==================== block 1
==> block_1/clock_wires.png <==
The bar under the picture is 50 µm long.
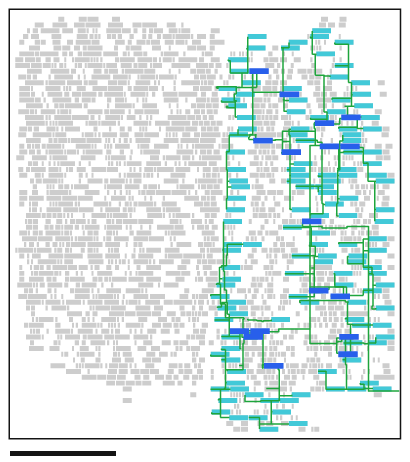

$ cat src/rtl/svm_dot_accum_if.sv
// Feature/weight pair stream in, window score and decision out, for svm_dot_accum.
interface svm_dot_accum_if #(
  parameter int FEAT_W = 16,
  parameter int WGT_W  = 16,
  parameter int ACC_W  = 40
);
  logic                     iStart;
  logic                     iValid;
  logic [FEAT_W-1:0]        iFeature;
  logic signed [WGT_W-1:0]  iWeight;
  logic                     oBusy;
  logic signed [ACC_W-1:0]  oScore;
  logic                     oHuman;
  logic                     oDone;
  logic                     oOvf;

  modport master (output iStart, iValid, iFeature, iWeight,
                  input  oBusy, oScore, oHuman, oDone, oOvf);
  modport slave  (input  iStart, iValid, iFeature, iWeight,
                  output oBusy, oScore, oHuman, oDone, oOvf);
endinterface

$ cat src/rtl/svm_dot_accum.sv
// Linear-SVM window scoring: signed dot product of N_FEAT pairs, plus bias, vs threshold.
// Define SVM_ACC_SAT_EN to saturate accumulation/bias at the ACC_W limits and flag oOvf.
module svm_dot_accum #(
  parameter int N_FEAT = 3780,
  parameter int FEAT_W = 16,
  parameter int WGT_W  = 16,
  parameter int ACC_W  = 40,
  parameter logic signed [ACC_W-1:0] BIAS   = '0,
  parameter logic signed [ACC_W-1:0] THRESH = '0
) (
  input  logic iClk,
  input  logic iRst_n,
  svm_dot_accum_if.slave bus
);
  localparam int PROD_W = FEAT_W + WGT_W + 1;
  localparam int CNT_W  = $clog2(N_FEAT) + 1;
  // Sum width covers both operands, so a narrow ACC_W still sees the true product.
  localparam int SUM_W  = ((ACC_W > PROD_W) ? ACC_W : PROD_W) + 1;
`ifdef SVM_ACC_SAT_EN
  localparam logic signed [SUM_W-1:0] SMAX = {{(SUM_W-ACC_W+1){1'b0}}, {(ACC_W-1){1'b1}}};
  localparam logic signed [SUM_W-1:0] SMIN = {{(SUM_W-ACC_W+1){1'b1}}, {(ACC_W-1){1'b0}}};
`endif

  typedef enum logic [1:0] {IDLE, ACC, DRAIN, FINAL} state_t;

  state_t                   state, stateNxt;
  logic [CNT_W-1:0]         cnt;
  logic signed [PROD_W-1:0] prod;
  logic                     prodVld;
  logic signed [ACC_W-1:0]  acc;
  logic                     accept, lastPair;
  logic [ACC_W:0]           accSum, finSum;
  logic signed [ACC_W-1:0]  finScore;

  // Returns {clamped, result}; clamped is only ever set in the saturating build.
  function automatic logic [ACC_W:0] addClamp(input logic signed [ACC_W-1:0] a,
                                              input logic signed [SUM_W-1:0] b);
    logic signed [SUM_W-1:0] s;
    s = SUM_W'(a) + b;
`ifdef SVM_ACC_SAT_EN
    if (s > SMAX) return {1'b1, SMAX[ACC_W-1:0]};
    if (s < SMIN) return {1'b1, SMIN[ACC_W-1:0]};
`endif
    return {1'b0, s[ACC_W-1:0]};
  endfunction

  assign accept   = (state == ACC) && bus.iValid && !bus.iStart;
  assign lastPair = (cnt == CNT_W'(N_FEAT - 1));
  assign accSum   = addClamp(acc, SUM_W'(prod));
  assign finSum   = addClamp(acc, SUM_W'(BIAS));
  assign finScore = finSum[ACC_W-1:0];

  always_comb begin
    stateNxt = state;
    case (state)
      IDLE:    if (bus.iStart) stateNxt = ACC;
      ACC:     if (bus.iStart) stateNxt = ACC;
               else if (accept && lastPair) stateNxt = DRAIN;
      DRAIN:   stateNxt = bus.iStart ? ACC : FINAL;
      FINAL:   stateNxt = bus.iStart ? ACC : IDLE;
      default: stateNxt = IDLE;
    endcase
  end

  always_ff @(posedge iClk or negedge iRst_n) begin
    if (!iRst_n) begin
      state      <= IDLE;
      cnt        <= '0;
      prod       <= '0;
      prodVld    <= 1'b0;
      acc        <= '0;
      bus.oBusy  <= 1'b0;
      bus.oScore <= '0;
      bus.oHuman <= 1'b0;
      bus.oDone  <= 1'b0;
      bus.oOvf   <= 1'b0;
    end else begin
      state     <= stateNxt;
      bus.oDone <= 1'b0;
      if (bus.iStart) begin
        // Start from any state discards the window in flight; score/decision hold.
        cnt       <= '0;
        prodVld   <= 1'b0;
        acc       <= '0;
        bus.oOvf  <= 1'b0;
        bus.oBusy <= 1'b1;
      end else begin
        prodVld <= accept;
        if (accept) begin
          prod <= PROD_W'($signed({1'b0, bus.iFeature})) * PROD_W'(bus.iWeight);
          cnt  <= cnt + 1'b1;
        end
        if (prodVld) begin
          acc <= accSum[ACC_W-1:0];
          if (accSum[ACC_W]) bus.oOvf <= 1'b1;
        end
        if (state == FINAL) begin
          bus.oScore <= finScore;
          bus.oHuman <= (finScore > THRESH);
          bus.oDone  <= 1'b1;
          bus.oBusy  <= 1'b0;
          if (finSum[ACC_W]) bus.oOvf <= 1'b1;
        end
      end
    end
  end
endmodule

$ cat src/flat_wrapper.sv
// flat-port wrapper written by rule: the top's interface ports become plain ports
module svm_dot_accum_flat 
#(
  parameter int N_FEAT = 3780,
  parameter int FEAT_W = 16,
  parameter int WGT_W  = 16,
  parameter int ACC_W  = 40,
  parameter logic signed [ACC_W-1:0] BIAS   = '0,
  parameter logic signed [ACC_W-1:0] THRESH = '0
)
  (iClk, iRst_n, bus_iStart, bus_iValid, bus_iFeature, bus_iWeight, bus_oBusy, bus_oScore, bus_oHuman, bus_oDone, bus_oOvf);
  svm_dot_accum_if #(.FEAT_W(FEAT_W), .WGT_W(WGT_W), .ACC_W(ACC_W)) bus_i ();
  input  logic iClk;
  input  logic iRst_n;
  input wire logic [$bits(bus_i.iStart)-1:0] bus_iStart;
  input wire logic [$bits(bus_i.iValid)-1:0] bus_iValid;
  input wire logic [$bits(bus_i.iFeature)-1:0] bus_iFeature;
  input wire logic [$bits(bus_i.iWeight)-1:0] bus_iWeight;
  output wire logic [$bits(bus_i.oBusy)-1:0] bus_oBusy;
  output wire logic [$bits(bus_i.oScore)-1:0] bus_oScore;
  output wire logic [$bits(bus_i.oHuman)-1:0] bus_oHuman;
  output wire logic [$bits(bus_i.oDone)-1:0] bus_oDone;
  output wire logic [$bits(bus_i.oOvf)-1:0] bus_oOvf;
  assign bus_i.iStart = bus_iStart;
  assign bus_i.iValid = bus_iValid;
  assign bus_i.iFeature = bus_iFeature;
  assign bus_i.iWeight = bus_iWeight;
  assign bus_oBusy = bus_i.oBusy;
  assign bus_oScore = bus_i.oScore;
  assign bus_oHuman = bus_i.oHuman;
  assign bus_oDone = bus_i.oDone;
  assign bus_oOvf = bus_i.oOvf;
  svm_dot_accum #(.N_FEAT(N_FEAT), .FEAT_W(FEAT_W), .WGT_W(WGT_W), .ACC_W(ACC_W), .BIAS(BIAS), .THRESH(THRESH)) u_core (.iClk(iClk), .iRst_n(iRst_n), .bus(bus_i));
endmodule
$ cat config.mk
export PLATFORM = sky130hd
export DESIGN_NAME = svm_dot_accum_flat
export DESIGN_NICKNAME = d
export VERILOG_FILES = /design/src/rtl/svm_dot_accum_if.sv /design/src/rtl/svm_dot_accum.sv /design/src/flat_wrapper.sv
export SDC_FILE = /design/constraint.sdc
export NUM_CORES = 1
export LEC_CHECK = 0
export CORE_ASPECT_RATIO = 1.1
export CORE_MARGIN = 2
export CORE_UTILIZATION = 45
export CTS_CLUSTER_DIAMETER = 60
export CTS_CLUSTER_SIZE = 28
export DETAILED_ROUTE_END_ITERATION = 8
export GPL_ROUTABILITY_DRIVEN = 0
export GPL_TIMING_DRIVEN = 0
export PLACE_DENSITY = 0.61
export SYNTH_ARGS = -nofsm -noshare
export SYNTH_HDL_FRONTEND = slang
export SYNTH_SLANG_ARGS = --single-unit
$ cat constraint.sdc
create_clock -name iClk -period 3.9 [get_ports iClk]
set_clock_uncertainty 0.05 [all_clocks]
set_input_delay 0.78 -clock iClk [delete_from_list [all_inputs] [get_ports iClk]]
set_output_delay 0.78 -clock iClk [all_outputs]
set_load 0.01 [all_outputs]
==================== block 2
===== src/rtl/ptr_mem_unit.sv =====
// Pointer-indirect load/store sequencer: reads a pointer pair, runs one bus access, writes back.
// Optional REQ watchdog enabled by defining PTR_MEM_TIMEOUT_EN.
module ptr_mem_unit #(
    parameter int unsigned TIMEOUT_CYCLES = 255
) (
    input  logic        i_clk,
    input  logic        i_rst_n,
    input  logic        i_start,
    input  logic        i_is_load,
    input  logic [1:0]  i_mode,
    input  logic [3:0]  i_rd,
    input  logic [3:0]  i_rp,
    input  logic [7:0]  i_ptr_lo,
    input  logic [7:0]  i_ptr_hi,
    input  logic [7:0]  i_rd_data,
    output logic [3:0]  o_rd_sel,
    output logic [3:0]  o_ptr_sel,
    output logic        o_wr_en,
    output logic [7:0]  o_wr_data,
    output logic        o_inc,
    output logic        o_dec,
    output logic [15:0] o_mem_addr,
    output logic [7:0]  o_mem_wdata,
    output logic        o_mem_req,
    output logic        o_mem_we,
    input  logic [7:0]  i_mem_rdata,
    input  logic        i_mem_ack,
    output logic        o_busy,
    output logic        o_done,
    output logic        o_err
);

    typedef enum logic [1:0] {StIdle, StLatch, StReq, StWb} state_e;

    state_e      r_state;
    logic        r_is_load;
    logic [1:0]  r_mode;
    logic [3:0]  r_rd;
    logic [3:0]  r_rp;
    logic [15:0] r_mem_addr;
    logic [7:0]  r_mem_wdata;
    logic        r_mem_req;
    logic        r_mem_we;
    logic [7:0]  r_wr_data;
    logic        r_wr_en;
    logic        r_inc;
    logic        r_dec;
    logic        r_done;

    logic        w_hazard;
    logic        w_do_inc;
    logic        w_do_dec;

    // A load landing in its own pointer pair must not be clobbered by the pointer update.
    assign w_hazard = r_is_load && (r_rd[3:1] == r_rp[3:1]);
    assign w_do_inc = (r_mode == 2'b01) && !w_hazard;
    assign w_do_dec = (r_mode == 2'b10) && !w_hazard;

`ifdef PTR_MEM_TIMEOUT_EN
    localparam logic [7:0] TimeoutLast = 8'(TIMEOUT_CYCLES - 1);

    logic [7:0] r_cnt;
    logic       r_err;
`else
    logic w_unused_timeout;
    assign w_unused_timeout = ^TIMEOUT_CYCLES;
`endif

    always_ff @(posedge i_clk or negedge i_rst_n) begin
        if (!i_rst_n) begin
            r_state     <= StIdle;
            r_is_load   <= 1'b0;
            r_mode      <= 2'b00;
            r_rd        <= 4'h0;
            r_rp        <= 4'h0;
            r_mem_addr  <= 16'h0000;
            r_mem_wdata <= 8'h00;
            r_mem_req   <= 1'b0;
            r_mem_we    <= 1'b0;
            r_wr_data   <= 8'h00;
            r_wr_en     <= 1'b0;
            r_inc       <= 1'b0;
            r_dec       <= 1'b0;
            r_done      <= 1'b0;
`ifdef PTR_MEM_TIMEOUT_EN
            r_cnt       <= 8'h00;
            r_err       <= 1'b0;
`endif
        end else begin
            r_wr_en <= 1'b0;
            r_inc   <= 1'b0;
            r_dec   <= 1'b0;
            r_done  <= 1'b0;
`ifdef PTR_MEM_TIMEOUT_EN
            r_err   <= 1'b0;
`endif
            case (r_state)
                StIdle: begin
                    if (i_start) begin
                        r_is_load <= i_is_load;
                        r_mode    <= i_mode;
                        r_rd      <= i_rd;
                        r_rp      <= i_rp & ~4'h1;
                        r_state   <= StLatch;
                    end
                end
                StLatch: begin
                    r_mem_addr  <= {i_ptr_hi, i_ptr_lo};
                    r_mem_wdata <= i_rd_data;
                    r_mem_req   <= 1'b1;
                    r_mem_we    <= !r_is_load;
`ifdef PTR_MEM_TIMEOUT_EN
                    r_cnt       <= 8'h00;
`endif
                    r_state     <= StReq;
                end
                StReq: begin
                    if (i_mem_ack) begin
                        if (r_is_load) begin
                            r_wr_data <= i_mem_rdata;
                        end
                        r_mem_req <= 1'b0;
                        r_mem_we  <= 1'b0;
                        r_wr_en   <= r_is_load;
                        r_inc     <= w_do_inc;
                        r_dec     <= w_do_dec;
                        r_done    <= 1'b1;
                        r_state   <= StWb;
                    end
`ifdef PTR_MEM_TIMEOUT_EN
                    else if (r_cnt == TimeoutLast) begin
                        r_mem_req <= 1'b0;
                        r_mem_we  <= 1'b0;
                        r_err     <= 1'b1;
                        r_state   <= StIdle;
                    end else begin
                        r_cnt <= r_cnt + 8'h01;
                    end
`endif
                end
                StWb: begin
                    r_state <= StIdle;
                end
                default: begin
                    r_state <= StIdle;
                end
            endcase
        end
    end

    assign o_rd_sel    = r_rd;
    assign o_ptr_sel   = r_rp;
    assign o_wr_en     = r_wr_en;
    assign o_wr_data   = r_wr_data;
    assign o_inc       = r_inc;
    assign o_dec       = r_dec;
    assign o_mem_addr  = r_mem_addr;
    assign o_mem_wdata = r_mem_wdata;
    assign o_mem_req   = r_mem_req;
    assign o_mem_we    = r_mem_we;
    assign o_busy      = (r_state != StIdle);
    assign o_done      = r_done;
`ifdef PTR_MEM_TIMEOUT_EN
    assign o_err       = r_err;
`else
    assign o_err       = 1'b0;
`endif

endmodule


===== config.mk =====
export PLATFORM = sky130hd
export DESIGN_NAME = ptr_mem_unit
export DESIGN_NICKNAME = d
export VERILOG_FILES = /design/src/rtl/ptr_mem_unit.sv
export SDC_FILE = /design/constraint.sdc
export NUM_CORES = 1
export LEC_CHECK = 0
export ABC_AREA = 1
export CAP_MARGIN = 20
export CORE_ASPECT_RATIO = 1.4
export CORE_MARGIN = 2
export CORE_UTILIZATION = 44
export DETAILED_ROUTE_END_ITERATION = 12
export GPL_TIMING_DRIVEN = 0
export PLACE_DENSITY = 0.87
export REMOVE_ABC_BUFFERS = 1
export SYNTH_ARGS = -nofsm -noshare
export SYNTH_HDL_FRONTEND = slang
export SYNTH_SLANG_ARGS = --single-unit

===== constraint.sdc =====
create_clock -name i_clk -period 2.15 [get_ports i_clk]
set_input_delay 0.3225 -clock i_clk [delete_from_list [all_inputs] [get_ports i_clk]]
set_output_delay 0.3225 -clock i_clk [all_outputs]
set_load 0.01 [all_outputs]

==================== block 3
===== src/rtl/arbiter_game_pkg.sv =====
// Shared types and constants for the multi-player reaction-game arbiter.
// Holds the FSM state enum, the per-state control-output encodings
// {cd_rst, w_rst, leds_rst, leds_sel} and the maximum supported player count.
package arbiter_game_pkg;

  localparam int MAX_PLAYERS = 8;

  typedef enum logic [2:0] {
    ST_RST       = 3'd0,
    ST_COUNTDOWN = 3'd1,
    ST_WAITING   = 3'd2,
    ST_GNT       = 3'd3,
    ST_WIN       = 3'd4,
    ST_END       = 3'd5
  } state_t;

  // Bit order: {cd_rst, w_rst, leds_rst, leds_sel}
  localparam logic [3:0] CTRL_RST       = 4'b1110;
  localparam logic [3:0] CTRL_COUNTDOWN = 4'b0100;
  localparam logic [3:0] CTRL_WAITING   = 4'b1110;
  localparam logic [3:0] CTRL_GNT       = 4'b1001;
  localparam logic [3:0] CTRL_WIN       = 4'b1001;
  localparam logic [3:0] CTRL_END       = 4'b1110;

  function automatic logic [3:0] ctrl_decode(input state_t s);
    logic [3:0] c;
    case (s)
      ST_RST:       c = CTRL_RST;
      ST_COUNTDOWN: c = CTRL_COUNTDOWN;
      ST_WAITING:   c = CTRL_WAITING;
      ST_GNT:       c = CTRL_GNT;
      ST_WIN:       c = CTRL_WIN;
      ST_END:       c = CTRL_END;
      default:      c = CTRL_RST;
    endcase
    return c;
  endfunction

endpackage


===== src/rtl/arbiter_game_req_encoder.sv =====
// Purely combinational encoder for the eligible-masked player requests.
// Ports: req (masked request vector) -> one (exactly one bit set),
//        onehot (req when exactly one bit set, else 0), idx (binary index of that bit).
module arbiter_game_req_encoder #(
  parameter int N     = 4,
  parameter int IDX_W = $clog2(N)
) (
  input  logic [N-1:0]     req,
  output logic             one,
  output logic [N-1:0]     onehot,
  output logic [IDX_W-1:0] idx
);

  always_comb begin
    // Clearing the lowest set bit leaves zero only for a single-bit vector.
    one    = (req != '0) && ((req & (req - N'(1))) == '0);
    onehot = one ? req : '0;
    idx    = '0;
    for (int i = 0; i < N; i++) begin
      if (req[i]) idx = IDX_W'(i);
    end
  end

endmodule


===== src/rtl/arbiter_game_fsm_n.sv =====
// Moore FSM arbitrating a first-press reaction game among N_PLAYERS players,
// with per-player saturating scores and optional false-start detection.
// Ports: clk, rst_in_n (async active-low); req, cd_done, w_done in;
//        gnt_out, winner_idx_out, winner_vld_out, cd_rst_out, w_rst_out,
//        leds_rst_out, leds_sel_out, score_out (packed), foul_out out.
// Build option: define ARBITER_GAME_FALSE_START_EN to flag presses during the
// countdown as fouls and exclude fouled players from the following race.
module arbiter_game_fsm_n
  import arbiter_game_pkg::*;
#(
  parameter int N_PLAYERS = 4,
  parameter int SCORE_W   = 4
) (
  input  logic                           clk,
  input  logic                           rst_in_n,
  input  logic [N_PLAYERS-1:0]           req,
  input  logic                           cd_done,
  input  logic                           w_done,
  output logic [N_PLAYERS-1:0]           gnt_out,
  output logic [$clog2(N_PLAYERS)-1:0]   winner_idx_out,
  output logic                           winner_vld_out,
  output logic                           cd_rst_out,
  output logic                           w_rst_out,
  output logic                           leds_rst_out,
  output logic                           leds_sel_out,
  output logic [N_PLAYERS*SCORE_W-1:0]   score_out,
  output logic [N_PLAYERS-1:0]           foul_out
);

  localparam int IDX_W = $clog2(N_PLAYERS);

  state_t               state, state_nxt;
  logic [N_PLAYERS-1:0] foul;
  logic [N_PLAYERS-1:0] elig;
  logic                 all_fouled;
  logic                 enc_one;
  logic [N_PLAYERS-1:0] enc_onehot;
  logic [IDX_W-1:0]     enc_idx;
  logic [N_PLAYERS-1:0] gnt;
  logic [IDX_W-1:0]     winner_idx;
  logic                 winner_vld;
  logic [SCORE_W-1:0]   score [N_PLAYERS];
  logic                 winner_released;

  // Only the winner's button matters once granted; other presses are ignored.
  assign winner_released = ((req & gnt) == '0);

`ifdef ARBITER_GAME_FALSE_START_EN
  logic [N_PLAYERS-1:0] foul_q;

  always_ff @(posedge clk or negedge rst_in_n) begin
    if (!rst_in_n) begin
      foul_q <= '0;
    end else if (state == ST_COUNTDOWN) begin
      foul_q <= foul_q | req;
    end else if (state == ST_END && req == '0) begin
      foul_q <= '0;
    end
  end

  assign foul       = foul_q;
  assign elig       = req & ~foul_q;
  // Includes presses on the cd_done edge itself, which also count as fouls.
  assign all_fouled = &(foul_q | req);
`else
  assign foul       = '0;
  assign elig       = req;
  assign all_fouled = 1'b0;
`endif

  arbiter_game_req_encoder #(
    .N     (N_PLAYERS),
    .IDX_W (IDX_W)
  ) u_enc (
    .req    (elig),
    .one    (enc_one),
    .onehot (enc_onehot),
    .idx    (enc_idx)
  );

  always_ff @(posedge clk or negedge rst_in_n) begin
    if (!rst_in_n) state <= ST_RST;
    else           state <= state_nxt;
  end

  always_comb begin
    state_nxt = state;
    case (state)
      ST_RST:       state_nxt = ST_COUNTDOWN;
      ST_COUNTDOWN: if (cd_done) state_nxt = all_fouled ? ST_END : ST_WAITING;
      ST_WAITING:   if (enc_one) state_nxt = ST_GNT;
      ST_GNT:       if (winner_released) state_nxt = ST_WIN;
      ST_WIN:       if (w_done) state_nxt = ST_END;
      ST_END:       if (req == '0) state_nxt = ST_COUNTDOWN;
      default:      state_nxt = ST_RST;
    endcase
  end

  always_ff @(posedge clk or negedge rst_in_n) begin
    if (!rst_in_n) begin
      gnt        <= '0;
      winner_idx <= '0;
      winner_vld <= 1'b0;
      for (int i = 0; i < N_PLAYERS; i++) score[i] <= '0;
    end else begin
      if (state == ST_WAITING && enc_one) begin
        gnt        <= enc_onehot;
        winner_idx <= enc_idx;
        winner_vld <= 1'b1;
      end
      if (state == ST_GNT && winner_released) begin
        for (int i = 0; i < N_PLAYERS; i++) begin
          if (gnt[i] && score[i] != '1) score[i] <= score[i] + 1'b1;
        end
      end
      if (state == ST_WIN && w_done) gnt <= '0;
      if (state == ST_END && req == '0) winner_vld <= 1'b0;
    end
  end

  assign {cd_rst_out, w_rst_out, leds_rst_out, leds_sel_out} = ctrl_decode(state);
  assign gnt_out        = gnt;
  assign winner_idx_out = winner_idx;
  assign winner_vld_out = winner_vld;
  assign foul_out       = foul;

  for (genvar g = 0; g < N_PLAYERS; g++) begin : g_score
    assign score_out[g*SCORE_W +: SCORE_W] = score[g];
  end

endmodule


===== config.mk =====
export PLATFORM = sky130hd
export DESIGN_NAME = arbiter_game_fsm_n
export DESIGN_NICKNAME = d
export VERILOG_FILES = /design/src/rtl/arbiter_game_pkg.sv /design/src/rtl/arbiter_game_req_encoder.sv /design/src/rtl/arbiter_game_fsm_n.sv
export SDC_FILE = /design/constraint.sdc
export NUM_CORES = 1
export LEC_CHECK = 0
export ABC_AREA = 1
export CORE_MARGIN = 2
export CORE_UTILIZATION = 53
export CTS_CLUSTER_SIZE = 25
export DETAILED_ROUTE_END_ITERATION = 7
export PLACE_DENSITY = 0.87
export SLEW_MARGIN = 20
export SYNTH_ARGS = -nofsm -noshare
export SYNTH_HDL_FRONTEND = slang
export SYNTH_HIERARCHICAL = 1
export SYNTH_SLANG_ARGS = --single-unit

===== constraint.sdc =====
create_clock -name clk -period 2.4 [get_ports clk]
set_input_delay 0.24 -clock clk [delete_from_list [all_inputs] [get_ports clk]]
set_output_delay 0.24 -clock clk [all_outputs]
set_load 0.1 [all_outputs]


==> notes/layouts.md <==
Pictures saved along the way, in no particular order.

Wiring by layer.
(a)
The bar under the picture is 50 µm long.
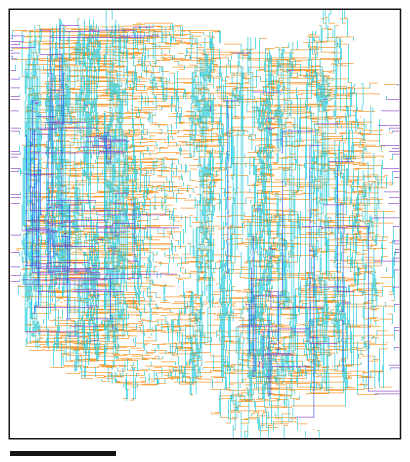
(b)
The bar under the picture is 20 µm long.
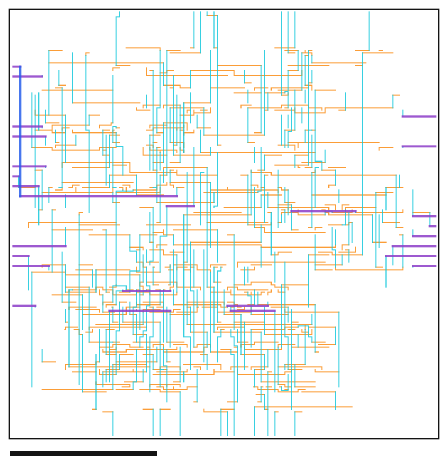
(c)
The bar under the picture is 20 µm long.
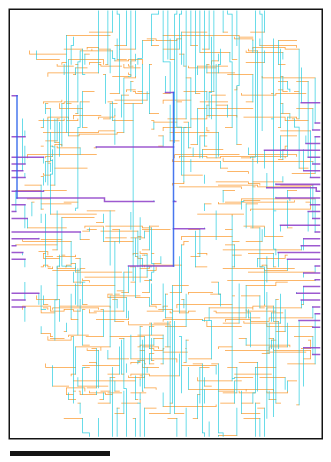
block 2 -> (c)
block 3 -> (b)
block 1 -> (a)
The one with the largest die is (a).
The one with the smallest die is (b).

==> block_1/clock_nets.png <==
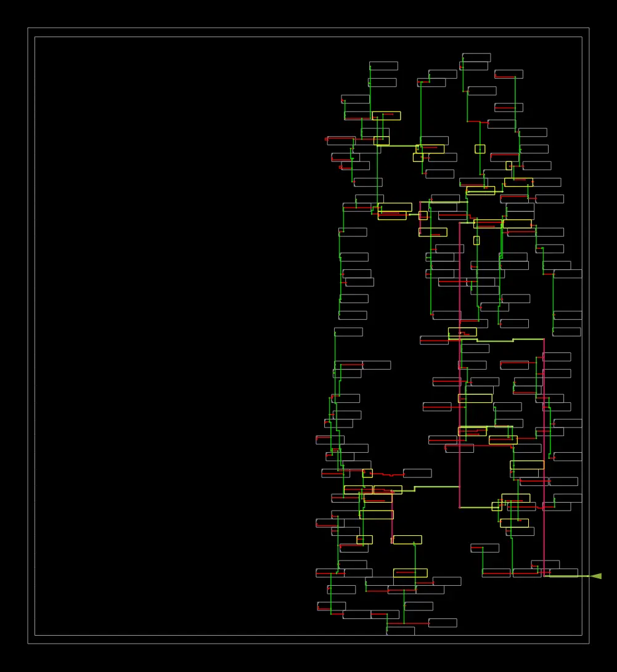
# clk buffers: 19
CTS buffer count: 17
Clock Latency Late Sink: 0.42 ns
Clock group: 1.77 mW
clk sinks: 132

==> block_1/ff_map.png <==
Other sequential cells in the stronger grey, the rest of the logic in the fainter grey.
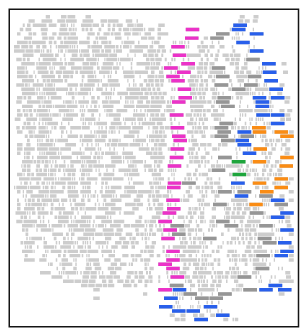
blue -> `u_core.bus.oScore`  # placed flops 40
green -> `u_core.state`  # placed flops 2
magenta -> `u_core.prod`  # placed flops 33, where a vertical strip down the middle
orange -> `u_core.cnt`  # placed flops 13, where right middle
not coloured = 44

About block_1/clock_wires.png:
blue -> clock-net drivers  # count 17
green -> clock wires  # length 1790 µm
cyan -> flip-flops  # count 132
routed clock nets = 18
clock group share of total power: 9.7%

==> Slide: Implementation Results, block 1 <==
Synthesis and Place & Route Summary

Run status
  – Status: finished, violations left
  – Failing checks: negative setup slack

Final layout
  – Top Registers: u_core.acc (40), u_core.bus.oScore (40), u_core.prod (33)
  – Non-clock buffer share: 11.5%
  – Top Layout Cells: 334 x nand2_1, 230 x inv_1, 184 x fa_1

Final timing
  – Unrepaired setup endpoints after global routing: yes
  – Final setup margin: -2.18 ns
  – Final setup vio count: 26
  – Slew Limit Fails: 0

Route
  – Pre-antenna DRT Iters: 6
  – Met1 WL: 18300 µm

Synthesis
  – Ys async rst share: 100%
  – Yosys warns: 0
  – Commonest cells in the netlist: 344 x nand2_1, 257 x inv_1, 195 x fa_1

Die
  – Cell Rows: 72

Placement
  – Pre-CTS WS: -3.91 ns

Critical path
  – Crit path from: bus_iWeight[4]
  – Reg-to-reg startpoint: u_core.acc[0]$_DFFE_PN0P_

Power and ir drop
  – Total power: 18.2 mW

CTS
  – CTS Hold Bufs: 0

GRT
  – Met3 GRT Util: 2.66%
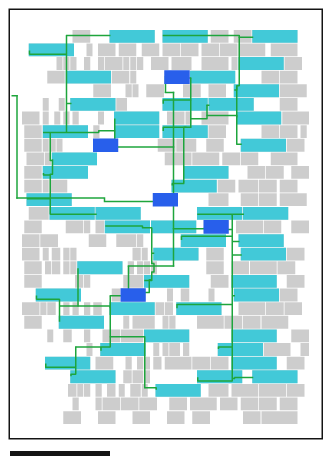
(block_2/clock_wires.png)
The bar under the picture is 20 µm long.
green -> clock wires  # length 507 µm
cyan -> flip-flops  # count 50
blue -> clock-net drivers  # count 5
routed clock nets = 6
flops lie = widely spread
Clock Latency Late Sink: 0.29 ns
clock group share of total power: 11.4%
Clock group: 494 µW
Worst Skew: 0.00668 ns

==> Slide: Implementation Results, block 2 <==
Synthesis and Place & Route Summary

Run status
  – Status: finished clean

Final timing
  – Rel. slew slack: 48.7%
  – Unrepaired setup endpoints after global routing: no
  – Cycle use final: 87.6%
  – Slew Limit Fails: 0
  – Final setup margin: 0.266 ns
  – Setup TNS: 0 ns
  – Max Clock Freq: 531 MHz
  – Final hold violations: 0
  – Worst-margin pin slew: 0.770 ns

Placement
  – Port Buf Inserts: 91
  – Post-DP Area: 3020 µm²
  – Final GP Congestion: 0.726

Die
  – Pre-Place Util: 46.0%
  – Cell Rows: 29
  – Tap cells: 62
  – # IOs: 95
  – Die height: 85.5 µm
  – DIE WIDTH: 62.2 µm

Power and ir drop
  – Flop pwr share: 37.5%
  – Seq group: 1.63 mW
  – LEAKAGE: 1.45 nW
  – Worst vdd ir: 0.595 mV
  – Internal power: 2.96 mW
  – Sw Pwr: 1.38 mW
  – Gate power share: 51.1%
  – Comb. pwr: 2.22 mW

Synthesis
  – Most common reg cell: dfrtp_1
  – Ys flops: 50
  – Ys async rst share: 100%
  – Post-synth cell types: 19
  – Yosys chip area: 2090 µm²
  – Syn Inst Count: 171
  – Complex Gates by Area: 2.88%
  – Adder Area Share: 1.80%
  – Seq share, synth: 60.0%
  – XORs/XNORs by Area: 0%
  – Commonest cells in the netlist: 50 x dfrtp_1, 37 x nand2_1, 19 x mux2_4

Critical path
  – Crit path largest cell delay: 0.53 ns
  – Crit. path cell count: 4
  – Critical Path Start Type: flop
  – Crit path DAT: 1.56 ns
  – Top cell by count, worst path: inv_1
  – R2R Setup Slk: 0.43 ns
  – Worst Setup EP: o_busy
  – Crit path from: r_state[0]$_DFFE_PN0P_
  – Worst endpoint required time: 1.83 ns
  – Reg2reg end: o_mem_wdata[1]$_DFFE_PN0P_
  – Family with the most delay on the worst path: buffers and inverters

CTS
  – CTS Hold Bufs: 1
  – Post-CTS Repair Setup Buffers: 0
  – CTS buffer count: 5
  – Root buffer cell: clkbuf_8

Final layout
  – Top cell excl fill/tap: clkdlybuf4s50_1
  – Layout area overhead: 49.0%
  – Fill cells: 345
  – Number of logic gates: 101
  – Post-layout util: 68.6%
  – Signal buffers: 93
  – Top Layout Cells: 90 x clkdlybuf4s50_1, 50 x dfrtp_1, 37 x nand2_1
  – Flop area: 1250 µm²

Route
  – WL/cell: 12.7 µm
  – Met1 WL: 1750 µm
  – Pre-antenna DRT Iters: 4
  – Residual DRC: 0
  – Vias per inst: 4.55

GRT
  – Pin count of the biggest net entering global routing: 42
  – Most Crowded Layer GR: met2

Hold path
  – Hold Path Class: in2async

Run
  – Tool warnings: 28
==> block_3/clock_nets.png <==
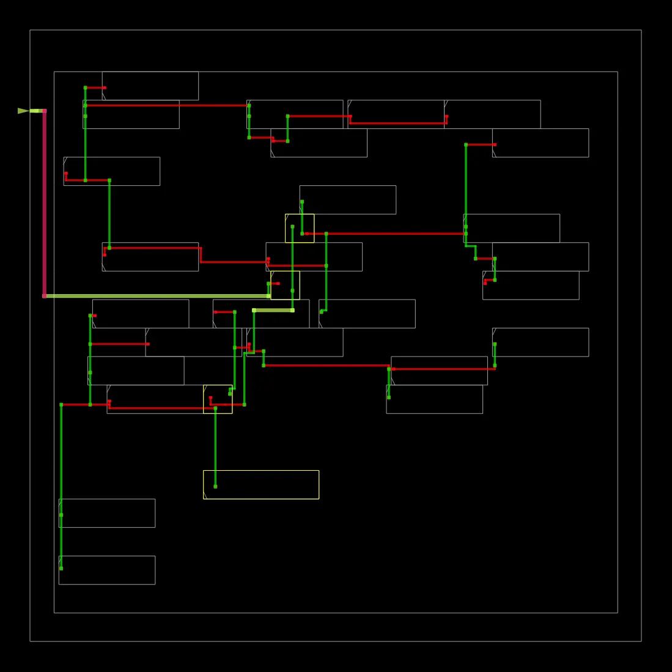
CTS buffer count: 3
Clock Latency Late Sink: 0.33 ns
Worst Skew: 0.0171 ns

==> block_3/pinout.png <==
Pins as bars across the die edge, other pins in grey.
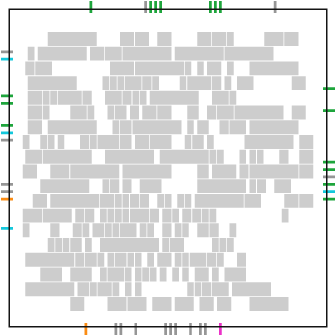
green -> `score_out`  # pins 16, direction output, edge 7 top, 6 right, 3 left
orange -> `winner_idx_out`  # pins 2, direction output, edge 1 left, 1 bottom
magenta -> `cd_rst_out`  # pins 1, direction output, edge bottom
cyan -> `foul_out`  # pins 4, direction output, edge 3 left, 1 right
all pins by edge = 11 bottom, 11 left, 9 top, 8 right
DIE WIDTH: 58.4 µm
Port Buf Inserts: 34
die height: 58.4 µm

==> Slide: Implementation Results, block 3 <==
Synthesis and Place & Route Summary

Run status
  – Status: finished clean

Final layout
  – Non-clock inverters: 20
  – Fill cells: 224
  – ClkCell Share: 2.75%
  – Top cell category: combinational gates
  – Registers: 26
  – Nets@finish: 240
  – Max FFs per register: 16
  – Top Layout Cells: 55 x nand2_1, 27 x buf_4, 26 x dfrtp_1
  – Comb area share: 41.9%

Critical path
  – Critical-path maximum fanout: 7
  – Crit-path cells: inv_2 > nand2_4 > nor2_8 > or2_4 > a21oi_2 > buf_12
  – R2R Setup Slk: 0.98 ns
  – Category of the most critical setup path: reg2out
  – Buf/Inv on CP: 2
  – Crit path from: state[2]$_DFFE_PN0P_

Synthesis
  – Post-Syn Area per Cell: 8.21 µm²
  – Most common reg cell: dfrtp_1
  – Ys flops: 26
  – Top cell type's share of synthesized area: 41.5%
  – Yosys warns: 6
  – Syn Inst Count: 191
  – Post-Syn Area: 1570 µm²
  – Commonest cells in the netlist: 55 x nand2_1, 26 x dfrtp_1, 17 x nand3_1
  – Yosys chip area: 1570 µm²
  – Post-synth cell types: 29

Final timing
  – Final setup vio count: 0
  – Fin Hold WS: 0.246 ns
  – Unrepaired setup endpoints after global routing: no

Power and ir drop
  – Total power: 2.63 mW
  – LEAKAGE: 1.00 nW
  – Internal power: 1.09 mW
  – Comb. pwr: 1.66 mW

Die
  – # IOs: 39
  – Core area: 2780 µm²

Route
  – Pre-antenna DRT Iters: 4
  – WL/cell: 11.5 µm
  – Vias per inst: 5.21
  – DRT iter0 DRCs: 41
  – Top Metal Used: met4
  – Residual DRC: 0

CTS
  – CTS tree: done
  – H-tree depth: 1
  – Clk sinks: 26
  – Post_cts resized: 0

GRT
  – Global router's overall resource usage: 19.3%
  – Met3 GRT Util: 2.86%

==================== block 4
==> block_4/layers.png <==
The bar under the picture is 50 µm long.
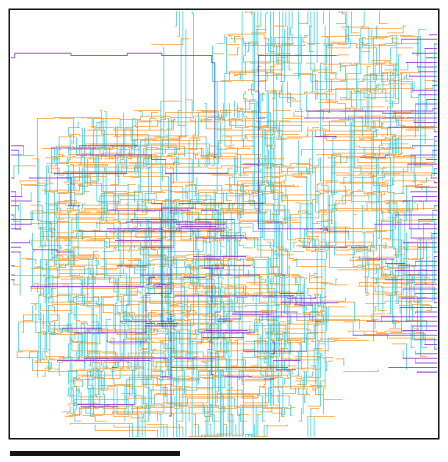

[src/rtl/hit_memory_reader_pkg.sv]
// Shared widths, memory field positions and reader state encoding.
// Matches the layout used by the SSID writer.
package hit_memory_reader_pkg;

  localparam int SSIDBITS         = 12;
  localparam int COLINDEXBITS_HNM = 5;
  localparam int NCOLS_HNM        = 2 ** COLINDEXBITS_HNM;
  localparam int ROWINDEXBITS_HNM = SSIDBITS - COLINDEXBITS_HNM;
  localparam int HITINFOBITS      = 8;
  localparam int MAXHITNBITS      = 4;
  localparam int ROWINDEXBITS_HLM = 8;
  localparam int NCOLS_HCM        = 12;
  localparam int NCOLS_HLM        = 64;
  localparam int MAXHITS          = NCOLS_HLM / HITINFOBITS;

  localparam logic [MAXHITNBITS-1:0] MAXHITS_C =
    MAXHITNBITS'(MAXHITS);

  typedef enum logic [2:0] {
    S_IDLE,
    S_HNM_WAIT,
    S_HNM_CHECK,
    S_HCM_WAIT,
    S_HCM_CHECK,
    S_HLM_WAIT,
    S_HLM_LOAD,
    S_STREAM
  } state_e;

endpackage

[src/rtl/hit_memory_reader_if.sv]
// Query, memory read ports and hit stream of the reader.
// master = reader side, slave = memories plus requester/consumer.
interface hit_memory_reader_if;
  import hit_memory_reader_pkg::*;

  logic                        requestValid;
  logic [SSIDBITS-1:0]         requestSSID;
  logic                        requestReady;
  logic [ROWINDEXBITS_HNM-1:0] hnmAddress;
  logic [NCOLS_HNM-1:0]        hnmData;
  logic [SSIDBITS-1:0]         hcmAddress;
  logic [NCOLS_HCM-1:0]        hcmData;
  logic [ROWINDEXBITS_HLM-1:0] hlmAddress;
  logic [NCOLS_HLM-1:0]        hlmData;
  logic                        hitValid;
  logic [HITINFOBITS-1:0]      hitInfo;
  logic                        hitLast;
  logic                        hitReady;
  logic                        emptyValid;
  logic                        overflow;

  modport master (
    input  requestValid, requestSSID,
    input  hnmData, hcmData, hlmData, hitReady,
    output requestReady,
    output hnmAddress, hcmAddress, hlmAddress,
    output hitValid, hitInfo, hitLast,
    output emptyValid, overflow
  );

  modport slave (
    output requestValid, requestSSID,
    output hnmData, hcmData, hlmData, hitReady,
    input  requestReady,
    input  hnmAddress, hcmAddress, hlmAddress,
    input  hitValid, hitInfo, hitLast,
    input  emptyValid, overflow
  );

endinterface

[src/rtl/hit_memory_reader_hit_unpacker.sv]
// Holds one HLM row and emits its hits oldest first.
// The row is left-aligned on load so the oldest hit is always on top.
module hit_unpacker
  import hit_memory_reader_pkg::*;
(
  input  logic                   clock,
  input  logic                   reset,
  input  logic                   load,
  input  logic [NCOLS_HLM-1:0]   row,
  input  logic [MAXHITNBITS-1:0] count,
  input  logic                   hit_ready,
  output logic                   hit_valid,
  output logic [HITINFOBITS-1:0] hit_info,
  output logic                   hit_last,
  output logic                   done
);

  logic [NCOLS_HLM-1:0]   row_q, row_d;
  logic [MAXHITNBITS-1:0] rem_q, rem_d;
  logic                   fire;

  assign hit_valid = (rem_q != '0);
  assign hit_last  = (rem_q == MAXHITNBITS'(1));
  assign hit_info  = row_q[NCOLS_HLM-1 -: HITINFOBITS];
  assign fire      = hit_valid && hit_ready;
  assign done      = fire && hit_last;

  always_comb begin
    row_d = row_q;
    rem_d = rem_q;
    if (load) begin
      row_d = row << ((MAXHITS - int'(count)) * HITINFOBITS);
      rem_d = count;
    end else if (fire) begin
      // shifting in zeros leaves the row cleared after the last hit
      row_d = row_q << HITINFOBITS;
      rem_d = rem_q - MAXHITNBITS'(1);
    end
  end

  always_ff @(posedge clock) begin
    if (reset) begin
      row_q <= '0;
      rem_q <= '0;
    end else begin
      row_q <= row_d;
      rem_q <= rem_d;
    end
  end

endmodule

[src/rtl/hit_memory_reader.sv]
// Walks HNM bitmap, HCM count and HLM row for one SSID query
// and streams the stored hits to the consumer.
module hit_memory_reader
  import hit_memory_reader_pkg::*;
(
  input logic clock,
  input logic reset,
  hit_memory_reader_if.master bus
);

  state_e                      state_q, state_d;
  logic [SSIDBITS-1:0]         ssid_q, ssid_d;
  logic [ROWINDEXBITS_HNM-1:0] hnm_addr_q, hnm_addr_d;
  logic [SSIDBITS-1:0]         hcm_addr_q, hcm_addr_d;
  logic [ROWINDEXBITS_HLM-1:0] hlm_addr_q, hlm_addr_d;
  logic [MAXHITNBITS-1:0]      count_q, count_d;
  logic                        empty_q, empty_d;
  logic                        overflow_q, overflow_d;
  logic                        load;
  logic                        done;
  logic [MAXHITNBITS-1:0]      hcm_count;

  assign hcm_count        = bus.hcmData[MAXHITNBITS-1:0];
  assign bus.requestReady = (state_q == S_IDLE);
  assign bus.hnmAddress   = hnm_addr_q;
  assign bus.hcmAddress   = hcm_addr_q;
  assign bus.hlmAddress   = hlm_addr_q;
  assign bus.emptyValid   = empty_q;
  assign bus.overflow     = overflow_q;

  always_comb begin
    state_d    = state_q;
    ssid_d     = ssid_q;
    hnm_addr_d = hnm_addr_q;
    hcm_addr_d = hcm_addr_q;
    hlm_addr_d = hlm_addr_q;
    count_d    = count_q;
    overflow_d = overflow_q;
    empty_d    = 1'b0;
    load       = 1'b0;
    case (state_q)
      S_IDLE: if (bus.requestValid) begin
        ssid_d     = bus.requestSSID;
        hnm_addr_d = bus.requestSSID[SSIDBITS-1:COLINDEXBITS_HNM];
        overflow_d = 1'b0;
        state_d    = S_HNM_WAIT;
      end
      S_HNM_WAIT: state_d = S_HNM_CHECK;
      S_HNM_CHECK: begin
        if (!bus.hnmData[ssid_q[COLINDEXBITS_HNM-1:0]]) begin
          empty_d = 1'b1;
          state_d = S_IDLE;
        end else begin
          hcm_addr_d = ssid_q;
          state_d    = S_HCM_WAIT;
        end
      end
      S_HCM_WAIT: state_d = S_HCM_CHECK;
      S_HCM_CHECK: begin
        hlm_addr_d = bus.hcmData[NCOLS_HCM-1 -: ROWINDEXBITS_HLM];
        count_d    = hcm_count;
        if (hcm_count == '0) begin
          empty_d = 1'b1;
          state_d = S_IDLE;
        end else begin
          // the row only holds MAXHITS hits; the rest are lost
          if (hcm_count > MAXHITS_C) begin
            count_d    = MAXHITS_C;
            overflow_d = 1'b1;
          end
          state_d = S_HLM_WAIT;
        end
      end
      S_HLM_WAIT: state_d = S_HLM_LOAD;
      S_HLM_LOAD: begin
        load    = 1'b1;
        state_d = S_STREAM;
      end
      S_STREAM: if (done) state_d = S_IDLE;
      default: state_d = S_IDLE;
    endcase
  end

  always_ff @(posedge clock) begin
    if (reset) begin
      state_q    <= S_IDLE;
      ssid_q     <= '0;
      hnm_addr_q <= '0;
      hcm_addr_q <= '0;
      hlm_addr_q <= '0;
      count_q    <= '0;
      empty_q    <= 1'b0;
      overflow_q <= 1'b0;
    end else begin
      state_q    <= state_d;
      ssid_q     <= ssid_d;
      hnm_addr_q <= hnm_addr_d;
      hcm_addr_q <= hcm_addr_d;
      hlm_addr_q <= hlm_addr_d;
      count_q    <= count_d;
      empty_q    <= empty_d;
      overflow_q <= overflow_d;
    end
  end

  hit_unpacker u_unpacker (
    .clock     (clock),
    .reset     (reset),
    .load      (load),
    .row       (bus.hlmData),
    .count     (count_q),
    .hit_ready (bus.hitReady),
    .hit_valid (bus.hitValid),
    .hit_info  (bus.hitInfo),
    .hit_last  (bus.hitLast),
    .done      (done)
  );

endmodule

[src/flat_wrapper.sv]
// flat-port wrapper written by rule: the top's interface ports become plain ports
module hit_memory_reader_flat import hit_memory_reader_pkg::*;
  (clock, reset, bus_requestValid, bus_requestSSID, bus_hnmData, bus_hcmData, bus_hlmData, bus_hitReady, bus_requestReady, bus_hnmAddress, bus_hcmAddress, bus_hlmAddress, bus_hitValid, bus_hitInfo, bus_hitLast, bus_emptyValid, bus_overflow);
  hit_memory_reader_if bus_i ();
  input logic clock;
  input logic reset;
  input wire logic [$bits(bus_i.requestValid)-1:0] bus_requestValid;
  input wire logic [$bits(bus_i.requestSSID)-1:0] bus_requestSSID;
  input wire logic [$bits(bus_i.hnmData)-1:0] bus_hnmData;
  input wire logic [$bits(bus_i.hcmData)-1:0] bus_hcmData;
  input wire logic [$bits(bus_i.hlmData)-1:0] bus_hlmData;
  input wire logic [$bits(bus_i.hitReady)-1:0] bus_hitReady;
  output wire logic [$bits(bus_i.requestReady)-1:0] bus_requestReady;
  output wire logic [$bits(bus_i.hnmAddress)-1:0] bus_hnmAddress;
  output wire logic [$bits(bus_i.hcmAddress)-1:0] bus_hcmAddress;
  output wire logic [$bits(bus_i.hlmAddress)-1:0] bus_hlmAddress;
  output wire logic [$bits(bus_i.hitValid)-1:0] bus_hitValid;
  output wire logic [$bits(bus_i.hitInfo)-1:0] bus_hitInfo;
  output wire logic [$bits(bus_i.hitLast)-1:0] bus_hitLast;
  output wire logic [$bits(bus_i.emptyValid)-1:0] bus_emptyValid;
  output wire logic [$bits(bus_i.overflow)-1:0] bus_overflow;
  assign bus_i.requestValid = bus_requestValid;
  assign bus_i.requestSSID = bus_requestSSID;
  assign bus_i.hnmData = bus_hnmData;
  assign bus_i.hcmData = bus_hcmData;
  assign bus_i.hlmData = bus_hlmData;
  assign bus_i.hitReady = bus_hitReady;
  assign bus_requestReady = bus_i.requestReady;
  assign bus_hnmAddress = bus_i.hnmAddress;
  assign bus_hcmAddress = bus_i.hcmAddress;
  assign bus_hlmAddress = bus_i.hlmAddress;
  assign bus_hitValid = bus_i.hitValid;
  assign bus_hitInfo = bus_i.hitInfo;
  assign bus_hitLast = bus_i.hitLast;
  assign bus_emptyValid = bus_i.emptyValid;
  assign bus_overflow = bus_i.overflow;
  hit_memory_reader u_core (.clock(clock), .reset(reset), .bus(bus_i));
endmodule
[config.mk]
export PLATFORM = sky130hd
export DESIGN_NAME = hit_memory_reader_flat
export DESIGN_NICKNAME = d
export VERILOG_FILES = /design/src/rtl/hit_memory_reader_pkg.sv /design/src/rtl/hit_memory_reader_if.sv /design/src/rtl/hit_memory_reader_hit_unpacker.sv /design/src/rtl/hit_memory_reader.sv /design/src/flat_wrapper.sv
export SDC_FILE = /design/constraint.sdc
export NUM_CORES = 1
export LEC_CHECK = 0
export ABC_AREA = 0
export CAP_MARGIN = 20
export CORE_MARGIN = 2
export CORE_UTILIZATION = 45
export CTS_CLUSTER_DIAMETER = 80
export DETAILED_ROUTE_END_ITERATION = 16
export PLACE_DENSITY = 0.74
export SYNTH_ARGS = -nofsm -noshare
export SYNTH_HDL_FRONTEND = slang
export SYNTH_SLANG_ARGS = --single-unit
[constraint.sdc]
create_clock -name clock -period 3.56 [get_ports clock]
set_input_delay 0.534 -clock clock [delete_from_list [all_inputs] [get_ports clock]]
set_output_delay 0.534 -clock clock [all_outputs]
set_load 0.1 [all_outputs]
==================== block 5
`src/rtl/boot_loader.sv`:
```
// boot_loader: receives a program as a byte stream and writes it into the core's
// instruction memory. Bytes are packed big-endian into 32-bit words. The core is
// held in reset while the program loads. After loading, the loader presents the
// entry PC and releases reset_pc.
module boot_loader #(
  parameter int ADDRESS_INSTRUCCION = 8,
  parameter int DATA_WIDTH          = 32,
  parameter int RELEASE_CYCLES      = 2
) (
  input  logic                           clk,
  input  logic                           reset_n,
  input  logic                           start,
  input  logic [ADDRESS_INSTRUCCION:0]   len_words,
  input  logic [ADDRESS_INSTRUCCION-1:0] entry_pc,
  input  logic                           in_valid,
  output logic                           in_ready,
  input  logic [7:0]                     in_byte,
  output logic                           imem_we,
  output logic [ADDRESS_INSTRUCCION-1:0] imem_addr,
  output logic [DATA_WIDTH-1:0]          imem_wdata,
  output logic                           reset_pc,
  output logic [ADDRESS_INSTRUCCION-1:0] pc_in,
  output logic                           busy,
  output logic                           done,
  output logic                           error
);

  localparam int A     = ADDRESS_INSTRUCCION;
  localparam int REL_W = (RELEASE_CYCLES > 1) ? $clog2(RELEASE_CYCLES) : 1;
  // Largest legal load: the whole memory, 2**A words.
  localparam logic [A:0] MAX_WORDS = {1'b1, {A{1'b0}}};

  typedef enum logic [1:0] {S_IDLE, S_LOAD, S_RELEASE, S_RUN} state_e;

  state_e                state_q, state_d;
  logic [A:0]            word_cnt_q, word_cnt_d;
  logic [A:0]            len_q, len_d;
  logic [1:0]            byte_cnt_q, byte_cnt_d;
  logic [DATA_WIDTH-9:0] wbuf_q, wbuf_d;
  logic [REL_W-1:0]      rel_cnt_q, rel_cnt_d;
  logic                  in_ready_q, in_ready_d;
  logic                  imem_we_q, imem_we_d;
  logic [A-1:0]          imem_addr_q, imem_addr_d;
  logic [DATA_WIDTH-1:0] imem_wdata_q, imem_wdata_d;
  logic                  reset_pc_q, reset_pc_d;
  logic [A-1:0]          pc_in_q, pc_in_d;
  logic                  busy_q, busy_d;
  logic                  done_q, done_d;
  logic                  error_q, error_d;
  logic [A:0]            word_cnt_inc;

  assign word_cnt_inc = word_cnt_q + 1'b1;

  // Next-state and next-output logic for the load sequencer.
  always_comb begin
    // NOTE: every _d gets a default first, so no path leaves it unassigned (no latch).
    state_d      = state_q;
    word_cnt_d   = word_cnt_q;
    len_d        = len_q;
    byte_cnt_d   = byte_cnt_q;
    wbuf_d       = wbuf_q;
    rel_cnt_d    = rel_cnt_q;
    in_ready_d   = in_ready_q;
    imem_we_d    = 1'b0;
    imem_addr_d  = imem_addr_q;
    imem_wdata_d = imem_wdata_q;
    reset_pc_d   = reset_pc_q;
    pc_in_d      = pc_in_q;
    busy_d       = busy_q;
    done_d       = done_q;
    error_d      = error_q;

    case (state_q)
      S_IDLE, S_RUN: begin
        if (start) begin
          if (len_words > MAX_WORDS) begin
            // Reject the request. The core keeps running if it was already released.
            error_d = 1'b1;
          end else begin
            error_d    = 1'b0;
            pc_in_d    = entry_pc;
            len_d      = len_words;
            word_cnt_d = '0;
            byte_cnt_d = '0;
            reset_pc_d = 1'b1;
            done_d     = 1'b0;
            busy_d     = 1'b1;
            if (len_words == '0) begin
              state_d   = S_RELEASE;
              rel_cnt_d = '0;
            end else begin
              state_d    = S_LOAD;
              in_ready_d = 1'b1;
            end
          end
        end
      end

      S_LOAD: begin
        if (in_valid && in_ready_q) begin
          wbuf_d     = {wbuf_q[DATA_WIDTH-17:0], in_byte};
          byte_cnt_d = byte_cnt_q + 2'd1;
          if (byte_cnt_q == 2'd3) begin
            imem_we_d    = 1'b1;
            imem_addr_d  = word_cnt_q[A-1:0];
            imem_wdata_d = {wbuf_q, in_byte};
            word_cnt_d   = word_cnt_inc;
            if (word_cnt_inc == len_q) begin
              state_d    = S_RELEASE;
              in_ready_d = 1'b0;
              rel_cnt_d  = '0;
            end
          end
        end
      end

      S_RELEASE: begin
        if (rel_cnt_q == REL_W'(RELEASE_CYCLES - 1)) begin
          state_d    = S_RUN;
          reset_pc_d = 1'b0;
          busy_d     = 1'b0;
          done_d     = 1'b1;
        end else begin
          rel_cnt_d = rel_cnt_q + 1'b1;
        end
      end

      default: state_d = S_IDLE;
    endcase
  end

  // State and registered outputs. Synchronous active-low reset.
  always_ff @(posedge clk) begin
    // NOTE: sequential state uses non-blocking assignments, so all flops update together at the edge.
    if (!reset_n) begin
      state_q      <= S_IDLE;
      word_cnt_q   <= '0;
      len_q        <= '0;
      byte_cnt_q   <= '0;
      wbuf_q       <= '0;
      rel_cnt_q    <= '0;
      in_ready_q   <= 1'b0;
      imem_we_q    <= 1'b0;
      imem_addr_q  <= '0;
      imem_wdata_q <= '0;
      reset_pc_q   <= 1'b1;
      pc_in_q      <= '0;
      busy_q       <= 1'b0;
      done_q       <= 1'b0;
      error_q      <= 1'b0;
    end else begin
      state_q      <= state_d;
      word_cnt_q   <= word_cnt_d;
      len_q        <= len_d;
      byte_cnt_q   <= byte_cnt_d;
      wbuf_q       <= wbuf_d;
      rel_cnt_q    <= rel_cnt_d;
      in_ready_q   <= in_ready_d;
      imem_we_q    <= imem_we_d;
      imem_addr_q  <= imem_addr_d;
      imem_wdata_q <= imem_wdata_d;
      reset_pc_q   <= reset_pc_d;
      pc_in_q      <= pc_in_d;
      busy_q       <= busy_d;
      done_q       <= done_d;
      error_q      <= error_d;
    end
  end

  assign in_ready   = in_ready_q;
  assign imem_we    = imem_we_q;
  assign imem_addr  = imem_addr_q;
  assign imem_wdata = imem_wdata_q;
  assign reset_pc   = reset_pc_q;
  assign pc_in      = pc_in_q;
  assign busy       = busy_q;
  assign done       = done_q;
  assign error      = error_q;

endmodule
```
`config.mk`:
```
export PLATFORM = sky130hd
export DESIGN_NAME = boot_loader
export DESIGN_NICKNAME = d
export VERILOG_FILES = /design/src/rtl/boot_loader.sv
export SDC_FILE = /design/constraint.sdc
export NUM_CORES = 1
export LEC_CHECK = 0
export CORE_MARGIN = 2
export CORE_UTILIZATION = 46
export DETAILED_ROUTE_END_ITERATION = 8
export GPL_TIMING_DRIVEN = 1
export PLACE_DENSITY = 0.75
export SETUP_SLACK_MARGIN = 0.15
export SLEW_MARGIN = 40
export SYNTH_ARGS = -nofsm -noshare
export SYNTH_HDL_FRONTEND = slang
export SYNTH_SLANG_ARGS = --single-unit
```
`constraint.sdc`:
```
create_clock -name clk -period 2.3 [get_ports clk]
set_clock_uncertainty 0.05 [all_clocks]
set_input_delay 0.46 -clock clk [delete_from_list [all_inputs] [get_ports clk]]
set_output_delay 0.46 -clock clk [all_outputs]
set_load 0.02 [all_outputs]
```
==================== block 6
===== src/rtl/mips_pkg.sv =====
// Shared types and constants for the instruction-memory boot loader.
// Loader state encoding plus the image length rule.
package mips_pkg;

  localparam int WORD_W      = 32;
  localparam int IMEM_ADDR_W = 10;

  typedef enum logic [2:0] {
    IDLE,
    LEN_HI,
    LEN_LO,
    DATA,
    CHECK,
    DONE,
    ERROR
  } ld_state_e;

  // A usable image holds between one word and the whole memory.
  function automatic logic len_ok(
    input logic [15:0] n,
    input int          aw
  );
    return (n != 16'd0) &&
           ({16'd0, n} <= (32'd1 << aw));
  endfunction

endpackage


===== src/rtl/imem_loader_if.sv =====
// Boot byte stream plus instruction-memory write port.
// master = host/memory side, slave = loader.
import mips_pkg::*;

interface imem_loader_if #(
  parameter int ADDR_W = IMEM_ADDR_W
);

  logic              byte_valid;
  logic [7:0]        byte_data;
  logic              byte_ready;
  logic [ADDR_W-1:0] mem_address;
  logic [WORD_W-1:0] mem_datain;
  logic              mem_write;

  modport master (
    output byte_valid,
    output byte_data,
    input  byte_ready,
    input  mem_address,
    input  mem_datain,
    input  mem_write
  );

  modport slave (
    input  byte_valid,
    input  byte_data,
    output byte_ready,
    output mem_address,
    output mem_datain,
    output mem_write
  );

endinterface


===== src/rtl/imem_word_packer.sv =====
// Packs a big-endian byte stream into 32-bit words.
// Emits each word with a one-cycle valid after its 4th byte.
import mips_pkg::*;

module imem_word_packer (
  input  logic              clk,
  input  logic              rst_n,
  input  logic              clr_i,
  input  logic              byte_en_i,
  input  logic [7:0]        byte_i,
  output logic              last_o,
  output logic [WORD_W-1:0] word_o,
  output logic              word_valid_o
);

  logic [1:0]        cnt_q, cnt_d;
  logic [23:0]       sh_q, sh_d;
  logic [WORD_W-1:0] word_q, word_d;
  logic              vld_q, vld_d;

  assign last_o       = byte_en_i && (cnt_q == 2'd3);
  assign word_o       = word_q;
  assign word_valid_o = vld_q;

  always_comb begin
    cnt_d  = cnt_q;
    sh_d   = sh_q;
    word_d = word_q;
    vld_d  = 1'b0;
    if (clr_i) begin
      cnt_d = '0;
      sh_d  = '0;
    end else if (byte_en_i) begin
      cnt_d = cnt_q + 2'd1;
      sh_d  = {sh_q[15:0], byte_i};
      if (last_o) begin
        word_d = {sh_q, byte_i};
        vld_d  = 1'b1;
      end
    end
  end

  always_ff @(posedge clk) begin
    if (!rst_n) begin
      cnt_q  <= '0;
      sh_q   <= '0;
      word_q <= '0;
      vld_q  <= 1'b0;
    end else begin
      cnt_q  <= cnt_d;
      sh_q   <= sh_d;
      word_q <= word_d;
      vld_q  <= vld_d;
    end
  end

endmodule


===== src/rtl/imem_loader.sv =====
// Boot-link byte stream to instruction memory writer.
// Holds the CPU until a checksum-verified image is resident.
import mips_pkg::*;

module imem_loader #(
  parameter int                ADDR_W    = IMEM_ADDR_W,
  parameter logic [ADDR_W-1:0] BASE_ADDR = '0
) (
  input  logic         clk,
  input  logic         rst_n,
  input  logic         start,
  imem_loader_if.slave bus,
  output logic         cpu_hold,
  output logic         done,
  output logic         error
);

  ld_state_e         state_q, state_d;
  logic [15:0]       len_q, len_d;
  logic [15:0]       wcnt_q, wcnt_d;
  logic [7:0]        chk_q, chk_d;
  logic [ADDR_W-1:0] addr_q, addr_d;
  logic              ready, acc, clr;
  logic              last, wvld;
  logic [WORD_W-1:0] word;
  logic [15:0]       len_full;

  assign ready = (state_q == LEN_HI) ||
                 (state_q == LEN_LO) ||
                 (state_q == DATA)   ||
                 (state_q == CHECK);
  assign acc      = bus.byte_valid && ready;
  assign len_full = {len_q[15:8], bus.byte_data};

  imem_word_packer u_pack (
    .clk          (clk),
    .rst_n        (rst_n),
    .clr_i        (clr),
    .byte_en_i    (acc && (state_q == DATA)),
    .byte_i       (bus.byte_data),
    .last_o       (last),
    .word_o       (word),
    .word_valid_o (wvld)
  );

  assign bus.byte_ready  = ready;
  assign bus.mem_address = addr_q;
  assign bus.mem_datain  = word;
  assign bus.mem_write   = wvld;
  assign cpu_hold        = (state_q != DONE);
  assign done            = (state_q == DONE);
  assign error           = (state_q == ERROR);

  always_comb begin
    state_d = state_q;
    len_d   = len_q;
    wcnt_d  = wcnt_q;
    chk_d   = chk_q;
    addr_d  = addr_q;
    clr     = 1'b0;
    // Address advances the cycle after each strobe.
    if (wvld) addr_d = addr_q + ADDR_W'(1);
    unique case (state_q)
      IDLE, DONE, ERROR: begin
        if (start) begin
          state_d = LEN_HI;
          clr     = 1'b1;
          len_d   = '0;
          wcnt_d  = '0;
          chk_d   = '0;
          addr_d  = BASE_ADDR;
        end
      end
      LEN_HI: begin
        if (acc) begin
          len_d   = {bus.byte_data, 8'h00};
          state_d = LEN_LO;
        end
      end
      LEN_LO: begin
        if (acc) begin
          len_d   = len_full;
          state_d = len_ok(len_full, ADDR_W) ? DATA : ERROR;
        end
      end
      DATA: begin
        if (acc) begin
          chk_d = chk_q ^ bus.byte_data;
          if (last) begin
            wcnt_d = wcnt_q + 16'd1;
            if (wcnt_q == len_q - 16'd1) state_d = CHECK;
          end
        end
      end
      CHECK: begin
        if (acc) begin
          state_d = (bus.byte_data == chk_q) ? DONE : ERROR;
        end
      end
      default: state_d = IDLE;
    endcase
  end

  always_ff @(posedge clk) begin
    if (!rst_n) begin
      state_q <= IDLE;
      len_q   <= '0;
      wcnt_q  <= '0;
      chk_q   <= '0;
      addr_q  <= BASE_ADDR;
    end else begin
      state_q <= state_d;
      len_q   <= len_d;
      wcnt_q  <= wcnt_d;
      chk_q   <= chk_d;
      addr_q  <= addr_d;
    end
  end

endmodule


===== src/flat_wrapper.sv =====
// flat-port wrapper written by rule: the top's interface ports become plain ports
module imem_loader_flat 
#(
  parameter int                ADDR_W    = IMEM_ADDR_W,
  parameter logic [ADDR_W-1:0] BASE_ADDR = '0
)
  (clk, rst_n, start, cpu_hold, done, error, bus_byte_valid, bus_byte_data, bus_byte_ready, bus_mem_address, bus_mem_datain, bus_mem_write);
  imem_loader_if #(.ADDR_W(ADDR_W)) bus_i ();
  input  logic clk;
  input  logic rst_n;
  input  logic start;
  output logic cpu_hold;
  output logic done;
  output logic error;
  input wire logic [$bits(bus_i.byte_valid)-1:0] bus_byte_valid;
  input wire logic [$bits(bus_i.byte_data)-1:0] bus_byte_data;
  output wire logic [$bits(bus_i.byte_ready)-1:0] bus_byte_ready;
  output wire logic [$bits(bus_i.mem_address)-1:0] bus_mem_address;
  output wire logic [$bits(bus_i.mem_datain)-1:0] bus_mem_datain;
  output wire logic [$bits(bus_i.mem_write)-1:0] bus_mem_write;
  assign bus_i.byte_valid = bus_byte_valid;
  assign bus_i.byte_data = bus_byte_data;
  assign bus_byte_ready = bus_i.byte_ready;
  assign bus_mem_address = bus_i.mem_address;
  assign bus_mem_datain = bus_i.mem_datain;
  assign bus_mem_write = bus_i.mem_write;
  imem_loader #(.ADDR_W(ADDR_W), .BASE_ADDR(BASE_ADDR)) u_core (.clk(clk), .rst_n(rst_n), .start(start), .bus(bus_i), .cpu_hold(cpu_hold), .done(done), .error(error));
endmodule

===== config.mk =====
export PLATFORM = sky130hd
export DESIGN_NAME = imem_loader_flat
export DESIGN_NICKNAME = d
export VERILOG_FILES = /design/src/rtl/mips_pkg.sv /design/src/rtl/imem_loader_if.sv /design/src/rtl/imem_word_packer.sv /design/src/rtl/imem_loader.sv /design/src/flat_wrapper.sv
export SDC_FILE = /design/constraint.sdc
export NUM_CORES = 1
export LEC_CHECK = 0
export CAP_MARGIN = 20
export CORE_ASPECT_RATIO = 1.5
export CORE_MARGIN = 3
export CORE_UTILIZATION = 45
export CTS_CLUSTER_DIAMETER = 30
export CTS_CLUSTER_SIZE = 14
export DETAILED_ROUTE_END_ITERATION = 10
export GPL_ROUTABILITY_DRIVEN = 0
export PLACE_DENSITY = 0.74
export SETUP_SLACK_MARGIN = 0.3
export SKIP_LAST_GASP = 1
export SYNTH_ARGS = -nofsm -noshare
export SYNTH_HDL_FRONTEND = slang
export SYNTH_SLANG_ARGS = --single-unit

===== constraint.sdc =====
create_clock -name clk -period 3.1 [get_ports clk]
set_clock_uncertainty 0.05 [all_clocks]
set_input_delay 0.465 -clock clk [delete_from_list [all_inputs] [get_ports clk]]
set_output_delay 0.465 -clock clk [all_outputs]
set_load 0.01 [all_outputs]

==================== block 7
==> config.mk <==
export PLATFORM = sky130hd
export DESIGN_NAME = uart_tx_flat
export DESIGN_NICKNAME = d
export VERILOG_FILES = /design/src/rtl/uart_pkg.sv /design/src/rtl/uart_tx_if.sv /design/src/rtl/uart_baud_gen.sv /design/src/rtl/uart_tx.sv /design/src/flat_wrapper.sv
export SDC_FILE = /design/constraint.sdc
export NUM_CORES = 1
export LEC_CHECK = 0
export CAP_MARGIN = 20
export CORE_ASPECT_RATIO = 0.6
export CORE_MARGIN = 2
export CORE_UTILIZATION = 40
export CTS_CLUSTER_DIAMETER = 200
export CTS_CLUSTER_SIZE = 12
export DETAILED_ROUTE_END_ITERATION = 7
export GPL_ROUTABILITY_DRIVEN = 0
export HOLD_SLACK_MARGIN = 0.06
export PLACE_DENSITY_LB_ADDON = 0.1
export SLEW_MARGIN = 20
export SYNTH_ARGS = -nofsm -noshare
export SYNTH_HDL_FRONTEND = slang
export SYNTH_SLANG_ARGS = --single-unit
==> constraint.sdc <==
create_clock -name t_clk -period 3.6 [get_ports t_clk]
set_input_delay 0.54 -clock t_clk [delete_from_list [all_inputs] [get_ports t_clk]]
set_output_delay 0.54 -clock t_clk [all_outputs]
set_load 0.02 [all_outputs]
==> src/rtl/uart_pkg.sv <==
// Shared UART types and helpers for the transmitter and its baud generator.
`ifndef Tx_CLKRATE
`define Tx_CLKRATE 1_000_000
`endif
`ifndef BAUD
`define BAUD 9600
`endif
`ifndef WORD_LENGTH
`define WORD_LENGTH 8
`endif

package uart_pkg;

   typedef enum logic [2:0] {IDLE, START, DATA, PARITY, STOP} tx_state_t;

   function automatic int baud_div(input int clkrate, input int baud);
      return clkrate / baud;
   endfunction

   // Counter width that never collapses to zero bits for tiny ranges.
   function automatic int cnt_width(input int n);
      return (n > 1) ? $clog2(n) : 1;
   endfunction

endpackage

==> src/rtl/uart_tx_if.sv <==
// Parallel-word valid/ready handshake feeding the UART transmitter.
interface uart_tx_if #(
   parameter int WORD_LENGTH = 8
);
   logic [WORD_LENGTH-1:0] tx_data;
   logic                   tx_valid;
   logic                   tx_ready;

   modport master (output tx_data, output tx_valid, input tx_ready);
   modport slave  (input tx_data, input tx_valid, output tx_ready);
endinterface

==> src/rtl/uart_baud_gen.sv <==
// Free-running bit-period counter; bit_done marks the last cycle of each bit.
module uart_baud_gen
   import uart_pkg::*;
#(
   parameter int BAUD_DIV = 104
) (
   input  logic clk,
   input  logic rst_n,
   input  logic clear_i,
   output logic bit_done_o
);
   localparam int            CW   = cnt_width(BAUD_DIV);
   localparam logic [CW-1:0] LAST = CW'(BAUD_DIV - 1);

   logic [CW-1:0] count_q, count_d;

   assign bit_done_o = (count_q == LAST);

   always_comb begin
      count_d = count_q + CW'(1);
      if (clear_i || bit_done_o) count_d = '0;
   end

   always_ff @(posedge clk or negedge rst_n) begin
      if (!rst_n) count_q <= '0;
      else        count_q <= count_d;
   end
endmodule

==> src/rtl/uart_tx.sv <==
// UART transmitter: holding register, shift register and frame FSM
// producing start, LSB-first data, optional parity and stop bits.
module uart_tx
   import uart_pkg::*;
#(
   parameter int CLKRATE     = `Tx_CLKRATE,
   parameter int BAUD        = `BAUD,
   parameter int WORD_LENGTH = `WORD_LENGTH,
   parameter bit PARITY_EN   = 1'b1,
   parameter bit PARITY_ODD  = 1'b0
) (
   input  logic      t_clk,
   input  logic      t_rst,
   uart_tx_if.slave  tx_if,
   output logic      tx_busy,
   output logic      UART_Tx_OUT
);
   localparam int            BAUD_DIV = baud_div(CLKRATE, BAUD);
   localparam int            IW       = cnt_width(WORD_LENGTH);
   localparam logic [IW-1:0] LAST_BIT = IW'(WORD_LENGTH - 1);

   tx_state_t              state_q, state_d;
   logic [WORD_LENGTH-1:0] shift_q, shift_d;
   logic [WORD_LENGTH-1:0] hold_q, hold_d;
   logic                   hold_full_q, hold_full_d;
   logic [IW-1:0]          idx_q, idx_d;
   logic                   parity_q, parity_d;
   logic                   line_q, line_d;
   logic                   bit_done, accept, load;

   // Counter sits at zero while idle so the start bit gets a full period.
   uart_baud_gen #(.BAUD_DIV(BAUD_DIV)) u_baud (
      .clk       (t_clk),
      .rst_n     (t_rst),
      .clear_i   (state_q == IDLE),
      .bit_done_o(bit_done)
   );

   assign accept         = tx_if.tx_valid && !hold_full_q;
   assign tx_if.tx_ready = !hold_full_q;
   assign tx_busy        = (state_q != IDLE);
   assign UART_Tx_OUT    = line_q;

   always_comb begin
      // NOTE: every output gets a default first so no path infers a latch.
      state_d     = state_q;
      shift_d     = shift_q;
      idx_d       = idx_q;
      parity_d    = parity_q;
      hold_d      = hold_q;
      hold_full_d = hold_full_q;
      line_d      = 1'b1;
      load        = 1'b0;

      unique case (state_q)
         IDLE: begin
            if (hold_full_q) begin
               load    = 1'b1;
               state_d = START;
            end
         end
         START: begin
            line_d = 1'b0;
            if (bit_done) state_d = DATA;
         end
         DATA: begin
            line_d = shift_q[0];
            if (bit_done) begin
               shift_d = shift_q >> 1;
               idx_d   = idx_q + IW'(1);
               if (idx_q == LAST_BIT) begin
                  idx_d   = '0;
                  state_d = PARITY_EN ? PARITY : STOP;
               end
            end
         end
         PARITY: begin
            line_d = parity_q;
            if (bit_done) state_d = STOP;
         end
         STOP: begin
            // A waiting word chains straight into the next start bit.
            if (bit_done) begin
               if (hold_full_q) begin
                  load    = 1'b1;
                  state_d = START;
               end else begin
                  state_d = IDLE;
               end
            end
         end
         default: state_d = IDLE;
      endcase

      if (load) begin
         shift_d     = hold_q;
         idx_d       = '0;
         parity_d    = (^hold_q) ^ PARITY_ODD;
         hold_full_d = 1'b0;
      end
      if (accept) begin
         hold_d      = tx_if.tx_data;
         hold_full_d = 1'b1;
      end
   end

   // NOTE: state uses non-blocking assignments so all registers update together.
   always_ff @(posedge t_clk or negedge t_rst) begin
      if (!t_rst) begin
         // NOTE: data registers are reset too so a stale word can never leak out.
         state_q     <= IDLE;
         shift_q     <= '0;
         hold_q      <= '0;
         hold_full_q <= 1'b0;
         idx_q       <= '0;
         parity_q    <= 1'b0;
         line_q      <= 1'b1;
      end else begin
         state_q     <= state_d;
         shift_q     <= shift_d;
         hold_q      <= hold_d;
         hold_full_q <= hold_full_d;
         idx_q       <= idx_d;
         parity_q    <= parity_d;
         line_q      <= line_d;
      end
   end
endmodule
==> src/flat_wrapper.sv <==
// flat-port wrapper written by rule: the top's interface ports become plain ports
module uart_tx_flat import uart_pkg::*;
#(
   parameter int CLKRATE     = `Tx_CLKRATE,
   parameter int BAUD        = `BAUD,
   parameter int WORD_LENGTH = `WORD_LENGTH,
   parameter bit PARITY_EN   = 1'b1,
   parameter bit PARITY_ODD  = 1'b0
)
  (t_clk, t_rst, tx_busy, UART_Tx_OUT, tx_if_tx_data, tx_if_tx_valid, tx_if_tx_ready);
  uart_tx_if #(.WORD_LENGTH(WORD_LENGTH)) tx_if_i ();
  input  logic t_clk;
  input  logic t_rst;
  output logic tx_busy;
  output logic UART_Tx_OUT;
  input wire logic [$bits(tx_if_i.tx_data)-1:0] tx_if_tx_data;
  input wire logic [$bits(tx_if_i.tx_valid)-1:0] tx_if_tx_valid;
  output wire logic [$bits(tx_if_i.tx_ready)-1:0] tx_if_tx_ready;
  assign tx_if_i.tx_data = tx_if_tx_data;
  assign tx_if_i.tx_valid = tx_if_tx_valid;
  assign tx_if_tx_ready = tx_if_i.tx_ready;
  uart_tx #(.CLKRATE(CLKRATE), .BAUD(BAUD), .WORD_LENGTH(WORD_LENGTH), .PARITY_EN(PARITY_EN), .PARITY_ODD(PARITY_ODD)) u_core (.t_clk(t_clk), .t_rst(t_rst), .tx_if(tx_if_i), .tx_busy(tx_busy), .UART_Tx_OUT(UART_Tx_OUT));
endmodule
==> block_4/pinout.png <==
Pins as bars across the die edge, other pins in grey.
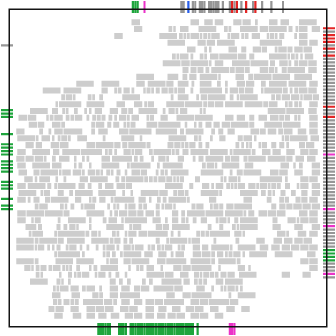
green -> `bus_hlmData`  # pins 64, direction input, edge 39 bottom, 18 left, 4 right, 3 top
magenta -> `bus_hitInfo`  # pins 8, direction output, edge 4 right, 3 bottom, 1 top
red -> `bus_hcmAddress`  # pins 12, direction output, edge 8 right, 4 top
blue -> `bus_hitLast`  # pins 1, direction output, edge top

Notes on block_4/layers.png above:
blue -> M4  # wire length 238 µm
purple -> M3  # wire length 1710 µm
cyan -> M2  # wire length 8740 µm
orange -> M1  # wire length 9220 µm
Via Count: 6472
total wire length: 19900 µm
global router's overall resource usage: 24.8%

==> Slide: Implementation Results, block 4 <==
Synthesis and Place & Route Summary

Final timing
  – Final setup margin: 0.841 ns
  – Unrepaired setup endpoints after global routing: no
  – Final setup vio count: 0
  – Fin Hold WS: 0.456 ns

Power and ir drop
  – Worst vdd ir: 0.346 mV
  – Clock group share of total power: 22.1%
  – Comb. pwr: 2.13 mW
  – Clock group: 1.09 mW
  – Flop pwr share: 34.7%
  – Total power: 4.92 mW
  – Internal power: 2.85 mW

Synthesis
  – Most common reg cell: dfxtp_1
  – Post-synth EDFFs: 0
  – Most common cell in the synthesized netlist: nand2_1
  – Post-synth cell types: 50
  – Seq share, synth: 32.6%
  – Ys async rst share: 0%
  – Top logic family: simple AND/OR/NAND/NOR gates
  – Yosys top cell by area: dfxtp_1
  – Top cell type's share of synthesized area: 32.6%

Final layout
  – ClkCell Share: 3.70%
  – Top cell category: combinational gates
  – Signal buffers: 173
  – Diodes inserted: 0
  – Post-layout util: 58.8%
  – Flop area: 2190 µm²
  – Top cell excl fill/tap: clkdlybuf4s50_1

Critical path
  – Critical Path Start Type: flop
  – Critical-path maximum fanout: 17
  – Crit path from: u_core.count_q[0]$_SDFFE_PP0P_
  – Family with the most delay on the worst path: simple AND/OR/NAND/NOR gates
  – Worst Setup EP: u_core.u_unpacker.row_q[41]$_SDFFE_PP0P_
  – Crit path DAT: 3.00 ns
  – Reg-to-reg startpoint: u_core.count_q[0]$_SDFFE_PP0P_
  – Reg2reg end: u_core.u_unpacker.row_q[41]$_SDFFE_PP0P_

Die
  – Tap cells: 184
  – Die height: 126 µm
  – Die Area: 15900 µm²
  – DIE WIDTH: 126 µm

Route
  – Antenna violation net count after detailed routing: 0
  – Top Metal Used: met4
  – Met2 WL post-DR: 8740 µm
  – Pre-antenna DRT Iters: 6

CTS
  – Clock Latency Late Sink: 0.36 ns
  – Post-CTS Repair Setup Buffers: 0
  – CTS tree: done
  – Clk sinks: 109
  – Clk buf depth: 2

Run status
  – Status: finished clean

Placement
  – Placed cell count: 1099
  – Port Buf Inserts: 163
  – Final GP Congestion: 0.854
  – Post-DP Area: 8230 µm²

GRT
  – Pin count of the biggest net entering global routing: 73
  – Most Crowded Layer GR: met2
  – M1 GR Usage: 36.4%

Run
  – Max-cap violations: 0

Hold path
  – Hold Crit Start: u_core.bus.hlmAddress[4]$_SDFFE_PP0P_
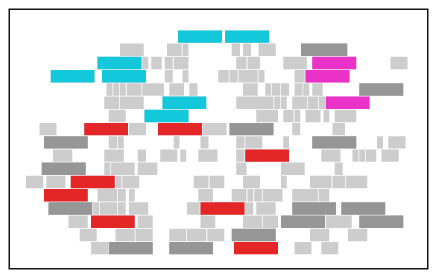
(block_7/ff_map.png)
Other sequential cells in the stronger grey, the rest of the logic in the fainter grey.
red -> `u_core.shift_q`  # placed flops 8
magenta -> `u_core.state_q`  # placed flops 3
cyan -> `u_core.u_baud.count_q`  # placed flops 7
not coloured = 14

==> Slide: Implementation Results, block 7 <==
Synthesis and Place & Route Summary

Run status
  – Status: finished clean

Hold path
  – Endpoint, Worst Hold: u_core.u_baud.count_q[0]$_DFF_PN0_

Critical path
  – Reg2Reg Depth: 5
  – Reg-to-reg startpoint: u_core.u_baud.count_q[0]$_DFF_PN0_
  – Critical Path Start Type: flop

Final layout
  – Fill cells: 341
  – Comb area share: 39.1%
  – Nets@finish: 172
  – Top Registers: u_core.hold_q (8), u_core.shift_q (8), u_core.u_baud.count_q (7)
  – Top Layout Cells: 31 x dfrtp_1, 16 x mux2_2, 13 x clkdlybuf4s50_1

Synthesis
  – Synth Net Count: 154
  – Yosys top cell by area: dfrtp_1
  – Seq share, synth: 50.0%
  – Most common cell in the synthesized netlist: dfrtp_1

Die
  – Core area: 3760 µm²
  – Die height: 53.1 µm
  – Die Area: 4550 µm²
  – Tap cells: 47

Route
  – Vias per inst: 5.08
  – WL/cell: 13.4 µm
  – Met2 WL post-DR: 1130 µm
  – Total wire length: 2750 µm

CTS
  – CTS buffer count: 5

Power and ir drop
  – Internal power: 851 µW

Final timing
  – Min cycle time layout: 2.40 ns
==> block_5/pinout.png <==
Pins as bars across the die edge, other pins in grey.
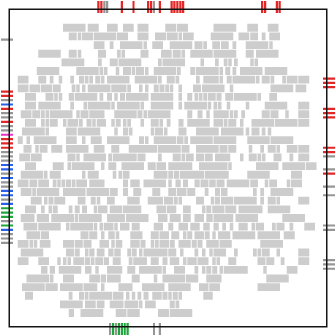
magenta -> `reset_n`  # pins 1, direction input, edge left
green -> `len_words`  # pins 9, direction input, edge 5 bottom, 4 left
red -> `imem_wdata`  # pins 32, direction output, edge 16 top, 9 right, 7 left
blue -> `entry_pc`  # pins 8, direction input, edge left
DIE WIDTH: 99.4 µm
Port Buf Inserts: 82

==> Slide: Implementation Results, block 5 <==
Synthesis and Place & Route Summary

Critical path
  – Reg2Reg Depth: 8
  – Family with the most delay on the worst path: simple AND/OR/NAND/NOR gates
  – Reg2reg end: in_ready$_SDFFE_PN0P_
  – Top cell by count, worst path: a21oi_4
  – Worst endpoint required time: 2.49 ns
  – R2R Setup Slk: 0.25 ns
  – Worst Setup EP: word_cnt_q[2]$_SDFFE_PN0P_
  – CP endpoint kind: flop
  – Crit. path cell count: 8

Die
  – Tap cells: 108
  – Core area: 8760 µm²
  – Cell Rows: 34

Power and ir drop
  – Top Consumer: registers
  – Flop pwr share: 47.2%
  – Switching part of the total: 33.0%
  – Sw Pwr: 1.33 mW
  – Clock group share of total power: 26.3%
  – Seq group: 1.90 mW
  – Comb. pwr: 1.07 mW

Final layout
  – Final non-filler cell total: 724
  – Fill cells: 793
  – Registers: 101
  – Flop area: 2030 µm²
  – Number of logic gates: 378
  – Comb area share: 38.0%
  – # clk buffers: 9
  – Top cell excl fill/tap: nand2_1
  – Top Layout Cells: 183 x nand2_1, 95 x dfxtp_1, 74 x clkdlybuf4s50_1

Placement
  – Detailed Place HPWL: 7180 µm
  – Pre-CTS WS: -0.260 ns
  – Post-DP Area: 5280 µm²
  – Placed cell count: 708

GRT
  – M1 GR Usage: 28.6%

Synthesis
  – Most common cell in the synthesized netlist: nand2_1
  – Most common reg cell: dfxtp_1
  – Yosys warns: 0
  – Top cell type's share of synthesized area: 48.3%
  – Post-Syn Area: 4190 µm²
  – Cell count listed in synth_stat.txt: 519
  – Syn Inst Count: 519
  – XORs/XNORs by Area: 1.88%
  – Area contributors post-synth: dfxtp_1 48%, nand2_1 16%, a21boi_0 9.1%
  – Yosys chip area: 4190 µm²
  – Synth mux share: 0.746%
  – Synth Net Count: 552
  – Post-synth cell types: 46
  – Complex Gates by Area: 21.6%

Final timing
  – Slew Limit Fails: 0
  – Min cycle time layout: 2.06 ns
  – Fin Hold WS: 0.330 ns
  – Final setup margin: 0.243 ns
  – Rel. slew slack: 68.1%

Route
  – Residual DRC: 0
  – Met2 WL post-DR: 4640 µm
  – Top Metal Used: met4
  – WL/cell: 14.2 µm

CTS
  – Post_cts resized: 5
  – Clock Latency Late Sink: 0.37 ns
  – H-tree depth: 3
  – CTS buffer count: 9
  – CTS Hold Bufs: 0

Run
  – Tool warnings: 29

Hold path
  – Endpoint, Worst Hold: len_q[5]$_SDFFE_PN0P_
  – Hold Path Class: in2reg

Run status
  – Status: finished clean
==> block_6/layers.png <==
The bar under the picture is 20 µm long.
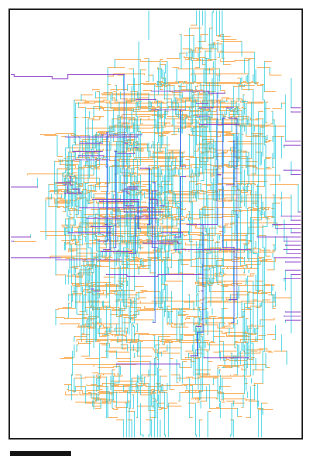
cyan -> M2  # wire length 6660 µm
blue -> M4  # wire length 488 µm
purple -> M3  # wire length 707 µm
orange -> M1  # wire length 5430 µm
total wire length: 13300 µm
WL/cell: 15.2 µm
Via Count: 4820

==> Slide: Implementation Results, block 6 <==
Synthesis and Place & Route Summary

Run status
  – Status: finished clean

Power and ir drop
  – Worst vdd ir: 0.277 mV
  – Total power: 3.68 mW
  – Comb. pwr: 943 µW

Synthesis
  – Synth mux share: 2.17%
  – Post-synth cell types: 51
  – Ys async rst share: 0%
  – Yosys warns: 0
  – Ys flops: 112
  – Top logic family: simple AND/OR/NAND/NOR gates
  – Adder Area Share: 0.933%

Critical path
  – Critical Path Start Type: flop
  – Family with the most delay on the worst path: simple AND/OR/NAND/NOR gates
  – CP max-delay cell: nor4_4
  – Crit. path cell count: 8
  – Buf/Inv on CP: 0

Route
  – Residual DRC: 0

Die
  – Cell Rows: 48
  – Die Area: 13300 µm²

Final layout
  – Nets@finish: 734
  – Fill cells: 1030
  – ClkCell Share: 4.79%
  – Signal buffers: 76

Run
  – Tool warnings: 26

Placement
  – Placed cell count: 856

GRT
  – First-pass GRT wire length: 21800 µm

Final timing
  – Final setup margin: 0.458 ns

CTS
  – Clock Latency Late Sink: 0.35 ns


==> layout pictures side by side <==
Ports around the boundary.
Pins as bars across the die edge, other pins in grey.
Plate I
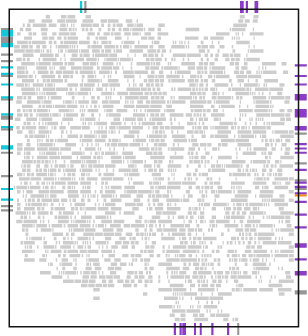
Plate II
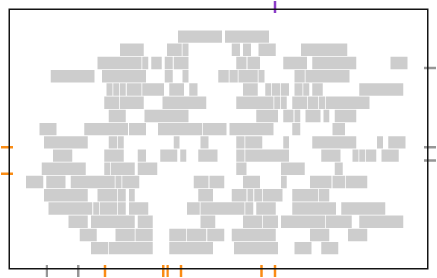
Plate III
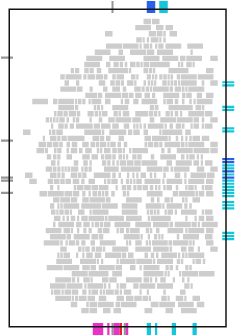
Plate IV
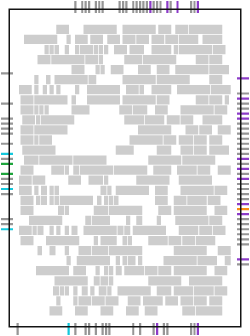
For block 2, see Plate IV.
For block 1, see Plate I.
For block 6, see Plate III.
For block 7, see Plate II.
- fewest pins: Plate II
- most pins: Plate IV

Key to Plate II:
purple -> `tx_busy`  # pins 1, direction output, edge top
orange -> `tx_if_tx_data`  # pins 8, direction input, edge 6 bottom, 2 left
all pins by edge = 8 bottom, 3 right, 2 left, 1 top


==> layout pictures side by side <==
Routed clock nets over the placement.
panel A
The bar under the picture is 20 µm long.
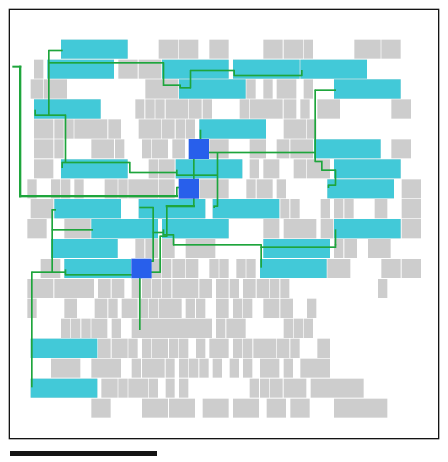
panel B
The bar under the picture is 20 µm long.
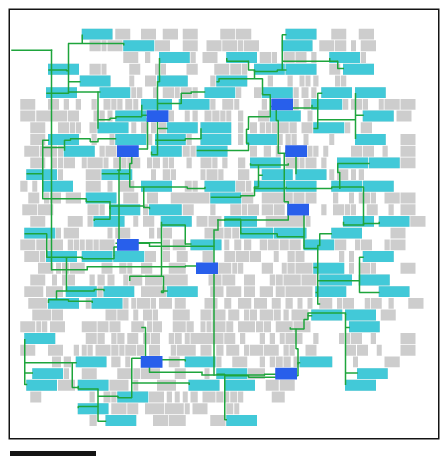
panel C
The bar under the picture is 20 µm long.
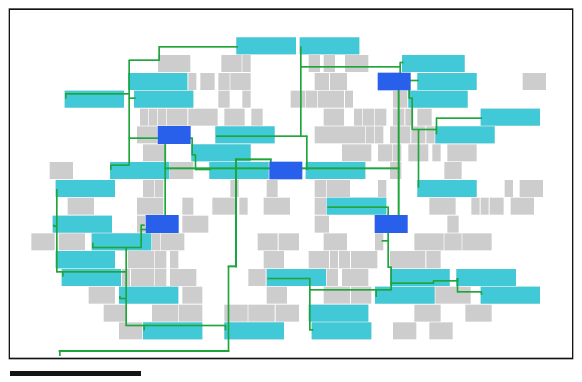
panel D
The bar under the picture is 20 µm long.
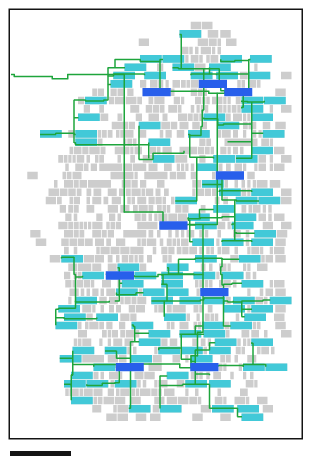
panel E
The bar under the picture is 50 µm long.
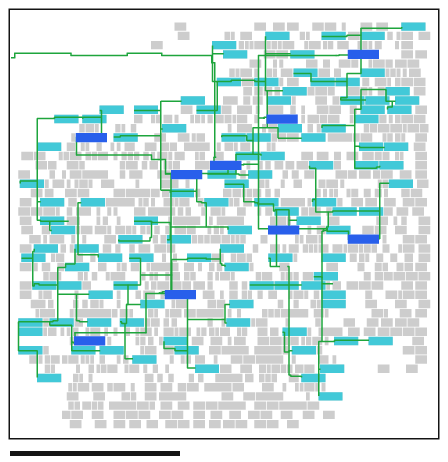
- fewest sequential cells: panel A
- largest die: panel E
panel D -> block 6
panel E -> block 4
panel B -> block 5
panel A -> block 3
panel C -> block 7

Power figures rest on the tool's default switching activity, not on a simulated workload.
